# ---- design 1 ----
Design 1, signal wires on met3:
Bar = 200 um.
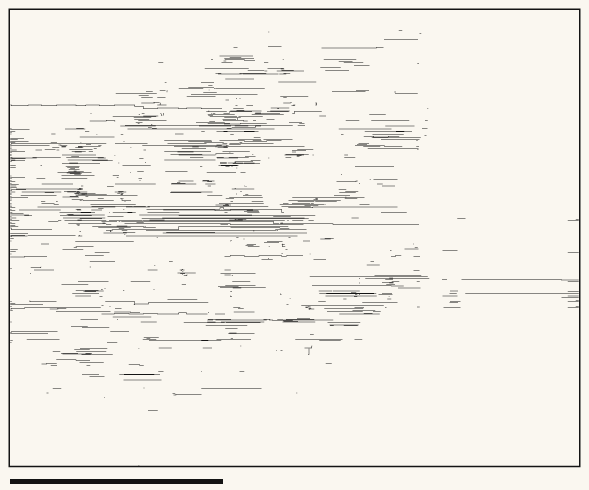

### src/rtl/bn_affine_stream_if.sv
// Stream, handshake and coefficient-load signals for bn_affine_stream.
// master drives beats in and accepts results; slave is the block.
interface bn_affine_stream_if #(
    parameter int DATA_WIDTH = 16,
    parameter int LANES      = 4,
    parameter int CHANNELS   = 8
);
    localparam int CW = (CHANNELS > 1) ? $clog2(CHANNELS) : 1;

    logic                          in_valid;
    logic                          in_ready;
    logic [DATA_WIDTH*LANES-1:0]   in_data;
    logic [1:0]                    act_mode;
    logic                          out_valid;
    logic                          out_ready;
    logic [DATA_WIDTH*LANES-1:0]   out_data;
    logic [CW-1:0]                 out_ch;
    logic                          out_last;
    logic                          cfg_we;
    logic [CW-1:0]                 cfg_addr;
    logic [DATA_WIDTH-1:0]         cfg_gamma;
    logic [DATA_WIDTH-1:0]         cfg_beta;

    modport master (
        output in_valid, in_data, act_mode, out_ready,
        output cfg_we, cfg_addr, cfg_gamma, cfg_beta,
        input  in_ready, out_valid, out_data, out_ch, out_last
    );

    modport slave (
        input  in_valid, in_data, act_mode, out_ready,
        input  cfg_we, cfg_addr, cfg_gamma, cfg_beta,
        output in_ready, out_valid, out_data, out_ch, out_last
    );
endinterface

### src/rtl/bn_affine_stream.sv
// Streaming batch-norm affine stage: y = act(sat(x*gamma + beta)).
// Three stages (table read, scaled product, bias+saturate+activation).
module bn_affine_stream #(
    parameter int DATA_WIDTH = 16,
    parameter int FRAC_BITS  = 8,
    parameter int LANES      = 4,
    parameter int CHANNELS   = 8,
    parameter int SPATIAL    = 16
) (
    input logic clk,
    input logic reset,
    bn_affine_stream_if.slave bus
);
    localparam int DW = DATA_WIDTH;
    localparam int PW = DW + 1;
    localparam int SW = DW + 2;
    localparam int CW = (CHANNELS > 1) ? $clog2(CHANNELS) : 1;
    localparam int BW = (SPATIAL > 1) ? $clog2(SPATIAL) : 1;
    localparam logic [DW-1:0] ONE = DW'(1) << FRAC_BITS;

    typedef logic [LANES-1:0][DW-1:0] vec_t;
    typedef logic [LANES-1:0][PW-1:0] pvec_t;
    typedef struct packed {
        logic [1:0]    mode;
        logic [CW-1:0] ch;
        logic          last;
    } tag_t;

    logic [DW-1:0] gtab [CHANNELS];
    logic [DW-1:0] btab [CHANNELS];

    logic [BW-1:0] beat_cnt;
    logic [CW-1:0] ch_cnt;
    logic          beat_wrap, ch_wrap;
    logic          en, acc;

    logic          v1, v2, ov;
    vec_t          x1;
    logic [DW-1:0] g1, b1, b2;
    tag_t          t1, t2, tin;
    pvec_t         p2, pn;
    vec_t          y3, yn;
    logic [CW-1:0] och;
    logic          olast;

    logic signed [2*DW-1:0] prod, sh;
    logic [SW-1:0]          sum;
    logic [DW-1:0]          sat;

    assign en            = !ov || bus.out_ready;
    assign acc           = bus.in_valid && en;
    assign bus.in_ready  = en;
    assign bus.out_valid = ov;
    assign bus.out_data  = y3;
    assign bus.out_ch    = och;
    assign bus.out_last  = olast;

    assign beat_wrap = beat_cnt == BW'(SPATIAL - 1);
    assign ch_wrap   = ch_cnt == CW'(CHANNELS - 1);
    assign tin       = '{mode: bus.act_mode, ch: ch_cnt, last: beat_wrap && ch_wrap};

    // Table writes ignore stalls; S1 reads the pre-edge contents (read-first).
    always_ff @(posedge clk) begin
        if (!reset) begin
            for (int i = 0; i < CHANNELS; i++) begin
                gtab[i] <= ONE;
                btab[i] <= '0;
            end
        end else if (bus.cfg_we) begin
            gtab[bus.cfg_addr] <= bus.cfg_gamma;
            btab[bus.cfg_addr] <= bus.cfg_beta;
        end
    end

    always_ff @(posedge clk) begin
        if (!reset) begin
            beat_cnt <= '0;
            ch_cnt   <= '0;
        end else if (acc) begin
            beat_cnt <= beat_wrap ? '0 : beat_cnt + 1'b1;
            if (beat_wrap) begin
                ch_cnt <= ch_wrap ? '0 : ch_cnt + 1'b1;
            end
        end
    end

    // Product clamped to DW+1 bits: any clamped value already saturates
    // after the bias add, so the narrow adder stays exact.
    always_comb begin
        prod = '0;
        sh   = '0;
        pn   = '0;
        for (int i = 0; i < LANES; i++) begin
            prod = $signed({{DW{x1[i][DW-1]}}, x1[i]})
                 * $signed({{DW{g1[DW-1]}}, g1});
            sh   = prod >>> FRAC_BITS;
            if (sh[2*DW-1:DW] != {DW{sh[2*DW-1]}}) begin
                pn[i] = sh[2*DW-1] ? {1'b1, {DW{1'b0}}}
                                   : {1'b0, {DW{1'b1}}};
            end else begin
                pn[i] = sh[PW-1:0];
            end
        end
    end

    always_comb begin
        sum = '0;
        sat = '0;
        yn  = '0;
        for (int i = 0; i < LANES; i++) begin
            sum = {p2[i][PW-1], p2[i]} + {{2{b2[DW-1]}}, b2};
            if (sum[SW-1:DW-1] != {3{sum[SW-1]}}) begin
                sat = sum[SW-1] ? {1'b1, {(DW-1){1'b0}}}
                                : {1'b0, {(DW-1){1'b1}}};
            end else begin
                sat = sum[DW-1:0];
            end
            unique case (1'b1)
                (t2.mode == 2'd1) && sat[DW-1]: yn[i] = '0;
                (t2.mode == 2'd2) && sat[DW-1]: yn[i] = {3'b111, sat[DW-1:3]};
                default:                        yn[i] = sat;
            endcase
        end
    end

    always_ff @(posedge clk) begin
        if (!reset) begin
            v1    <= 1'b0;
            v2    <= 1'b0;
            ov    <= 1'b0;
            x1    <= '0;
            g1    <= '0;
            b1    <= '0;
            b2    <= '0;
            t1    <= '0;
            t2    <= '0;
            p2    <= '0;
            y3    <= '0;
            och   <= '0;
            olast <= 1'b0;
        end else if (en) begin
            v1    <= bus.in_valid;
            x1    <= bus.in_data;
            g1    <= gtab[ch_cnt];
            b1    <= btab[ch_cnt];
            t1    <= tin;
            v2    <= v1;
            p2    <= pn;
            b2    <= b1;
            t2    <= t1;
            ov    <= v2;
            y3    <= yn;
            och   <= t2.ch;
            olast <= v2 && t2.last;
        end
    end
endmodule

### src/flat_wrapper.sv
// flat-port wrapper written by rule: the top's interface ports become plain ports
module bn_affine_stream_flat 
#(
    parameter int DATA_WIDTH = 16,
    parameter int FRAC_BITS  = 8,
    parameter int LANES      = 4,
    parameter int CHANNELS   = 8,
    parameter int SPATIAL    = 16
)
  (clk, reset, bus_in_valid, bus_in_data, bus_act_mode, bus_out_ready, bus_cfg_we, bus_cfg_addr, bus_cfg_gamma, bus_cfg_beta, bus_in_ready, bus_out_valid, bus_out_data, bus_out_ch, bus_out_last);
  bn_affine_stream_if #(.DATA_WIDTH(DATA_WIDTH), .LANES(LANES), .CHANNELS(CHANNELS)) bus_i ();
  input logic clk;
  input logic reset;
  input wire logic [$bits(bus_i.in_valid)-1:0] bus_in_valid;
  input wire logic [$bits(bus_i.in_data)-1:0] bus_in_data;
  input wire logic [$bits(bus_i.act_mode)-1:0] bus_act_mode;
  input wire logic [$bits(bus_i.out_ready)-1:0] bus_out_ready;
  input wire logic [$bits(bus_i.cfg_we)-1:0] bus_cfg_we;
  input wire logic [$bits(bus_i.cfg_addr)-1:0] bus_cfg_addr;
  input wire logic [$bits(bus_i.cfg_gamma)-1:0] bus_cfg_gamma;
  input wire logic [$bits(bus_i.cfg_beta)-1:0] bus_cfg_beta;
  output wire logic [$bits(bus_i.in_ready)-1:0] bus_in_ready;
  output wire logic [$bits(bus_i.out_valid)-1:0] bus_out_valid;
  output wire logic [$bits(bus_i.out_data)-1:0] bus_out_data;
  output wire logic [$bits(bus_i.out_ch)-1:0] bus_out_ch;
  output wire logic [$bits(bus_i.out_last)-1:0] bus_out_last;
  assign bus_i.in_valid = bus_in_valid;
  assign bus_i.in_data = bus_in_data;
  assign bus_i.act_mode = bus_act_mode;
  assign bus_i.out_ready = bus_out_ready;
  assign bus_i.cfg_we = bus_cfg_we;
  assign bus_i.cfg_addr = bus_cfg_addr;
  assign bus_i.cfg_gamma = bus_cfg_gamma;
  assign bus_i.cfg_beta = bus_cfg_beta;
  assign bus_in_ready = bus_i.in_ready;
  assign bus_out_valid = bus_i.out_valid;
  assign bus_out_data = bus_i.out_data;
  assign bus_out_ch = bus_i.out_ch;
  assign bus_out_last = bus_i.out_last;
  bn_affine_stream #(.DATA_WIDTH(DATA_WIDTH), .FRAC_BITS(FRAC_BITS), .LANES(LANES), .CHANNELS(CHANNELS), .SPATIAL(SPATIAL)) u_core (.clk(clk), .reset(reset), .bus(bus_i));
endmodule
### config.mk
export PLATFORM = sky130hd
export DESIGN_NAME = bn_affine_stream_flat
export DESIGN_NICKNAME = d
export VERILOG_FILES = /design/src/rtl/bn_affine_stream_if.sv /design/src/rtl/bn_affine_stream.sv /design/src/flat_wrapper.sv
export SDC_FILE = /design/constraint.sdc
export NUM_CORES = 2
export LEC_CHECK = 0
export CAP_MARGIN = 20
export CORE_ASPECT_RATIO = 0.8
export CORE_UTILIZATION = 28
export DETAILED_ROUTE_END_ITERATION = 16
export GPL_ROUTABILITY_DRIVEN = 0
export SKIP_CTS_REPAIR_TIMING = 1
export SLEW_MARGIN = 10
export SYNTH_ARGS = -nofsm -noshare
export SYNTH_HDL_FRONTEND = slang
export SYNTH_SLANG_ARGS = --single-unit
### constraint.sdc
create_clock -name clk -period 13.86 [get_ports clk]
set_clock_uncertainty 0.05 [all_clocks]
set_input_delay 2.079 -clock clk [delete_from_list [all_inputs] [get_ports clk]]
set_output_delay 2.079 -clock clk [all_outputs]
set_load 0.005 [all_outputs]
# ---- design 2 ----
`config.mk`:
```
export PLATFORM = sky130hd
export DESIGN_NAME = reset_seq
export DESIGN_NICKNAME = d
export VERILOG_FILES = /design/src/rtl/reset_seq.sv
export SDC_FILE = /design/constraint.sdc
export NUM_CORES = 1
export LEC_CHECK = 0
export CAP_MARGIN = 20
export CORE_ASPECT_RATIO = 0.8
export CORE_MARGIN = 2
export CORE_UTILIZATION = 40
export CTS_BUF_LIST = sky130_fd_sc_hd__clkbuf_8
export CTS_CLUSTER_DIAMETER = 60
export DETAILED_ROUTE_END_ITERATION = 6
export GPL_ROUTABILITY_DRIVEN = 0
export PLACE_DENSITY = 0.58
export SLEW_MARGIN = 20
export SYNTH_ARGS = -nofsm -noshare
export SYNTH_HDL_FRONTEND = slang
export SYNTH_SLANG_ARGS = --single-unit
```
`constraint.sdc`:
```
create_clock -name clk -period 2.7 [get_ports clk]
set_clock_uncertainty 0.1 [all_clocks]
set_input_delay 0.54 -clock clk [delete_from_list [all_inputs] [get_ports clk]]
set_output_delay 0.54 -clock clk [all_outputs]
set_load 0.01 [all_outputs]
```
`src/rtl/reset_seq.sv`:
```
// Staged reset sequencer: stretches the synchronized reset, then releases each
// domain in index order, waiting for its ack (bounded by a timeout) before the next.
//
// state   | meaning
// ASSERT  | all domains held in reset, counting out the stretch period
// RELEASE | stage idx released, waiting for GAP and its ack (or the timeout)
// RUN     | every domain released; acks ignored until soft_req
module reset_seq #(
  parameter int NUM_STAGES = 3,
  parameter int STRETCH    = 16,
  parameter int GAP        = 8,
  parameter int TIMEOUT    = 64
) (
  input  logic                  clk,
  input  logic                  reset,
  input  logic                  soft_req,
  input  logic [NUM_STAGES-1:0] stage_ack,
  output logic [NUM_STAGES-1:0] rst_n_out,
  output logic                  busy,
  output logic                  done,
  output logic                  timeout_err
);

  localparam int MAXC = (STRETCH > TIMEOUT) ? STRETCH : TIMEOUT;
  localparam int CW   = $clog2(MAXC + 1);
  localparam int IW   = $clog2(NUM_STAGES) + 1;

  localparam logic [CW-1:0] STRETCH_LAST = CW'(STRETCH - 1);
  localparam logic [CW-1:0] GAP_LAST     = CW'(GAP - 1);
  localparam logic [CW-1:0] TO_LAST      = CW'(TIMEOUT - 1);
  localparam logic [CW-1:0] TO_SAT       = CW'(TIMEOUT);
  localparam logic [IW-1:0] IDX_LAST     = IW'(NUM_STAGES - 1);

  typedef enum logic [1:0] {
    ASSERT  = 2'd0,
    RELEASE = 2'd1,
    RUN     = 2'd2
  } state_t;

  state_t          state;
  logic [CW-1:0]   cnt;
  logic [IW-1:0]   idx;
  logic            ack_cur;

  // Mux the ack of the stage currently being released.
  always_comb begin
    ack_cur = 1'b0;
    for (int i = 0; i < NUM_STAGES; i++) begin
      if (idx == IW'(i)) ack_cur = stage_ack[i];
    end
  end

  always_ff @(posedge clk or negedge reset) begin
    if (!reset) begin
      state       <= ASSERT;
      cnt         <= '0;
      idx         <= '0;
      rst_n_out   <= '0;
      busy        <= 1'b1;
      done        <= 1'b0;
      timeout_err <= 1'b0;
    end else begin
      case (state)
        ASSERT: begin
          if (cnt == STRETCH_LAST) begin
            rst_n_out <= NUM_STAGES'(1);
            cnt       <= '0;
            idx       <= '0;
            state     <= RELEASE;
          end else begin
            cnt <= cnt + CW'(1);
          end
        end
        RELEASE: begin
          if (soft_req) begin
            rst_n_out <= '0;
            cnt       <= '0;
            idx       <= '0;
            busy      <= 1'b1;
            done      <= 1'b0;
            state     <= ASSERT;
          end else if (cnt == TO_LAST || (cnt >= GAP_LAST && ack_cur)) begin
            // The timeout path wins even when the ack lands on the same edge.
            if (cnt == TO_LAST) timeout_err <= 1'b1;
            if (idx == IDX_LAST) begin
              busy  <= 1'b0;
              done  <= 1'b1;
              state <= RUN;
            end else begin
              rst_n_out <= (rst_n_out << 1) | NUM_STAGES'(1);
              idx       <= idx + IW'(1);
              cnt       <= '0;
            end
          end else if (cnt != TO_SAT) begin
            cnt <= cnt + CW'(1);
          end
        end
        RUN: begin
          if (soft_req) begin
            rst_n_out <= '0;
            cnt       <= '0;
            idx       <= '0;
            busy      <= 1'b1;
            done      <= 1'b0;
            state     <= ASSERT;
          end else begin
            rst_n_out <= '1;
          end
        end
        default: begin
          rst_n_out <= '0;
          cnt       <= '0;
          idx       <= '0;
          busy      <= 1'b1;
          done      <= 1'b0;
          state     <= ASSERT;
        end
      endcase
    end
  end

endmodule

```
# ---- design 3 ----
`src/rtl/switch_event_collector_pkg.sv`:
```
// Shared types and default constants for the switch event collector.
package sw_evt_pkg;

  typedef enum logic [1:0] {
    PRIME  = 2'd0,
    IDLE   = 2'd1,
    SETTLE = 2'd2,
    PUSH   = 2'd3
  } sw_evt_state_t;

  localparam int unsigned SETTLE_CYC_DEFAULT = 32'd25000;
  localparam int unsigned QDEPTH_DEFAULT     = 32'd4;

endpackage

```
`src/rtl/switch_event_collector_if.sv`:
```
// Event handshake bundle between the collector (master) and the
// matrix-entry consumer (slave).
interface switch_event_collector_if #(
  parameter int unsigned WIDTH = 8
);
  logic             evt_valid;
  logic             evt_ready;
  logic [WIDTH-1:0] evt_value;
  logic [WIDTH-1:0] evt_mask;
  logic             evt_dropped;
  logic             drop_clr;

  modport master (
    output evt_valid, evt_value, evt_mask, evt_dropped,
    input  evt_ready, drop_clr
  );

  modport slave (
    input  evt_valid, evt_value, evt_mask, evt_dropped,
    output evt_ready, drop_clr
  );
endinterface

```
`src/rtl/switch_event_collector_fifo.sv`:
```
// Generic synchronous FIFO. A push into a full FIFO is accepted only when
// a pop happens in the same cycle. DEPTH must be a power of two.
module sw_evt_fifo #(
  parameter int unsigned W     = 16,
  parameter int unsigned DEPTH = 4
) (
  input  logic         clk,
  input  logic         rst,
  input  logic         push,
  input  logic         pop,
  input  logic [W-1:0] din,
  output logic [W-1:0] dout,
  output logic         empty,
  output logic         full
);
  localparam int unsigned AW = $clog2(DEPTH);
  localparam int unsigned CW = AW + 1;

  logic [W-1:0]  mem_r [DEPTH];
  logic [AW-1:0] wr_ptr_r;
  logic [AW-1:0] rd_ptr_r;
  logic [CW-1:0] count_r;
  logic          do_push_s;
  logic          do_pop_s;

  assign empty     = (count_r == CW'(0));
  assign full      = (count_r == CW'(DEPTH));
  assign do_pop_s  = pop && !empty;
  assign do_push_s = push && (!full || do_pop_s);
  assign dout      = mem_r[rd_ptr_r];

  // Storage, pointers and occupancy count.
  always_ff @(posedge clk or posedge rst) begin
    if (rst) begin
      for (int i = 0; i < int'(DEPTH); i++) mem_r[i] <= '0;
      wr_ptr_r <= '0;
      rd_ptr_r <= '0;
      count_r  <= '0;
    end else begin
      if (do_push_s) begin
        mem_r[wr_ptr_r] <= din;
        wr_ptr_r        <= wr_ptr_r + AW'(1);
      end
      if (do_pop_s) begin
        rd_ptr_r <= rd_ptr_r + AW'(1);
      end
      case ({do_push_s, do_pop_s})
        2'b10:   count_r <= count_r + CW'(1);
        2'b01:   count_r <= count_r - CW'(1);
        default: count_r <= count_r;
      endcase
    end
  end
endmodule

```
`src/rtl/switch_event_collector.sv`:
```
// Turns the debounced switch vector into settled, handshaked change events
// carrying the new switch word and a mask of changed bits.
// Build option: define SW_EVT_QUEUE_EN for a QDEPTH-entry event FIFO;
// otherwise a single holding register buffers one event.
module switch_event_collector
  import sw_evt_pkg::*;
#(
  parameter int unsigned WIDTH      = 8,
  parameter int unsigned SETTLE_CYC = SETTLE_CYC_DEFAULT,
  parameter int unsigned QDEPTH     = QDEPTH_DEFAULT
) (
  input  logic                     clk,
  input  logic                     rst,
  input  logic [WIDTH-1:0]         sw_in,
  switch_event_collector_if.master evt
);
  localparam int unsigned CNTW = $clog2(SETTLE_CYC);
  localparam logic [CNTW-1:0] CNT_LAST = CNTW'(SETTLE_CYC - 1);

  sw_evt_state_t    state_r, state_nx_s;
  logic [WIDTH-1:0] sw_r, base_r, prev_r;
  logic [CNTW-1:0]  cnt_r;
  logic [WIDTH-1:0] mask_s;
  logic             push_s, pop_s, full_s, drop_s, valid_s, dropped_r;
  logic [WIDTH-1:0] head_value_s, head_mask_s;

  // Input capture; runs through reset so PRIME baselines the live switches.
  always_ff @(posedge clk) begin
    sw_r <= sw_in;
  end

  // State register.
  always_ff @(posedge clk or posedge rst) begin
    if (rst) state_r <= PRIME;
    else     state_r <= state_nx_s;
  end

  // Next-state and push decision.
  always_comb begin
    state_nx_s = state_r;
    push_s     = 1'b0;
    mask_s     = sw_r ^ base_r;
    case (state_r)
      PRIME:  state_nx_s = IDLE;
      IDLE: begin
        if (sw_r != base_r) state_nx_s = SETTLE;
        else                state_nx_s = IDLE;
      end
      SETTLE: begin
        if (sw_r != prev_r)        state_nx_s = SETTLE;
        else if (cnt_r == CNT_LAST) state_nx_s = PUSH;
        else                        state_nx_s = SETTLE;
      end
      PUSH: begin
        state_nx_s = IDLE;
        push_s     = (mask_s != '0);
      end
      default: state_nx_s = PRIME;
    endcase
  end

  // Baseline, settle reference and quiet-cycle counter.
  always_ff @(posedge clk or posedge rst) begin
    if (rst) begin
      base_r <= '0;
      prev_r <= '0;
      cnt_r  <= '0;
    end else begin
      case (state_r)
        PRIME: base_r <= sw_r;
        IDLE: begin
          if (sw_r != base_r) begin
            prev_r <= sw_r;
            cnt_r  <= '0;
          end
        end
        SETTLE: begin
          if (sw_r != prev_r) begin
            prev_r <= sw_r;
            cnt_r  <= '0;
          end else if (cnt_r != CNT_LAST) begin
            cnt_r <= cnt_r + CNTW'(1);
          end
        end
        PUSH:    base_r <= sw_r;
        default: base_r <= base_r;
      endcase
    end
  end

  assign pop_s  = valid_s && evt.evt_ready;
  assign drop_s = push_s && full_s && !pop_s;

`ifdef SW_EVT_QUEUE_EN
  logic empty_s;
  logic [2*WIDTH-1:0] dout_s;

  sw_evt_fifo #(.W(2 * WIDTH), .DEPTH(QDEPTH)) u_fifo (
    .clk   (clk),
    .rst   (rst),
    .push  (push_s),
    .pop   (pop_s),
    .din   ({sw_r, mask_s}),
    .dout  (dout_s),
    .empty (empty_s),
    .full  (full_s)
  );

  assign valid_s                     = !empty_s;
  assign {head_value_s, head_mask_s} = dout_s;
`else
  logic               hold_valid_r;
  logic [2*WIDTH-1:0] hold_data_r;

  // Single-entry holding register; refills in the same cycle it is popped.
  always_ff @(posedge clk or posedge rst) begin
    if (rst) begin
      hold_valid_r <= 1'b0;
      hold_data_r  <= '0;
    end else if (push_s && (!hold_valid_r || pop_s)) begin
      hold_valid_r <= 1'b1;
      hold_data_r  <= {sw_r, mask_s};
    end else if (pop_s) begin
      hold_valid_r <= 1'b0;
    end
  end

  assign full_s                      = hold_valid_r;
  assign valid_s                     = hold_valid_r;
  assign {head_value_s, head_mask_s} = hold_data_r;
`endif

  // Sticky drop flag; a new drop outranks a simultaneous clear.
  always_ff @(posedge clk or posedge rst) begin
    if (rst)               dropped_r <= 1'b0;
    else if (drop_s)       dropped_r <= 1'b1;
    else if (evt.drop_clr) dropped_r <= 1'b0;
  end

  assign evt.evt_valid   = valid_s;
  assign evt.evt_value   = head_value_s;
  assign evt.evt_mask    = head_mask_s;
  assign evt.evt_dropped = dropped_r;
endmodule

```
`src/flat_wrapper.sv`:
```
// flat-port wrapper written by rule: the top's interface ports become plain ports
module switch_event_collector_flat import sw_evt_pkg::*;
#(
  parameter int unsigned WIDTH      = 8,
  parameter int unsigned SETTLE_CYC = SETTLE_CYC_DEFAULT,
  parameter int unsigned QDEPTH     = QDEPTH_DEFAULT
)
  (clk, rst, sw_in, evt_evt_valid, evt_evt_value, evt_evt_mask, evt_evt_dropped, evt_evt_ready, evt_drop_clr);
  switch_event_collector_if #(.WIDTH(WIDTH)) evt_i ();
  input  logic clk;
  input  logic rst;
  input  logic [WIDTH-1:0] sw_in;
  output wire logic [$bits(evt_i.evt_valid)-1:0] evt_evt_valid;
  output wire logic [$bits(evt_i.evt_value)-1:0] evt_evt_value;
  output wire logic [$bits(evt_i.evt_mask)-1:0] evt_evt_mask;
  output wire logic [$bits(evt_i.evt_dropped)-1:0] evt_evt_dropped;
  input wire logic [$bits(evt_i.evt_ready)-1:0] evt_evt_ready;
  input wire logic [$bits(evt_i.drop_clr)-1:0] evt_drop_clr;
  assign evt_evt_valid = evt_i.evt_valid;
  assign evt_evt_value = evt_i.evt_value;
  assign evt_evt_mask = evt_i.evt_mask;
  assign evt_evt_dropped = evt_i.evt_dropped;
  assign evt_i.evt_ready = evt_evt_ready;
  assign evt_i.drop_clr = evt_drop_clr;
  switch_event_collector #(.WIDTH(WIDTH), .SETTLE_CYC(SETTLE_CYC), .QDEPTH(QDEPTH)) u_core (.clk(clk), .rst(rst), .sw_in(sw_in), .evt(evt_i));
endmodule
```
`config.mk`:
```
export PLATFORM = sky130hd
export DESIGN_NAME = switch_event_collector_flat
export DESIGN_NICKNAME = d
export VERILOG_FILES = /design/src/rtl/switch_event_collector_pkg.sv /design/src/rtl/switch_event_collector_if.sv /design/src/rtl/switch_event_collector_fifo.sv /design/src/rtl/switch_event_collector.sv /design/src/flat_wrapper.sv
export SDC_FILE = /design/constraint.sdc
export NUM_CORES = 1
export LEC_CHECK = 0
export ABC_CLOCK_PERIOD_IN_PS = 3500
export CELL_PAD_IN_SITES_DETAIL_PLACEMENT = 1
export CELL_PAD_IN_SITES_GLOBAL_PLACEMENT = 2
export CORE_UTILIZATION = 35
export CTS_BUF_LIST = sky130_fd_sc_hd__clkbuf_2 sky130_fd_sc_hd__clkbuf_4 sky130_fd_sc_hd__clkbuf_8
export CTS_CLUSTER_DIAMETER = 80
export DETAILED_ROUTE_END_ITERATION = 16
export PLACE_DENSITY = 0.83
export SYNTH_ARGS = -nofsm -noshare
export SYNTH_HDL_FRONTEND = slang
export SYNTH_HIERARCHICAL = 1
export SYNTH_SLANG_ARGS = --single-unit
```
`constraint.sdc`:
```
create_clock -name clk -period 3.5 [get_ports clk]
set_input_delay 0.7 -clock clk [delete_from_list [all_inputs] [get_ports clk]]
set_output_delay 0.7 -clock clk [all_outputs]
set_load 0.005 [all_outputs]
```
Design 1, placement density heat map:
27 x 21 tiles, from white (low) to dark blue (high), 0 to 100% covered.
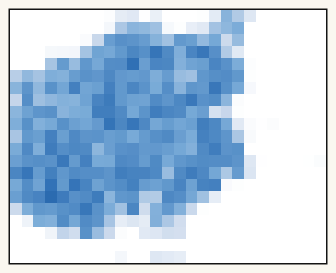
fullest tile	76%
nearly empty tiles	41%
emptiest ninth of the die	lower right
tiles over 75% full	0.20%
mean over tiles	29%

Design 1, cell classes on the final placement:
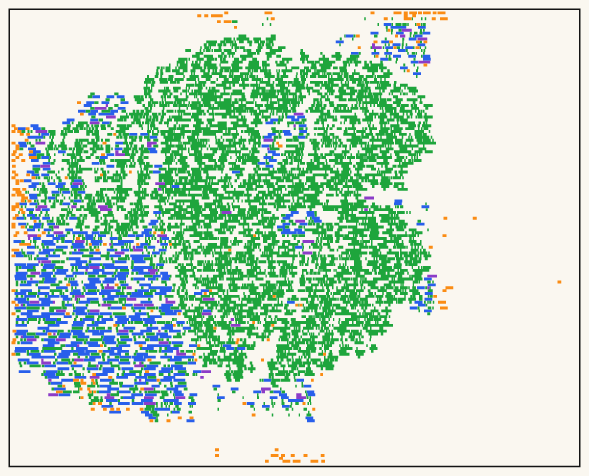
color	class	cells	share of their area
orange	other buffers and delay cells	238	3.3%
blue	flops	526	20%
purple	clock drivers and dummy loads	109	3.0%
green	all other logic	5765	74%
Util after Layout: 0.312
area of the core: 0.226 mm^2
standard-cell row count: 156

Notes on 'signal wires on met3' of design 1 above:
main direction	horizontal
wire length on this layer	13800 um
longest straight run	161 um

==> impl_metrics.toml, design 1 <==
# flow metrics
[setup_path]
origin_of_the_worst_setup_path = "u_core.g1[7]"
cp.required_ns = 14.45
setup.reg_to_reg.worst_slack_ns = 5.46
slowest_stage = "sky130_fd_sc_hd__dfxtp_2"
setup.worst_path.class = "flip-flop to flip-flop"

[detailed_routing]
highest_layer = "met5"
dr_wl_met2_um = 81500

[synthesis]
synthesis.area_mm2 = 0.0636
seq_area_frac_synth = 0.206

[layout]
nonClockBufferCount = 238
finalNonFillerCells = 9642
seqAreaFraction = 0.186
signal_buffer_area_fraction = 0.0315

[floorplanning]
design.portCount = 176
die_w_um = 535

[grt]
grt_util_met1 = 0.235
vias_in_the_first_global_route = 48800
gr-max-usage-layer = "met2"

[power_and_ir_drop]
worst_ir_drop_vdd_mv = 0.112
p_seq_mw = 2.20

[final_timing]
unrepaired_setup_endpoints_after_global_routing = "false"

[clocking]
htree_levels = 2
tritoncts = "built"

[outcome]
status = "completed"
[design 1: worst max-delay path: cells and delay by family, from the launching register on]
family                   cells  cell delay (ns)
AND/OR/NAND/NOR              4             0.75
XOR/XNOR                     1             0.27
adder cells (fa/ha/maj)      7             3.51
flip-flops                   1             0.75
AND-OR/OR-AND                7             2.07
buffers and inverters        6             0.89
[design 1: kinds of logic after synthesis]
kind of cell    Yosys count  synth area share
flops                   526             0.206
simple gates           2032             0.161
mux                     108            0.0298
compound gates          833            0.0866
buf+inv                1521            0.0901
xor+xnor                154            0.0212
fa+ha+maj              1436             0.406
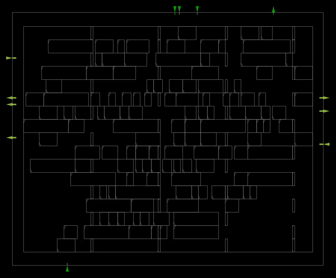
Design 2: cell outlines without signal wires
number of well taps: 38
Seq Cell Count: 18
filler cell count: 269
final non-filler cell total: 169
register fraction of the total cell area: 0.338

==> impl_metrics.toml, design 2 <==
# flow metrics
[power_and_ir_drop]
power_leader = "combinational cells"
powerComb_mw = 0.493
power_switching_mw = 0.453

[layout]
largest_reg_flops = 7
most-common-layout-cells = "sky130_fd_sc_hd__dfrtp_1 (17), sky130_fd_sc_hd__clkdlybuf4s50_1 (11), sky130_fd_sc_hd__nand2_1 (10)"
final.signal_inverter_count = 9
number_of_clock_buffers_in_the_layout = 4

[setup_path]
worstReg2RegStart = "idx[0]"
critical_path.endpoint = "idx[0]"
cp_max_fo = 5
cpPeakStageDelay_ns = 0.42
path_cells = "inv_1, ha_1, a21oi_1, a221oi_2, a21o_2, nand2_2, a211o_1, mux2_4"

[detailed_routing]
route.vias.total = 917
drc = 0
drt-initial-drc-count = 52

[outcome]
status = "completed"

[synthesis]
yosysTopAreaCellShare = 0.372
number_of_nets_at_floorplan = 130
seq_area_frac_synth = 0.395
ys_ff = 18

[floorplanning]
row_count = 17

[grt]
grt_pass1_wl_um = 3890

[final_timing]
maxClockFrequency_ghz = 0.442
slew_worst_pin_ns = 0.477

[clocking]
clk_latency_ns = 0.26
==> design 2: through the flow <==
step | setup slack, ns | instances
global route | 0.323 | 169
finish | 0.438 | 169
CTS | 0.436 | 169
detailed placement | 0.197 | 165
floorplan | 0.630 | 118
global placement | 0.229 | 165
==> design 2: cell families after synthesis <==
| logic type | Yosys count | share of synthesized area |
|---|---|---|
| fa+ha+maj | 6 | 0.0656 |
| simple gates | 42 | 0.215 |
| buf+inv | 14 | 0.0688 |
| compound gates | 37 | 0.243 |
| flops | 18 | 0.395 |
| mux | 1 | 0.0131 |
Design 3, signal wires on met3:
Bar = 20 um.
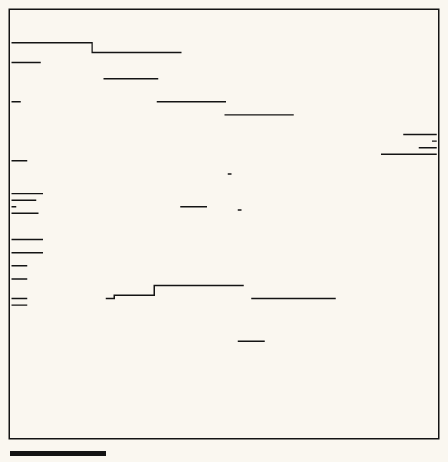
main direction	horizontal
wire length on this layer	209 um
nets with wire on the layer	19
Total Routed Length: 5510 um
met3 GRT Util: 0.0588
DR vias: 1795

==> impl_metrics.toml, design 3 <==
# flow metrics
[detailed_routing]
dr_wl_met2_um = 2600
drt-wirelength-per-cell_um = 15.2

[final_timing]
slew_worst_pin_ns = 0.676
unrepaired_setup_endpoints_after_global_routing = "false"
final.period_utilization = 0.675

[run]
stage_log_warnings = 29

[floorplanning]
fp_util = 0.363
die_w_um = 88.7

[grt]
total_routing_usage_reported_by_global_routing = 0.163
grtUsageMet2 = 0.238
grt_antenna_before_repair = 0

[clocking]
htree_levels = 3
post_cts.resized_instances = 0
ctsLongestPathBuffers = 2

[setup_path]
slowest_stage = "sky130_fd_sc_hd__nor2b_1"
setup.reg_to_reg.worst_slack_ns = 1.14
reg2reg_to = "u_core/cnt_r[6]"
timing.critical_path.to_type = "flip-flop"

[power_and_ir_drop]
p_leak_nw = 1.37
power_switching_share = 0.334
power_switching_mw = 0.923

[synthesis]
synth_area_leader_cell = "sky130_fd_sc_hd__dfrtp_1"
top_area_cells_in_the_synthesized_netlist = "sky130_fd_sc_hd__dfrtp_1 (48%), sky130_fd_sc_hd__mux2_2 (11%), sky130_fd_sc_hd__dfxtp_1 (6.1%)"
flip_flops_with_a_built_in_enable = 0

[layout]
area.combinational_mm2 = 0.00111
signal_buffer_area_fraction = 0.102
proportion_of_layout_cells_with_a_drive_suffix_above_1 = 0.205
clock_cell_area_share = 0.0621

[outcome]
status = "completed"

[placed_design]
globalplace.congestion = 0.721
io_buffers = 29
[design 3: state kept, by name, summed over array words and instances (netlist names)]
register / cells
u_core/base_r: 8
u_core/evt.evt_dropped: 1
u_core/hold_data_r: 16
u_core/cnt_r: 15
u_core/evt.evt_valid: 1
u_core/prev_r: 8
u_core/state_r: 2
u_core/sw_r: 8
[design 3: cells by family (layout without fill, tap and decap cells)]
family          Yosys count  in the layout  share of synthesized area
xor+xnor                 16             16                     0.0532
simple gates             60             60                      0.126
compound gates           41             41                      0.107
flops                    59             59                      0.546
mux                      26             26                      0.111
buf+inv                  15             57                     0.0328
fa+ha+maj                 5              5                     0.0238

# ---- design 4 ----
Design 4, cell classes on the final placement:
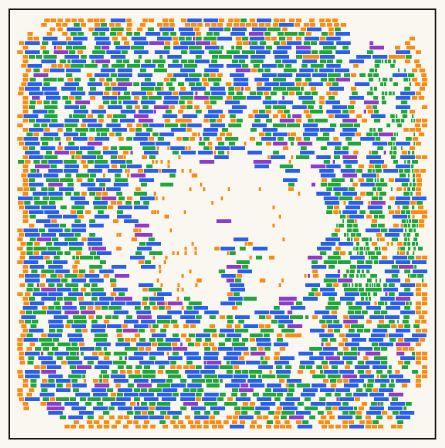

**src/rtl/matrix_result_streamer.sv**
```systemverilog
// Matrix result streamer: captures the packed result vector of an upstream
// matrix multiplier on the rising edge of its done flag, then streams the
// valid elements one per beat as (address, data) pairs with a valid/ready
// handshake. Element counts beyond the buffer size are clamped and flagged.
module matrix_result_streamer #(
    parameter int TYPE_BW      = 32,
    parameter int OUT_MEM_SIZE = 16
) (
    input  logic                            clk,
    input  logic                            reset,
    input  logic                            arm_i,
    input  logic                            mm_done_i,
    input  logic [TYPE_BW*OUT_MEM_SIZE-1:0] mm_result_i,
    input  logic [31:0]                     count_i,
    input  logic [31:0]                     base_addr_i,
    output logic [TYPE_BW-1:0]              data_o,
    output logic [31:0]                     addr_o,
    output logic                            valid_o,
    input  logic                            ready_i,
    output logic                            last_o,
    output logic                            busy_o,
    output logic                            finished_o,
    output logic                            clamp_err_o
);

    localparam int IDX_W = (OUT_MEM_SIZE > 1) ? $clog2(OUT_MEM_SIZE) : 1;
    localparam logic [31:0]    MAX_CNT = 32'(OUT_MEM_SIZE);
    localparam logic [IDX_W:0] EFF_MAX = (IDX_W+1)'(OUT_MEM_SIZE);
    localparam logic [IDX_W:0] CNT_ONE = {{IDX_W{1'b0}}, 1'b1};
    localparam logic [IDX_W-1:0] IDX_ONE = {{(IDX_W-1){1'b0}}, 1'b1};

    typedef enum logic [1:0] {
        IDLE   = 2'd0,
        ARMED  = 2'd1,
        STREAM = 2'd2,
        FINISH = 2'd3
    } state_t;

    state_t               state_q;
    state_t               state_d;
    logic                 done_q;
    logic [31:0]          cnt_q;
    logic [31:0]          base_q;
    logic [IDX_W-1:0]     idx;
    logic [TYPE_BW-1:0]   buffer [OUT_MEM_SIZE];
    logic                 clamp_err_q;

    logic                 capture;
    logic                 is_last;
    logic [IDX_W:0]       eff_cnt;

    // Effective element count is the latched count clamped to the buffer size.
    assign eff_cnt = (cnt_q > MAX_CNT) ? EFF_MAX : cnt_q[IDX_W:0];
    // Only a low-to-high transition of done while armed triggers a capture.
    assign capture = (state_q == ARMED) && mm_done_i && !done_q;
    assign is_last = ({1'b0, idx} == (eff_cnt - CNT_ONE));
    assign clamp_err_o = clamp_err_q;

    // State register.
    always_ff @(posedge clk or negedge reset) begin
        if (!reset) begin
            state_q <= IDLE;
        end else begin
            state_q <= state_d;
        end
    end

    // Next-state and beat outputs; outputs are zero outside their states.
    always_comb begin
        state_d    = state_q;
        valid_o    = 1'b0;
        last_o     = 1'b0;
        data_o     = '0;
        addr_o     = '0;
        busy_o     = (state_q != IDLE);
        finished_o = 1'b0;
        case (state_q)
            IDLE: begin
                if (arm_i) state_d = ARMED;
            end
            ARMED: begin
                if (capture) state_d = (eff_cnt == '0) ? FINISH : STREAM;
            end
            STREAM: begin
                valid_o = 1'b1;
                last_o  = is_last;
                data_o  = buffer[idx];
                addr_o  = base_q + {{(32-IDX_W){1'b0}}, idx};
                if (ready_i && is_last) state_d = FINISH;
            end
            FINISH: begin
                finished_o = 1'b1;
                state_d    = IDLE;
            end
            default: state_d = IDLE;
        endcase
    end

    // Done edge detector; resets high so an upstream done held after reset
    // is not mistaken for a fresh completion.
    always_ff @(posedge clk or negedge reset) begin
        if (!reset) begin
            done_q <= 1'b1;
        end else begin
            done_q <= mm_done_i;
        end
    end

    // Job parameters, clamp flag, result snapshot and element index.
    always_ff @(posedge clk or negedge reset) begin
        if (!reset) begin
            cnt_q       <= '0;
            base_q      <= '0;
            idx         <= '0;
            clamp_err_q <= 1'b0;
            for (int g = 0; g < OUT_MEM_SIZE; g++) buffer[g] <= '0;
        end else begin
            if (state_q == IDLE && arm_i) begin
                cnt_q       <= count_i;
                base_q      <= base_addr_i;
                clamp_err_q <= 1'b0;
            end
            if (capture) begin
                for (int g = 0; g < OUT_MEM_SIZE; g++)
                    buffer[g] <= mm_result_i[g*TYPE_BW +: TYPE_BW];
                idx <= '0;
                if (cnt_q > MAX_CNT) clamp_err_q <= 1'b1;
            end
            if (state_q == STREAM && ready_i && !is_last) begin
                idx <= idx + IDX_ONE;
            end
        end
    end

endmodule

```
**config.mk**
```make
export PLATFORM = sky130hd
export DESIGN_NAME = matrix_result_streamer
export DESIGN_NICKNAME = d
export VERILOG_FILES = /design/src/rtl/matrix_result_streamer.sv
export SDC_FILE = /design/constraint.sdc
export NUM_CORES = 1
export LEC_CHECK = 0
export CORE_AREA = 4 4 249 251
export DETAILED_ROUTE_END_ITERATION = 16
export DIE_AREA = 0 0 253 255
export GPL_TIMING_DRIVEN = 0
export MAX_ROUTING_LAYER = met4
export PLACE_DENSITY = 0.78
export SYNTH_ARGS = -nofsm -noshare
export SYNTH_HDL_FRONTEND = slang
export SYNTH_SLANG_ARGS = --single-unit
```
**constraint.sdc**
```tcl
create_clock -name clk -period 9.94 [get_ports clk]
set_input_delay 1.988 -clock clk [delete_from_list [all_inputs] [get_ports clk]]
set_output_delay 1.988 -clock clk [all_outputs]
set_load 0.005 [all_outputs]
```
# ---- design 5 ----
**src/rtl/iot_event_arbiter.sv**
```systemverilog
// Round-robin serialiser of per-device connect/disconnect events into a single change/on_off stream.
// Optional duplicate-event suppression is enabled by defining IOT_ARB_DEDUP_EN.
module iot_event_arbiter #(
  parameter int N_DEV = 8,
  parameter int ID_W  = 3
) (
  input  logic              clk,
  input  logic              rst,
  input  logic [N_DEV-1:0]  dev_evt,
  input  logic [N_DEV-1:0]  dev_state,
  output logic              change,
  output logic              on_off,
  output logic [ID_W-1:0]   dev_id,
  output logic [N_DEV-1:0]  active_mask,
  output logic              overrun
);

  localparam logic [ID_W-1:0] LAST_ID = ID_W'(N_DEV - 1);

  logic [N_DEV-1:0] pend_q, pend_d;
  logic [N_DEV-1:0] pval_q, pval_d;
  logic [N_DEV-1:0] mask_q, mask_d;
  logic [ID_W-1:0]  ptr_q, ptr_d;
  logic             change_q, change_d;
  logic             on_off_q, on_off_d;
  logic [ID_W-1:0]  dev_id_q, dev_id_d;
  logic             overrun_q, overrun_d;

  logic             grant;
  logic [ID_W-1:0]  gnt;
  logic [N_DEV-1:0] gnt_oh;
  logic             redundant;

  // Search pend starting at ptr, wrapping; first hit wins.
  always_comb begin
    int unsigned idx;
    grant  = 1'b0;
    gnt    = '0;
    gnt_oh = '0;
    idx    = 0;
    for (int unsigned k = 0; k < N_DEV; k++) begin
      idx = k + 32'(ptr_q);
      if (idx >= N_DEV) idx = idx - N_DEV;
      if (!grant && pend_q[idx[ID_W-1:0]]) begin
        grant = 1'b1;
        gnt   = idx[ID_W-1:0];
      end
    end
    if (grant) gnt_oh[gnt] = 1'b1;
  end

  always_comb begin
    pend_d    = pend_q;
    pval_d    = pval_q;
    mask_d    = mask_q;
    ptr_d     = ptr_q;
    change_d  = 1'b0;
    on_off_d  = on_off_q;
    dev_id_d  = dev_id_q;
    overrun_d = |(dev_evt & pend_q & ~gnt_oh);
    redundant = 1'b0;

    if (grant) begin
`ifdef IOT_ARB_DEDUP_EN
      redundant = (pval_q[gnt] == mask_q[gnt]);
`else
      redundant = 1'b0;
`endif
      pend_d[gnt] = 1'b0;
      mask_d[gnt] = pval_q[gnt];
      ptr_d       = (gnt == LAST_ID) ? '0 : gnt + ID_W'(1);
      if (!redundant) begin
        change_d = 1'b1;
        on_off_d = pval_q[gnt];
        dev_id_d = gnt;
      end
    end

    // New captures follow the grant so a same-edge event re-arms the slot.
    for (int unsigned i = 0; i < N_DEV; i++) begin
      if (dev_evt[i]) begin
        pend_d[i] = 1'b1;
        pval_d[i] = dev_state[i];
      end
    end
  end

  always_ff @(posedge clk) begin
    if (!rst) begin
      pend_q    <= '0;
      pval_q    <= '0;
      mask_q    <= '0;
      ptr_q     <= '0;
      change_q  <= 1'b0;
      on_off_q  <= 1'b0;
      dev_id_q  <= '0;
      overrun_q <= 1'b0;
    end else begin
      pend_q    <= pend_d;
      pval_q    <= pval_d;
      mask_q    <= mask_d;
      ptr_q     <= ptr_d;
      change_q  <= change_d;
      on_off_q  <= on_off_d;
      dev_id_q  <= dev_id_d;
      overrun_q <= overrun_d;
    end
  end

  assign change      = change_q;
  assign on_off      = on_off_q;
  assign dev_id      = dev_id_q;
  assign active_mask = mask_q;
  assign overrun     = overrun_q;

endmodule

```
**config.mk**
```make
export PLATFORM = sky130hd
export DESIGN_NAME = iot_event_arbiter
export DESIGN_NICKNAME = d
export VERILOG_FILES = /design/src/rtl/iot_event_arbiter.sv
export SDC_FILE = /design/constraint.sdc
export NUM_CORES = 1
export LEC_CHECK = 0
export CAP_MARGIN = 20
export CORE_ASPECT_RATIO = 1.5
export CORE_MARGIN = 2
export CORE_UTILIZATION = 60
export CTS_CLUSTER_SIZE = 30
export DETAILED_ROUTE_END_ITERATION = 7
export PLACE_DENSITY = 0.95
export SLEW_MARGIN = 25
export SYNTH_ARGS = -nofsm -noshare
export SYNTH_HDL_FRONTEND = slang
export SYNTH_SLANG_ARGS = --single-unit
```
**constraint.sdc**
```tcl
create_clock -name clk -period 10.13 [get_ports clk]
set_clock_uncertainty 0.15 [all_clocks]
set_input_delay 2.026 -clock clk [delete_from_list [all_inputs] [get_ports clk]]
set_output_delay 2.026 -clock clk [all_outputs]
set_load 0.1 [all_outputs]
```
# ---- design 6 ----
File: src/rtl/fifo_wr_arb_pkg.sv
// fifo_wr_arb_pkg: definitions shared by the FIFO write arbiter and its round-robin picker.
//   - arb_state_e         : arbiter FSM states (IDLE, BURST)
//   - DefaultDsize/Nreq/MaxBurst : default parameter values for fifo_wr_arb
//   - CntW / StatW        : burst counter width and per-requester statistics counter width
package fifo_wr_arb_pkg;

    localparam int unsigned DefaultDsize    = 8;
    localparam int unsigned DefaultNreq     = 4;
    localparam int unsigned DefaultMaxBurst = 8;

    // MAX_BURST is at most 255, so 8 bits always hold the in-grant word count.
    localparam int unsigned CntW  = 8;
    localparam int unsigned StatW = 16;

    typedef enum logic {
        IDLE,
        BURST
    } arb_state_e;

endpackage

File: src/rtl/fifo_wr_arb_rr_pick.sv
// rr_pick: combinational round-robin selector.
// Returns a one-hot select of the first set request bit at or above rr_ptr, wrapping
// past the top requester back to 0. All-zero when no request is set.
// Ports:
//   req    [NREQ-1:0] : request vector
//   rr_ptr [PtrW-1:0] : index the search starts from
//   sel    [NREQ-1:0] : one-hot winner
module rr_pick
    import fifo_wr_arb_pkg::*;
#(
    parameter int unsigned NREQ = DefaultNreq,
    localparam int unsigned PtrW = (NREQ > 1) ? $clog2(NREQ) : 1
) (
    input  logic [NREQ-1:0] req,
    input  logic [PtrW-1:0] rr_ptr,
    output logic [NREQ-1:0] sel
);

    logic            found;
    logic [PtrW-1:0] idx;

    always_comb begin
        sel   = '0;
        found = 1'b0;
        idx   = '0;
        for (int unsigned k = 0; k < NREQ; k++) begin
            idx = PtrW'((32'(rr_ptr) + k) % NREQ);
            if (!found && req[idx]) begin
                sel[idx] = 1'b1;
                found    = 1'b1;
            end
        end
    end

endmodule

File: src/rtl/fifo_wr_arb.sv
// fifo_wr_arb: round-robin burst arbiter feeding the write side of a FIFO.
// One requester owns the FIFO write port per grant; a grant ends on a word marked last,
// after MAX_BURST words, or when the owner drops its request. One idle arbitration cycle
// separates consecutive grants. Everything runs in the FIFO write-clock domain.
// Optional feature: define FIFO_WR_ARB_STATS_EN to add the wr_count port holding a
// saturating 16-bit accepted-word count per requester.
// Ports:
//   wclk, wrst  : clock, synchronous active-high reset
//   req         : per-requester word valid
//   req_data    : requester i data in [i*DSIZE +: DSIZE]
//   req_last    : current word ends the requester's burst
//   ack         : word accepted from requester i this cycle
//   gnt         : one-hot current owner (registered), zero when idle
//   wfull       : FIFO full
//   winc, wdata : FIFO write enable and data
//   wr_count    : (FIFO_WR_ARB_STATS_EN only) per-requester ack counts, 16 bits each
module fifo_wr_arb
    import fifo_wr_arb_pkg::*;
#(
    parameter int unsigned DSIZE     = DefaultDsize,
    parameter int unsigned NREQ      = DefaultNreq,
    parameter int unsigned MAX_BURST = DefaultMaxBurst,
    localparam int unsigned PtrW     = (NREQ > 1) ? $clog2(NREQ) : 1
) (
    input  logic                  wclk,
    input  logic                  wrst,
    input  logic [NREQ-1:0]       req,
    input  logic [NREQ*DSIZE-1:0] req_data,
    input  logic [NREQ-1:0]       req_last,
    output logic [NREQ-1:0]       ack,
    output logic [NREQ-1:0]       gnt,
    input  logic                  wfull,
    output logic                  winc,
    output logic [DSIZE-1:0]      wdata
`ifdef FIFO_WR_ARB_STATS_EN
    ,
    output logic [NREQ*StatW-1:0] wr_count
`endif
);

    arb_state_e      state;
    logic [NREQ-1:0] gnt_q;
    logic [NREQ-1:0] sel;
    logic [CntW-1:0] cnt_q;
    logic [PtrW-1:0] rr_ptr_q;
    logic [PtrW-1:0] owner;
    logic [PtrW-1:0] ptr_next;
    logic            owner_req;
    logic            owner_last;
    logic            burst_done;

    rr_pick #(
        .NREQ(NREQ)
    ) u_rr_pick (
        .req   (req),
        .rr_ptr(rr_ptr_q),
        .sel   (sel)
    );

    always_comb begin
        owner = '0;
        for (int unsigned i = 0; i < NREQ; i++) begin
            if (gnt_q[i]) owner = PtrW'(i);
        end
    end

    assign owner_req  = |(gnt_q & req);
    assign owner_last = |(gnt_q & req_last);
    assign ptr_next   = (owner == PtrW'(NREQ - 1)) ? '0 : owner + 1'b1;
    // Evaluated only on an accepted word: this word is the last one of the grant.
    assign burst_done = owner_last || (cnt_q == CntW'(MAX_BURST - 1));

    // Reset forces the write side quiet even though gnt_q still holds the old owner.
    assign ack  = wrst ? '0 : (gnt_q & req & {NREQ{~wfull}});
    assign winc = |ack;
    assign gnt  = gnt_q;

    always_comb begin
        wdata = '0;
        if (!wrst) begin
            for (int unsigned i = 0; i < NREQ; i++) begin
                if (gnt_q[i]) wdata = req_data[i*DSIZE +: DSIZE];
            end
        end
    end

    always_ff @(posedge wclk) begin
        if (wrst) begin
            state    <= IDLE;
            gnt_q    <= '0;
            cnt_q    <= '0;
            rr_ptr_q <= '0;
        end else begin
            unique case (state)
                IDLE: begin
                    cnt_q <= '0;
                    if (|req) begin
                        gnt_q <= sel;
                        state <= BURST;
                    end else begin
                        gnt_q <= '0;
                    end
                end
                BURST: begin
                    // A full FIFO freezes the grant, including an owner that has dropped req.
                    if (!wfull) begin
                        if (owner_req && !burst_done) begin
                            cnt_q <= cnt_q + 1'b1;
                        end else begin
                            // Last word, MAX_BURST reached, or owner went away.
                            gnt_q    <= '0;
                            cnt_q    <= '0;
                            rr_ptr_q <= ptr_next;
                            state    <= IDLE;
                        end
                    end
                end
                default: begin
                    state <= IDLE;
                    gnt_q <= '0;
                    cnt_q <= '0;
                end
            endcase
        end
    end

`ifdef FIFO_WR_ARB_STATS_EN
    logic [NREQ*StatW-1:0] stat_q;

    always_ff @(posedge wclk) begin
        if (wrst) begin
            stat_q <= '0;
        end else begin
            for (int unsigned i = 0; i < NREQ; i++) begin
                if (ack[i] && (stat_q[i*StatW +: StatW] != {StatW{1'b1}})) begin
                    stat_q[i*StatW +: StatW] <= stat_q[i*StatW +: StatW] + 1'b1;
                end
            end
        end
    end

    assign wr_count = stat_q;
`endif

endmodule

File: config.mk
export PLATFORM = sky130hd
export DESIGN_NAME = fifo_wr_arb
export DESIGN_NICKNAME = d
export VERILOG_FILES = /design/src/rtl/fifo_wr_arb_pkg.sv /design/src/rtl/fifo_wr_arb_rr_pick.sv /design/src/rtl/fifo_wr_arb.sv
export SDC_FILE = /design/constraint.sdc
export NUM_CORES = 1
export LEC_CHECK = 0
export CORE_ASPECT_RATIO = 0.5
export CORE_MARGIN = 5
export CORE_UTILIZATION = 43
export CTS_BUF_LIST = sky130_fd_sc_hd__clkbuf_8
export DETAILED_ROUTE_END_ITERATION = 7
export GPL_ROUTABILITY_DRIVEN = 0
export PLACE_DENSITY = 0.85
export SYNTH_ARGS = -nofsm -noshare
export SYNTH_HDL_FRONTEND = slang
export SYNTH_SLANG_ARGS = --single-unit
File: constraint.sdc
create_clock -name wclk -period 2.5 [get_ports wclk]
set_input_delay 0.375 -clock wclk [delete_from_list [all_inputs] [get_ports wclk]]
set_output_delay 0.375 -clock wclk [all_outputs]
set_load 0.005 [all_outputs]
# ---- design 7 ----
===== src/rtl/rba_mp_ckpt.sv =====
// Ready-bit array for the PRF with CDB forwarding and branch checkpoints.
// Mispredict recovery restores live bits from a slot, merged with same-cycle CDB sets.
module rba_mp_ckpt #(
  parameter int DEPTH    = 48,
  parameter int ADDR_W   = 6,
  parameter int NUM_RD   = 4,
  parameter int NUM_CDB  = 2,
  parameter int NUM_CKPT = 4,
  parameter int CK_W     = (NUM_CKPT > 1) ? $clog2(NUM_CKPT) : 1
) (
  input  logic                      clk,
  input  logic                      reset,
  input  logic [NUM_RD*ADDR_W-1:0]  rd_addr,
  output logic [NUM_RD-1:0]         rd_dout,
  input  logic                      du_clr_en,
  input  logic [ADDR_W-1:0]         du_clr_addr,
  input  logic [NUM_CDB-1:0]        cdb_set_en,
  input  logic [NUM_CDB*ADDR_W-1:0] cdb_set_addr,
  input  logic                      ckpt_save_en,
  input  logic [CK_W-1:0]           ckpt_save_id,
  input  logic                      ckpt_free_en,
  input  logic [CK_W-1:0]           ckpt_free_id,
  input  logic                      ckpt_restore_en,
  input  logic [CK_W-1:0]           ckpt_restore_id,
  output logic [NUM_CKPT-1:0]       ckpt_valid,
  output logic                      ckpt_err
);

  logic [DEPTH-1:0]    live;
  logic [DEPTH-1:0]    live_nxt;
  logic [DEPTH-1:0]    set_mask;
  logic [DEPTH-1:0]    clr_mask;
  logic [DEPTH-1:0]    fwd;
  logic [DEPTH-1:0]    ckpt_sel;
  logic [DEPTH-1:0]    ckpt [NUM_CKPT];
  logic [NUM_CKPT-1:0] valid_nxt;
  logic                rvalid;
  logic                save_ok;
  logic                free_bad;
  logic                rest_bad;
  logic                err_nxt;

  // Address decode; out-of-range addresses never match a bit.
  always_comb begin
    set_mask = '0;
    clr_mask = '0;
    for (int b = 0; b < DEPTH; b++) begin
      for (int j = 0; j < NUM_CDB; j++) begin
        if (cdb_set_en[j] &&
            cdb_set_addr[j*ADDR_W +: ADDR_W] == ADDR_W'(b))
          set_mask[b] = 1'b1;
      end
      if (du_clr_en && du_clr_addr == ADDR_W'(b))
        clr_mask[b] = 1'b1;
    end
  end

  assign fwd = live | set_mask;

  always_comb begin
    rd_dout = '0;
    for (int i = 0; i < NUM_RD; i++) begin
      for (int b = 0; b < DEPTH; b++) begin
        if (rd_addr[i*ADDR_W +: ADDR_W] == ADDR_W'(b))
          rd_dout[i] = fwd[b];
      end
    end
  end

  always_comb begin
    ckpt_sel = '0;
    rvalid   = 1'b0;
    free_bad = ckpt_free_en;
    for (int k = 0; k < NUM_CKPT; k++) begin
      if (ckpt_restore_id == CK_W'(k)) begin
        ckpt_sel = ckpt[k];
        rvalid   = ckpt_restore_en && ckpt_valid[k];
      end
      if (ckpt_free_id == CK_W'(k) && ckpt_valid[k])
        free_bad = 1'b0;
    end
    rest_bad = ckpt_restore_en && !rvalid;
    save_ok  = ckpt_save_en && !ckpt_restore_en;
    err_nxt  = free_bad || rest_bad;
    live_nxt = rvalid ? (ckpt_sel | set_mask)
                      : ((live & ~clr_mask) | set_mask);
  end

  // Free, then save (wins over free), then a valid restore consumes its slot.
  always_comb begin
    valid_nxt = ckpt_valid;
    for (int k = 0; k < NUM_CKPT; k++) begin
      if (ckpt_free_en && ckpt_free_id == CK_W'(k))
        valid_nxt[k] = 1'b0;
      if (save_ok && ckpt_save_id == CK_W'(k))
        valid_nxt[k] = 1'b1;
      if (rvalid && ckpt_restore_id == CK_W'(k))
        valid_nxt[k] = 1'b0;
    end
  end

  always_ff @(posedge clk) begin
    if (reset) begin
      live       <= '0;
      ckpt_valid <= '0;
      ckpt_err   <= 1'b0;
      for (int k = 0; k < NUM_CKPT; k++)
        ckpt[k] <= '0;
    end else begin
      live       <= live_nxt;
      ckpt_valid <= valid_nxt;
      ckpt_err   <= err_nxt;
      for (int k = 0; k < NUM_CKPT; k++) begin
        if (save_ok && ckpt_save_id == CK_W'(k))
          ckpt[k] <= live_nxt;
        else
          ckpt[k] <= ckpt[k] | set_mask;
      end
    end
  end

endmodule

===== config.mk =====
export PLATFORM = sky130hd
export DESIGN_NAME = rba_mp_ckpt
export DESIGN_NICKNAME = d
export VERILOG_FILES = /design/src/rtl/rba_mp_ckpt.sv
export SDC_FILE = /design/constraint.sdc
export NUM_CORES = 1
export LEC_CHECK = 0
export ABC_AREA = 1
export CORE_AREA = 2 2 202 204
export DETAILED_ROUTE_END_ITERATION = 8
export DIE_AREA = 0 0 204 206
export PLACE_DENSITY = 0.62
export SETUP_SLACK_MARGIN = 0.05
export SYNTH_ARGS = -nofsm -noshare
export SYNTH_HDL_FRONTEND = slang
export SYNTH_SLANG_ARGS = --single-unit

===== constraint.sdc =====
create_clock -name clk -period 5.9 [get_ports clk]
set_input_delay 1.77 -clock clk [delete_from_list [all_inputs] [get_ports clk]]
set_output_delay 1.77 -clock clk [all_outputs]
set_load 0.01 [all_outputs]

# ---- design 8 ----
**src/rtl/mux_pkg.sv**
```systemverilog
// Shared constants and helpers for the channel mux / scan blocks.
package mux_pkg;

    localparam logic MODE_MANUAL = 1'b0;
    localparam logic MODE_SCAN   = 1'b1;

    // Explicit wrap, so a non-power-of-two channel count never reaches an invalid index
    function automatic int unsigned sel_next(
        input int unsigned cur,
        input int unsigned ch
    );
        return (cur == ch - 1) ? 0 : cur + 1;
    endfunction

endpackage

```
**src/rtl/scan_timer.sv**
```systemverilog
// Dwell counter for scan mode; tick marks the last cycle on a channel.
module scan_timer #(
    parameter int DWELL = 200
) (
    input  logic clk,
    input  logic rst_n,
    input  logic en,
    input  logic clr,
    output logic tick
);

    localparam int CW = (DWELL > 1) ? $clog2(DWELL) : 1;
    localparam logic [CW-1:0] LAST = CW'(DWELL - 1);

    logic [CW-1:0] cnt;

    assign tick = en && !clr && (cnt == LAST);

    always_ff @(posedge clk or negedge rst_n) begin
        if (!rst_n) begin
            cnt <= '0;
        end else if (clr) begin
            cnt <= '0;
        end else if (en) begin
            cnt <= tick ? '0 : cnt + 1'b1;
        end
    end

endmodule

```
**src/rtl/mux_nby1_scan.sv**
```systemverilog
// N-channel registered mux with manual select and round-robin scan mode.
module mux_nby1_scan
    import mux_pkg::*;
#(
    parameter int CH    = 4,
    parameter int W     = 1,
    parameter int DWELL = 200,
    localparam int SW   = $clog2(CH)
) (
    input  logic            clk,
    input  logic            rst_n,
    input  logic [CH*W-1:0] d,
    input  logic [SW-1:0]   sel,
    input  logic            mode,
    input  logic            hold,
    output logic [W-1:0]    y,
    output logic [SW-1:0]   cur_sel,
    output logic            sw_pulse
);

    localparam int IW = $clog2(CH * W);

    logic          prev_mode;
    logic          mode_entry;
    logic          en;
    logic          clr;
    logic          tick;
    logic          sel_chg;
    logic [SW-1:0] sel_nxt;
    logic [IW-1:0] base;

    assign mode_entry = (mode == MODE_SCAN) && (prev_mode == MODE_MANUAL);
    assign en         = (mode == MODE_SCAN) && !hold;
    // Mode entry clears the counter even while hold is asserted
    assign clr        = mode_entry || ((mode == MODE_MANUAL) && !hold);

    scan_timer #(
        .DWELL(DWELL)
    ) u_timer (
        .clk  (clk),
        .rst_n(rst_n),
        .en   (en),
        .clr  (clr),
        .tick (tick)
    );

    always_comb begin
        sel_nxt = cur_sel;
        unique case (1'b1)
            !hold && (mode == MODE_MANUAL): begin
                if (int'(sel) < CH) sel_nxt = sel;
            end
            tick: sel_nxt = SW'(sel_next(int'(cur_sel), CH));
            default: sel_nxt = cur_sel;
        endcase
    end

    assign base = IW'(cur_sel) * IW'(W);

    // The strobe is delayed one cycle so it lines up with the new channel's first y
    always_ff @(posedge clk or negedge rst_n) begin
        if (!rst_n) begin
            cur_sel   <= '0;
            y         <= '0;
            sel_chg   <= 1'b0;
            sw_pulse  <= 1'b0;
            prev_mode <= MODE_MANUAL;
        end else begin
            cur_sel   <= sel_nxt;
            y         <= d[base +: W];
            sel_chg   <= (sel_nxt != cur_sel);
            sw_pulse  <= sel_chg;
            prev_mode <= mode;
        end
    end

endmodule

```
**config.mk**
```make
export PLATFORM = sky130hd
export DESIGN_NAME = mux_nby1_scan
export DESIGN_NICKNAME = d
export VERILOG_FILES = /design/src/rtl/mux_pkg.sv /design/src/rtl/scan_timer.sv /design/src/rtl/mux_nby1_scan.sv
export SDC_FILE = /design/constraint.sdc
export NUM_CORES = 1
export LEC_CHECK = 0
export ABC_AREA = 1
export CORE_MARGIN = 8
export CORE_UTILIZATION = 30
export CTS_CLUSTER_SIZE = 10
export DETAILED_ROUTE_END_ITERATION = 10
export HOLD_SLACK_MARGIN = 0.05
export REMOVE_ABC_BUFFERS = 1
export SYNTH_ARGS = -nofsm -noshare
export SYNTH_HDL_FRONTEND = slang
export SYNTH_SLANG_ARGS = --single-unit
```
**constraint.sdc**
```tcl
create_clock -name clk -period 2.9 [get_ports clk]
set_clock_uncertainty 0.1 [all_clocks]
set_input_delay 0.58 -clock clk [delete_from_list [all_inputs] [get_ports clk]]
set_output_delay 0.58 -clock clk [all_outputs]
set_load 0.1 [all_outputs]
```

==> gallery <==
Sequential cells grouped by signal name.
panel A
Bar = 100 um. Other sequential cells in the stronger gray, the rest of the logic in the fainter gray.
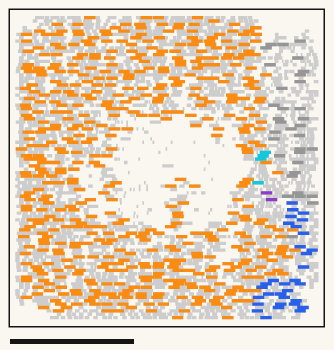
panel B
Bar = 20 um. Other sequential cells in the stronger gray, the rest of the logic in the fainter gray.
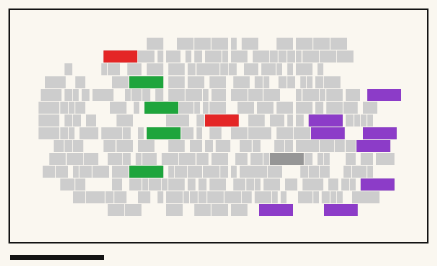
panel C
Bar = 50 um. Other sequential cells in the stronger gray, the rest of the logic in the fainter gray.
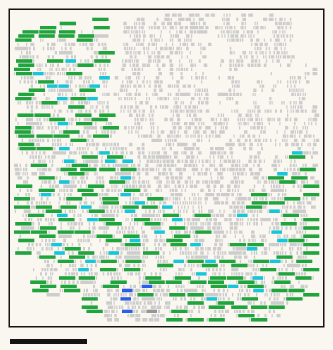
panel D
Bar = 20 um. Other sequential cells in the stronger gray, the rest of the logic in the fainter gray.
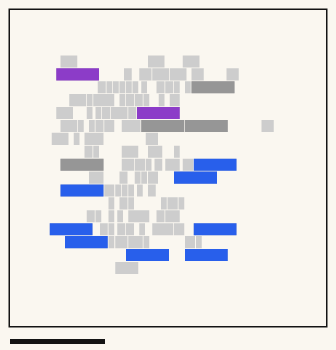
panel E
Bar = 20 um. Other sequential cells in the stronger gray, the rest of the logic in the fainter gray.
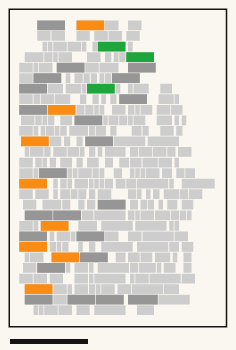
Panel B comes from design 6.
Panel E comes from design 5.
Panel C comes from design 7.
Panel A comes from design 4.
Panel D comes from design 8.

Design 7, cell classes on the final placement:
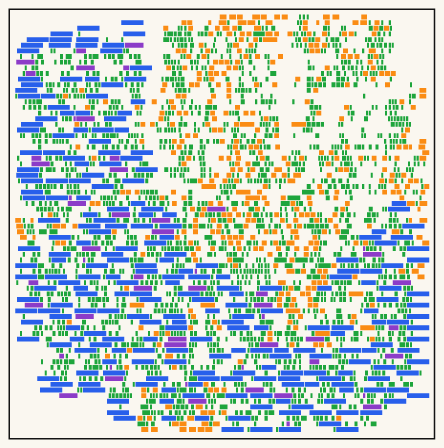
color	class	cells	share of their area
green	all other logic	2046	45%
purple	clock drivers and dummy loads	52	4.5%
orange	other buffers and delay cells	454	18%
blue	flops	245	32%

==> impl_metrics.toml, design 7 <==
# flow metrics
[outcome]
status = "complete, but fails checks"
violations_in_the_final_reports = "negative setup slack"

[placed_design]
globalplace.congestion = 1.04

[grt]
grt_util_met1 = 0.436
grtUsageMet2 = 0.504

[final_timing]
timing.final.setup_violations = 4
unrepaired_setup_endpoints_after_global_routing = "true"
final.period_utilization = 1.11
setup_ws_post_layout_ns = -0.678

[synthesis]
synthesis.area_mm2 = 0.0157

[worst_hold_path]
terminating_pin_of_the_worst_hold_path = "ckpt_valid[0]"

[setup_path]
setup.worst_path.class = "input pin to output pin"
cp.arrival_ns = 4.81
cpPeakStageDelay_ns = 0.26

[clocking]
post_cts.resized_instances = 109
tritoncts.num_buffers = 28

[layout]
nMultiInputCombCells = 1786
layout_top_registers = "ckpt (192), live (48), ckpt_valid (4)"

[floorplanning]
total_die_size_mm2 = 0.0420
design 7: per-layer routing:
metal | up-vias | routed length [um] | part of all wire
li1 | 8492 | - | -
met1 | 8419 | 28600 | 0.43
met2 | 868 | 29600 | 0.45
met3 | 156 | 5810 | 0.088
met4 | 0 | 2360 | 0.036
met5 | - | 0 | 0
Design 5, cell classes on the final placement:
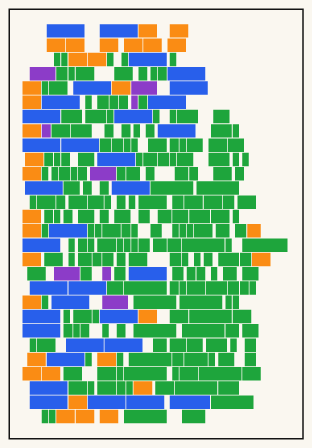
color	class	cells	share of their area
green	all other logic	213	61%
orange	other buffers and delay cells	32	12%
blue	flops	33	25%
purple	clock drivers and dummy loads	8	3.1%
area of the core: 0.00389 mm^2
finished layout cell area: 0.00275 mm^2
Util after Layout: 0.706

==> impl_metrics.toml, design 5 <==
# flow metrics
[synthesis]
ys_ff = 33
async_reset_ff_frac = 0
yosys-mux-area-fraction = 0.309

[clocking]
clk_latency_ns = 0.28
ctsRootBufferMaster = "sky130_fd_sc_hd__clkbuf_8"

[floorplanning]
total_die_size_mm2 = 0.00454

[layout]
finalNetCount = 305

[outcome]
status = "completed"

[placed_design]
globalplace.congestion = 1.05

[final_timing]
fin_crit_ns = 5.29

[worst_hold_path]
timing.hold.worst.start = "dev_id[0]"

[detailed_routing]
drt_pre_antenna_iters = 5

[grt]
grt_start_max_net_pins = 33

[setup_path]
most_frequent_cp_cell = "sky130_fd_sc_hd__mux2_2"
path_cells = "clkinv_1, ha_1, mux4_2, mux2_2, and3_1, a211oi_1, a31oi_1, nor2_1, mux2_2, mux2_2, a311o_1"
-- design 5: area by class of cell --
class                           instances  area, um^2  area share
Clock buffer                            6        72.6      0.0264
Multi-Input combinational cell        203        1590       0.579
Inverter                               10        37.5      0.0137
Clock inverter                          2        10.0     0.00364
Tap cell                               45        56.3      0.0205
Timing Repair Buffer                   32         318       0.116
Sequential cell                        33         662       0.241
Design 4, signal wires on met3:
Bar = 100 um.
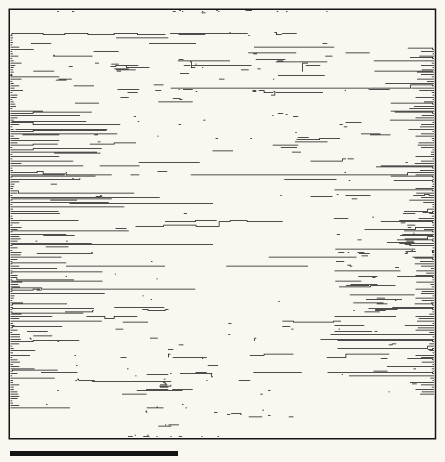
longest straight run	129 um
share of all routed wire	7.9%
nets with wire on the layer	466
main direction	horizontal
wire length on this layer	7650 um

Design 4, cell outlines without signal wires:
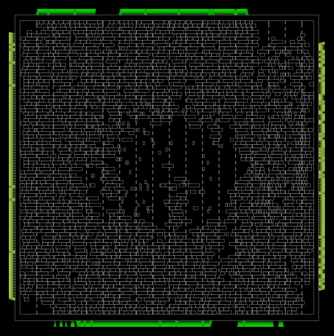
area of the core: 0.0599 mm^2
filler cell count: 4535
number of well taps: 782
register fraction of the total cell area: 0.399
standard-cell row count: 90

About 'cell classes on the final placement' of design 4:
color	class	cells	share of their area
blue	flops	584	41%
purple	clock drivers and dummy loads	115	6.0%
green	all other logic	981	33%
orange	other buffers and delay cells	766	20%

==> impl_metrics.toml, design 4 <==
# flow metrics
[detailed_routing]
route.vias.total = 18500
viasPerCell = 5.63
drt-initial-drc-count = 1139
drt.antenna.violating_nets = 0
routed_wl_um = 97200

[synthesis]
synth.lib_cells_used.distinct = 54
flip_flops_with_a_built_in_enable = 0
synth_area_leader_cell = "sky130_fd_sc_hd__dfrtp_1"

[clocking]
clkSinkCount = 584
clk_latency_ns = 0.59
post_cts.resized_instances = 0
tritoncts = "built"

[floorplanning]
design.portCount = 650

[layout]
area_used_by_sequential_logic_in_the_layout_mm2 = 0.0146
largest_reg_flops = 512
nMultiInputCombCells = 971
layout.sequential_cells = 584
nonClockBufferCount = 766
most-common-layout-cells = "sky130_fd_sc_hd__clkdlybuf4s50_1 (648), sky130_fd_sc_hd__dfrtp_1 (583), sky130_fd_sc_hd__mux2_2 (576)"
largest_class = "registers"
number_of_clock_buffers_in_the_layout = 97

[grt]
grt_antenna_before_repair = 61

[final_timing]
totalNegativeSetupSlack_ns = 0
setup_ws_post_layout_ns = 3.14
clock-skew-final_ns = 0.0129
final.period_utilization = 0.684
report.final.slew_viol_count = 0

[placed_design]
place.detailed.instances = 3113
io_buffers = 649
globalplace.congestion = 0.939

[outcome]
status = "completed"

[setup_path]
slowest_stage = "sky130_fd_sc_hd__clkbuf_1"
cp_max_fo = 10

[run]
drv_cap = 0
==> design 4: path summary, 6_finish.rpt <==
path	start	end	slack [ns]	cells past startpoint
max reg2reg	cnt_q[19]	idx[2]	5.82	11
max in group asynchronous	reset	buffer[73]	6.67	4
min	buffer[441]	buffer[441]	0.50	1
min in group asynchronous	reset	base_q[11]	1.43	1
min reg2reg	buffer[441]	buffer[441]	0.50	1
max	idx[0]	data_o[30]	3.14	7
==> design 4: routing by layer <==
layer	track usage	up-vias	routed length [um]
met3	0.0801	196	7650
li1	-	7796	-
met5	-	-	0
met4	0.129	0	3840
met1	0.352	9810	36500
met2	0.511	732	49200
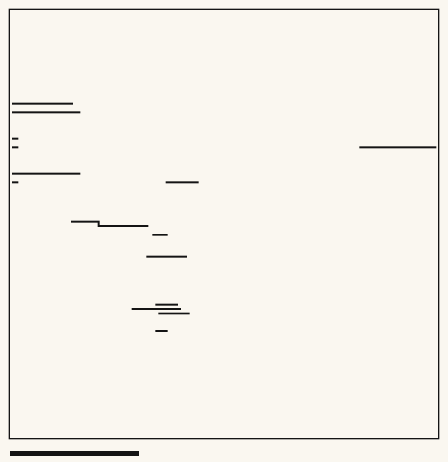
Design 8: signal wires on met3
Bar = 20 um.
main direction	horizontal
share of all routed wire	5.5%
wire length on this layer	85.7 um
longest straight run	11.7 um

==> impl_metrics.toml, design 8 <==
# flow metrics
[layout]
clock_cell_area_share = 0.0377
final.signal_inverter_count = 15
layout.filler_cells = 250
layout.sequential_cells = 14
syn2layout_area_growth_pct = 25.2
area.combinational_um2 = 362

[synthesis]
synth_area_leader_cell = "sky130_fd_sc_hd__dfrtp_1"
synth.cellmix.compoundShare = 0.112

[clocking]
ctsRootBufferMaster = "sky130_fd_sc_hd__clkbuf_4"

[floorplanning]
floorplan.core_area_mm2 = 0.00245
fp_util = 0.313

[detailed_routing]
routed_wl_um = 1570
dr_wl_met2_um = 666
route.vias.total = 651

[grt]
overflow_after_grt = 0

[placed_design]
post_place_worst_slack_ns = 0.809
detailed_place.area_um2 = 926

[outcome]
status = "completed"

[setup_path]
cp.buffers_inverters = 1

[worst_hold_path]
timing.hold.worst.start = "sel_chg"
-- design 8: placed cells by master, fill, tap and decap left out, drive strengths merged --
master,netlist,layout
xor2,3,3
nor3,2,2
nor2,9,9
a21oi,1,1
dfrtp,14,14
clkbuf,0,4
nand4,1,1
o21ai,7,7
a22o,1,1
inv,15,15
nand3,11,11
a31oi,1,1
xnor2,1,1
o22ai,5,5
buf,0,4
ha,2,2
clkdlybuf4s50,0,9
nand2,19,19
-- design 8: flip-flops by register name, summed over array words and instances (netlist names) --
signal / count
u_timer.cnt: 8
cur_sel: 2
prev_mode: 1
sel_chg: 1
sw_pulse: 1
y: 1
Design 6, placement density heat map:
9 x 5 tiles, from white (low) to dark blue (high), 0 to 100% covered.
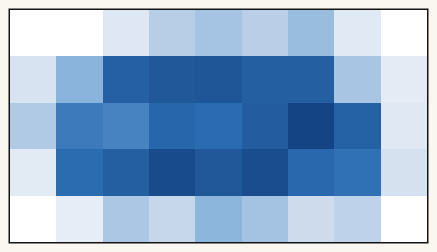
fullest tile	92%
tiles over 75% full	36%
densest ninth of the die	center
emptiest ninth of the die	upper left

==> impl_metrics.toml, design 6 <==
# flow metrics
[synthesis]
synthesis.area_per_instance_um2 = 7.31
synth.lib_cells_used.distinct = 43

[layout]
area_used_by_sequential_logic_in_the_layout_um2 = 300
area.combinational_um2 = 986

[setup_path]
setup.reg_to_reg.worst_slack_ns = 0.31
worstRegToRegCells = 7

[clocking]
htree_levels = 1
postCtsSetupRepairBufs = 0
ctsLongestPathBuffers = 2

[outcome]
status = "completed"

[detailed_routing]
routed_wl_um = 4470

[worst_hold_path]
terminating_pin_of_the_worst_hold_path = "cnt_q[0]"
-- design 6: sequential cells by signal (all words and copies together), names as in the netlist --
signal,flops
gnt,4
rr_ptr_q,2
state,1
cnt_q,8
-- design 6: worst max-delay path: stages --
cell and delay, ns:
sky130_fd_sc_hd__clkdlybuf4s50_1 0.60, sky130_fd_sc_hd__nand2_1 0.11, sky130_fd_sc_hd__and4_1 0.21, sky130_fd_sc_hd__nor3_1 0.14, sky130_fd_sc_hd__clkdlybuf4s50_1 0.53
-- design 6: metal layers --
metal	GRT usage	up-vias
met3	0.0337	13
li1	-	808
met2	0.360	34
met1	0.257	785
met5	0	-
met4	0.0678	0

# ---- design 9 ----
**config.mk**
```make
export PLATFORM = sky130hd
export DESIGN_NAME = tt_um_weight_loader
export DESIGN_NICKNAME = d
export VERILOG_FILES = /design/src/rtl/tt_um_weight_loader.sv
export SDC_FILE = /design/constraint.sdc
export NUM_CORES = 1
export LEC_CHECK = 0
export CORE_ASPECT_RATIO = 0.75
export CORE_UTILIZATION = 50
export DETAILED_ROUTE_END_ITERATION = 16
export PLACE_DENSITY = 0.81
export SLEW_MARGIN = 5
export SYNTH_ARGS = -nofsm -noshare
export SYNTH_HDL_FRONTEND = slang
export SYNTH_SLANG_ARGS = --single-unit
```
**constraint.sdc**
```tcl
create_clock -name clk -period 2.05 [get_ports clk]
set_input_delay 0.3075 -clock clk [delete_from_list [all_inputs] [get_ports clk]]
set_output_delay 0.3075 -clock clk [all_outputs]
set_load 0.01 [all_outputs]
```
**src/rtl/tt_um_weight_loader.sv**
```systemverilog
// Ternary weight loader: accepts packed 2-bit weights over a byte stream into a shadow buffer,
// then commits the full matrix to W in a single edge.
module tt_um_weight_loader #(
  parameter int unsigned InLen  = 16,
  parameter int unsigned OutLen = 8
) (
  input  logic              clk,
  input  logic              rst_n,
  input  logic              load_start,
  input  logic              in_valid,
  input  logic [7:0]        in_data,
  output logic              in_ready,
  output logic signed [1:0] W [InLen][OutLen],
  output logic              w_valid,
  output logic              load_busy,
  output logic              load_done,
  output logic              enc_err
);

  localparam int unsigned NW     = InLen * OutLen;
  localparam int unsigned NBytes = NW / 4;
  localparam int unsigned CntW   = (NBytes > 1) ? $clog2(NBytes) : 1;

  typedef enum logic [1:0] {StIdle, StLoad, StCommit} state_e;

  state_e             state_q, state_d;
  logic [CntW-1:0]    cnt_q, cnt_d;
  logic [1:0]         shadow_q [NW];
  logic [1:0]         shadow_d [NW];
  logic signed [1:0]  w_q [InLen][OutLen];
  logic               w_valid_q, load_done_q, enc_err_q, enc_err_d;
  logic [1:0]         code [4];
  logic               byte_err;

  // Illegal code 2'b10 is stored as zero and flagged.
  always_comb begin
    byte_err = 1'b0;
    for (int j = 0; j < 4; j++) begin
      code[j] = in_data[2*j +: 2];
      if (code[j] == 2'b10) begin
        code[j]  = 2'b00;
        byte_err = 1'b1;
      end
    end
  end

  always_comb begin
    state_d   = state_q;
    cnt_d     = cnt_q;
    enc_err_d = enc_err_q;
    shadow_d  = shadow_q;
    unique case (state_q)
      StIdle: begin
        if (load_start) state_d = StLoad;
      end
      StLoad: begin
        if (!load_start && in_valid) begin
          for (int i = 0; i < int'(NW); i++) begin
            if ((i / 4) == int'(cnt_q)) shadow_d[i] = code[i % 4];
          end
          cnt_d = cnt_q + CntW'(1);
          if (byte_err) enc_err_d = 1'b1;
          if (cnt_q == CntW'(NBytes - 1)) state_d = StCommit;
        end
      end
      StCommit: begin
        state_d = load_start ? StLoad : StIdle;
      end
      default: state_d = StIdle;
    endcase
    // A new load always starts from a clean slate, whatever state it arrives in.
    if (load_start) begin
      cnt_d     = '0;
      enc_err_d = 1'b0;
      for (int i = 0; i < int'(NW); i++) shadow_d[i] = 2'b00;
    end
  end

  always_ff @(posedge clk or negedge rst_n) begin
    if (!rst_n) begin
      state_q     <= StIdle;
      cnt_q       <= '0;
      enc_err_q   <= 1'b0;
      w_valid_q   <= 1'b0;
      load_done_q <= 1'b0;
      for (int i = 0; i < int'(NW); i++) shadow_q[i] <= 2'b00;
      for (int r = 0; r < int'(InLen); r++) begin
        for (int c = 0; c < int'(OutLen); c++) w_q[r][c] <= 2'sb00;
      end
    end else begin
      state_q     <= state_d;
      cnt_q       <= cnt_d;
      enc_err_q   <= enc_err_d;
      shadow_q    <= shadow_d;
      load_done_q <= (state_q == StCommit);
      if (state_q == StCommit) begin
        w_valid_q <= 1'b1;
        for (int r = 0; r < int'(InLen); r++) begin
          for (int c = 0; c < int'(OutLen); c++) w_q[r][c] <= shadow_q[r*OutLen + c];
        end
      end
    end
  end

  assign W         = w_q;
  assign in_ready  = (state_q == StLoad);
  assign load_busy = (state_q != StIdle);
  assign w_valid   = w_valid_q;
  assign load_done = load_done_q;
  assign enc_err   = enc_err_q;

endmodule

```
==> impl_metrics.toml <==
# flow metrics
[clocking]
postCtsSetupRepairBufs = 2
post_cts.resized_instances = 4
clkSinkCount = 522
tritoncts = "built"
tritoncts.num_buffers = 50

[setup_path]
slowest_stage = "sky130_fd_sc_hd__dfrtp_2"
worstReg2RegStart = "cnt_q[0]"
critPathTopFamily = "flip-flops"
cp_max_fo = 3
worstRegToRegCells = 7
timing.critical_path.to_type = "output pin"
cp.buffers_inverters = 1
reg2reg_to = "shadow_q[6]"
setup.reg_to_reg.worst_slack_ns = 0.26

[detailed_routing]
met3_routed_length_um = 3270
route.vias.total = 15300
drt-wirelength-per-cell_um = 19.5
highest_layer = "met4"
drt_pre_antenna_iters = 5

[floorplanning]
total_die_size_mm2 = 0.0442
die_w_um = 242

[layout]
largest_class = "registers"
layout.sequential_cells = 522
proportion_of_layout_cells_with_a_drive_suffix_above_1 = 0.0820

[synthesis]
synthTopCellsByCount = "sky130_fd_sc_hd__nand2_1 (769), sky130_fd_sc_hd__dfrtp_1 (522), sky130_fd_sc_hd__nand2b_1 (246)"
seq_area_frac_synth = 0.602
flop_cell = "sky130_fd_sc_hd__dfrtp_1"

[final_timing]
totalNegativeSetupSlack_ns = 0
maxClockFrequency_ghz = 0.524

[placed_design]
globalplace.congestion = 0.838
dpl.hpwl_um = 36400

[outcome]
status = "completed"

[grt]
use_met3 = 0.0431
grt_pass1_wl_um = 88600

[power_and_ir_drop]
power_frac_comb = 0.041
clkPwrFrac = 0.466
power by group through the flow:
| stage | clock (mW) | sequential, mW | combinational (mW) |
|---|---|---|---|
| final | 9.77 | 10.4 | 0.857 |
| after detailed placement | 0 | 10.5 | 0.862 |
| after floorplan | 0 | 10.5 | 0.395 |
| after global routing | 10.4 | 10.4 | 0.926 |
| after global placement | 0 | 10.5 | 0.849 |
| after CTS | 9.96 | 10.4 | 0.868 |
state kept, by name, indices dropped and copies added (netlist names):
register,cells
cnt_q,5
load_done,1
state_q,2
enc_err,1
W,256
shadow_q,256
w_valid,1
Design 9, sequential cells grouped by signal name:
Bar = 50 um. Other sequential cells in the stronger gray, the rest of the logic in the fainter gray.
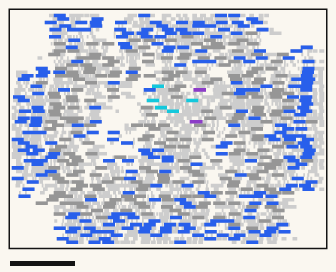
color	netlist name	placed flops
blue	W	256
cyan	cnt_q	5
purple	state_q	2
not colored	259
power in sequential cells: 10.4 mW
register fraction of the total cell area: 0.484
area used by sequential logic in the layout: 0.0131 mm^2
Util after Layout: 0.637

Design 9, placement density heat map:
24 x 18 tiles, from white (low) to dark blue (high), 0 to 100% covered.
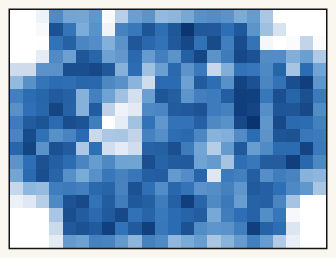
tiles over 75% full	35%
nearly empty tiles	8.1%
mean over tiles	59%
densest ninth of the die	middle right
fullest tile	99%
area of the core: 0.0424 mm^2
Core Util at FP: 0.512

Design 9, cell outlines without signal wires:
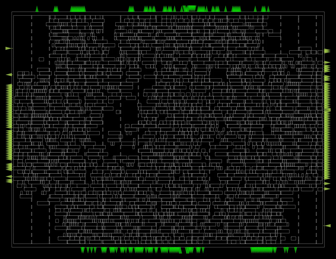
number of well taps: 569
filler cell count: 3206
final non-filler cell total: 2890



## Gallery

Cell outlines without signal wires.
picture 1
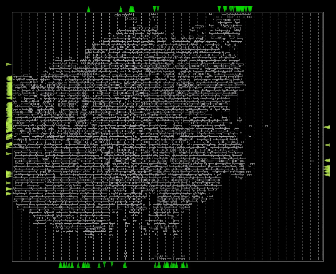
picture 2
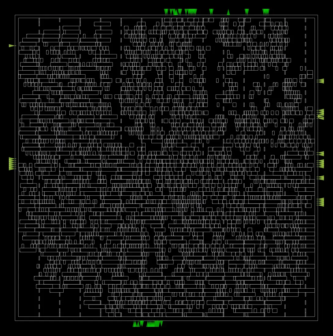
picture 3
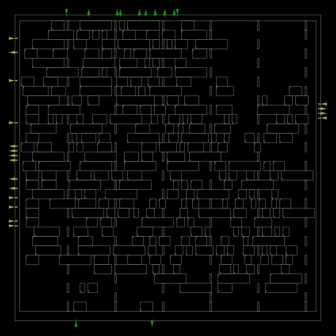
picture 4
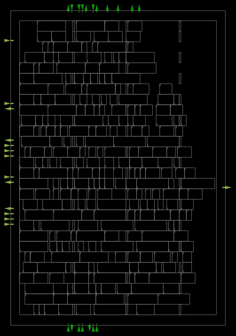
picture 3 -> design 3
picture 2 -> design 7
picture 1 -> design 1
picture 4 -> design 5
Of these, highest utilization: picture 4
Of these, most sequential cells: picture 1


## Gallery

Placement density heat map.
(a)
20 x 21 tiles, from white (low) to dark blue (high), 0 to 100% covered.
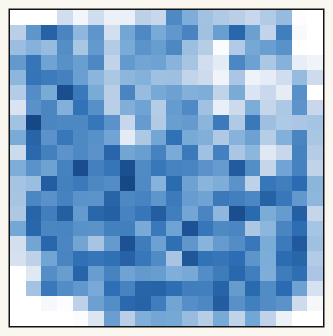
(b)
6 x 8 tiles, from white (low) to dark blue (high), 0 to 100% covered.
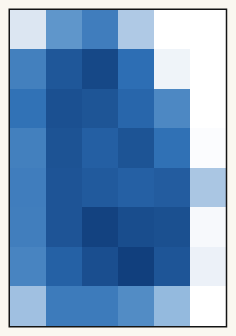
(c)
6 x 5 tiles, from white (low) to dark blue (high), 0 to 100% covered.
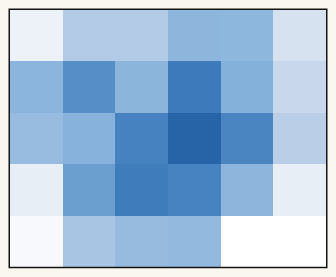
(d)
7 x 7 tiles, from white (low) to dark blue (high), 0 to 100% covered.
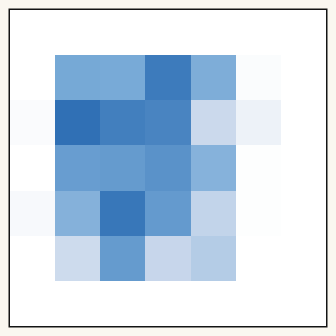
(e)
25 x 26 tiles, from white (low) to dark blue (high), 0 to 100% covered.
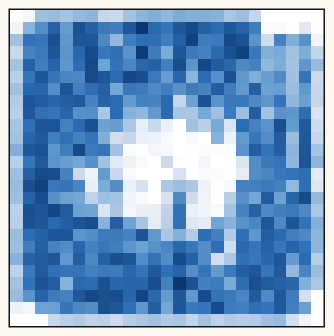
(f)
9 x 9 tiles, from white (low) to dark blue (high), 0 to 100% covered.
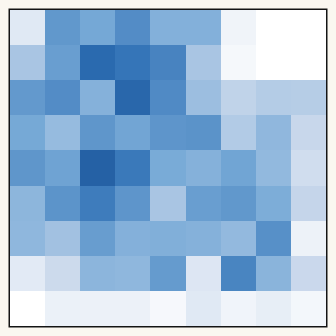
- (e) = design 4
- (c) = design 2
- (a) = design 7
- (f) = design 3
- (b) = design 5
- (d) = design 8
- highest utilization: (b)

Power figures rest on the tool's default switching activity, not on a simulated workload.
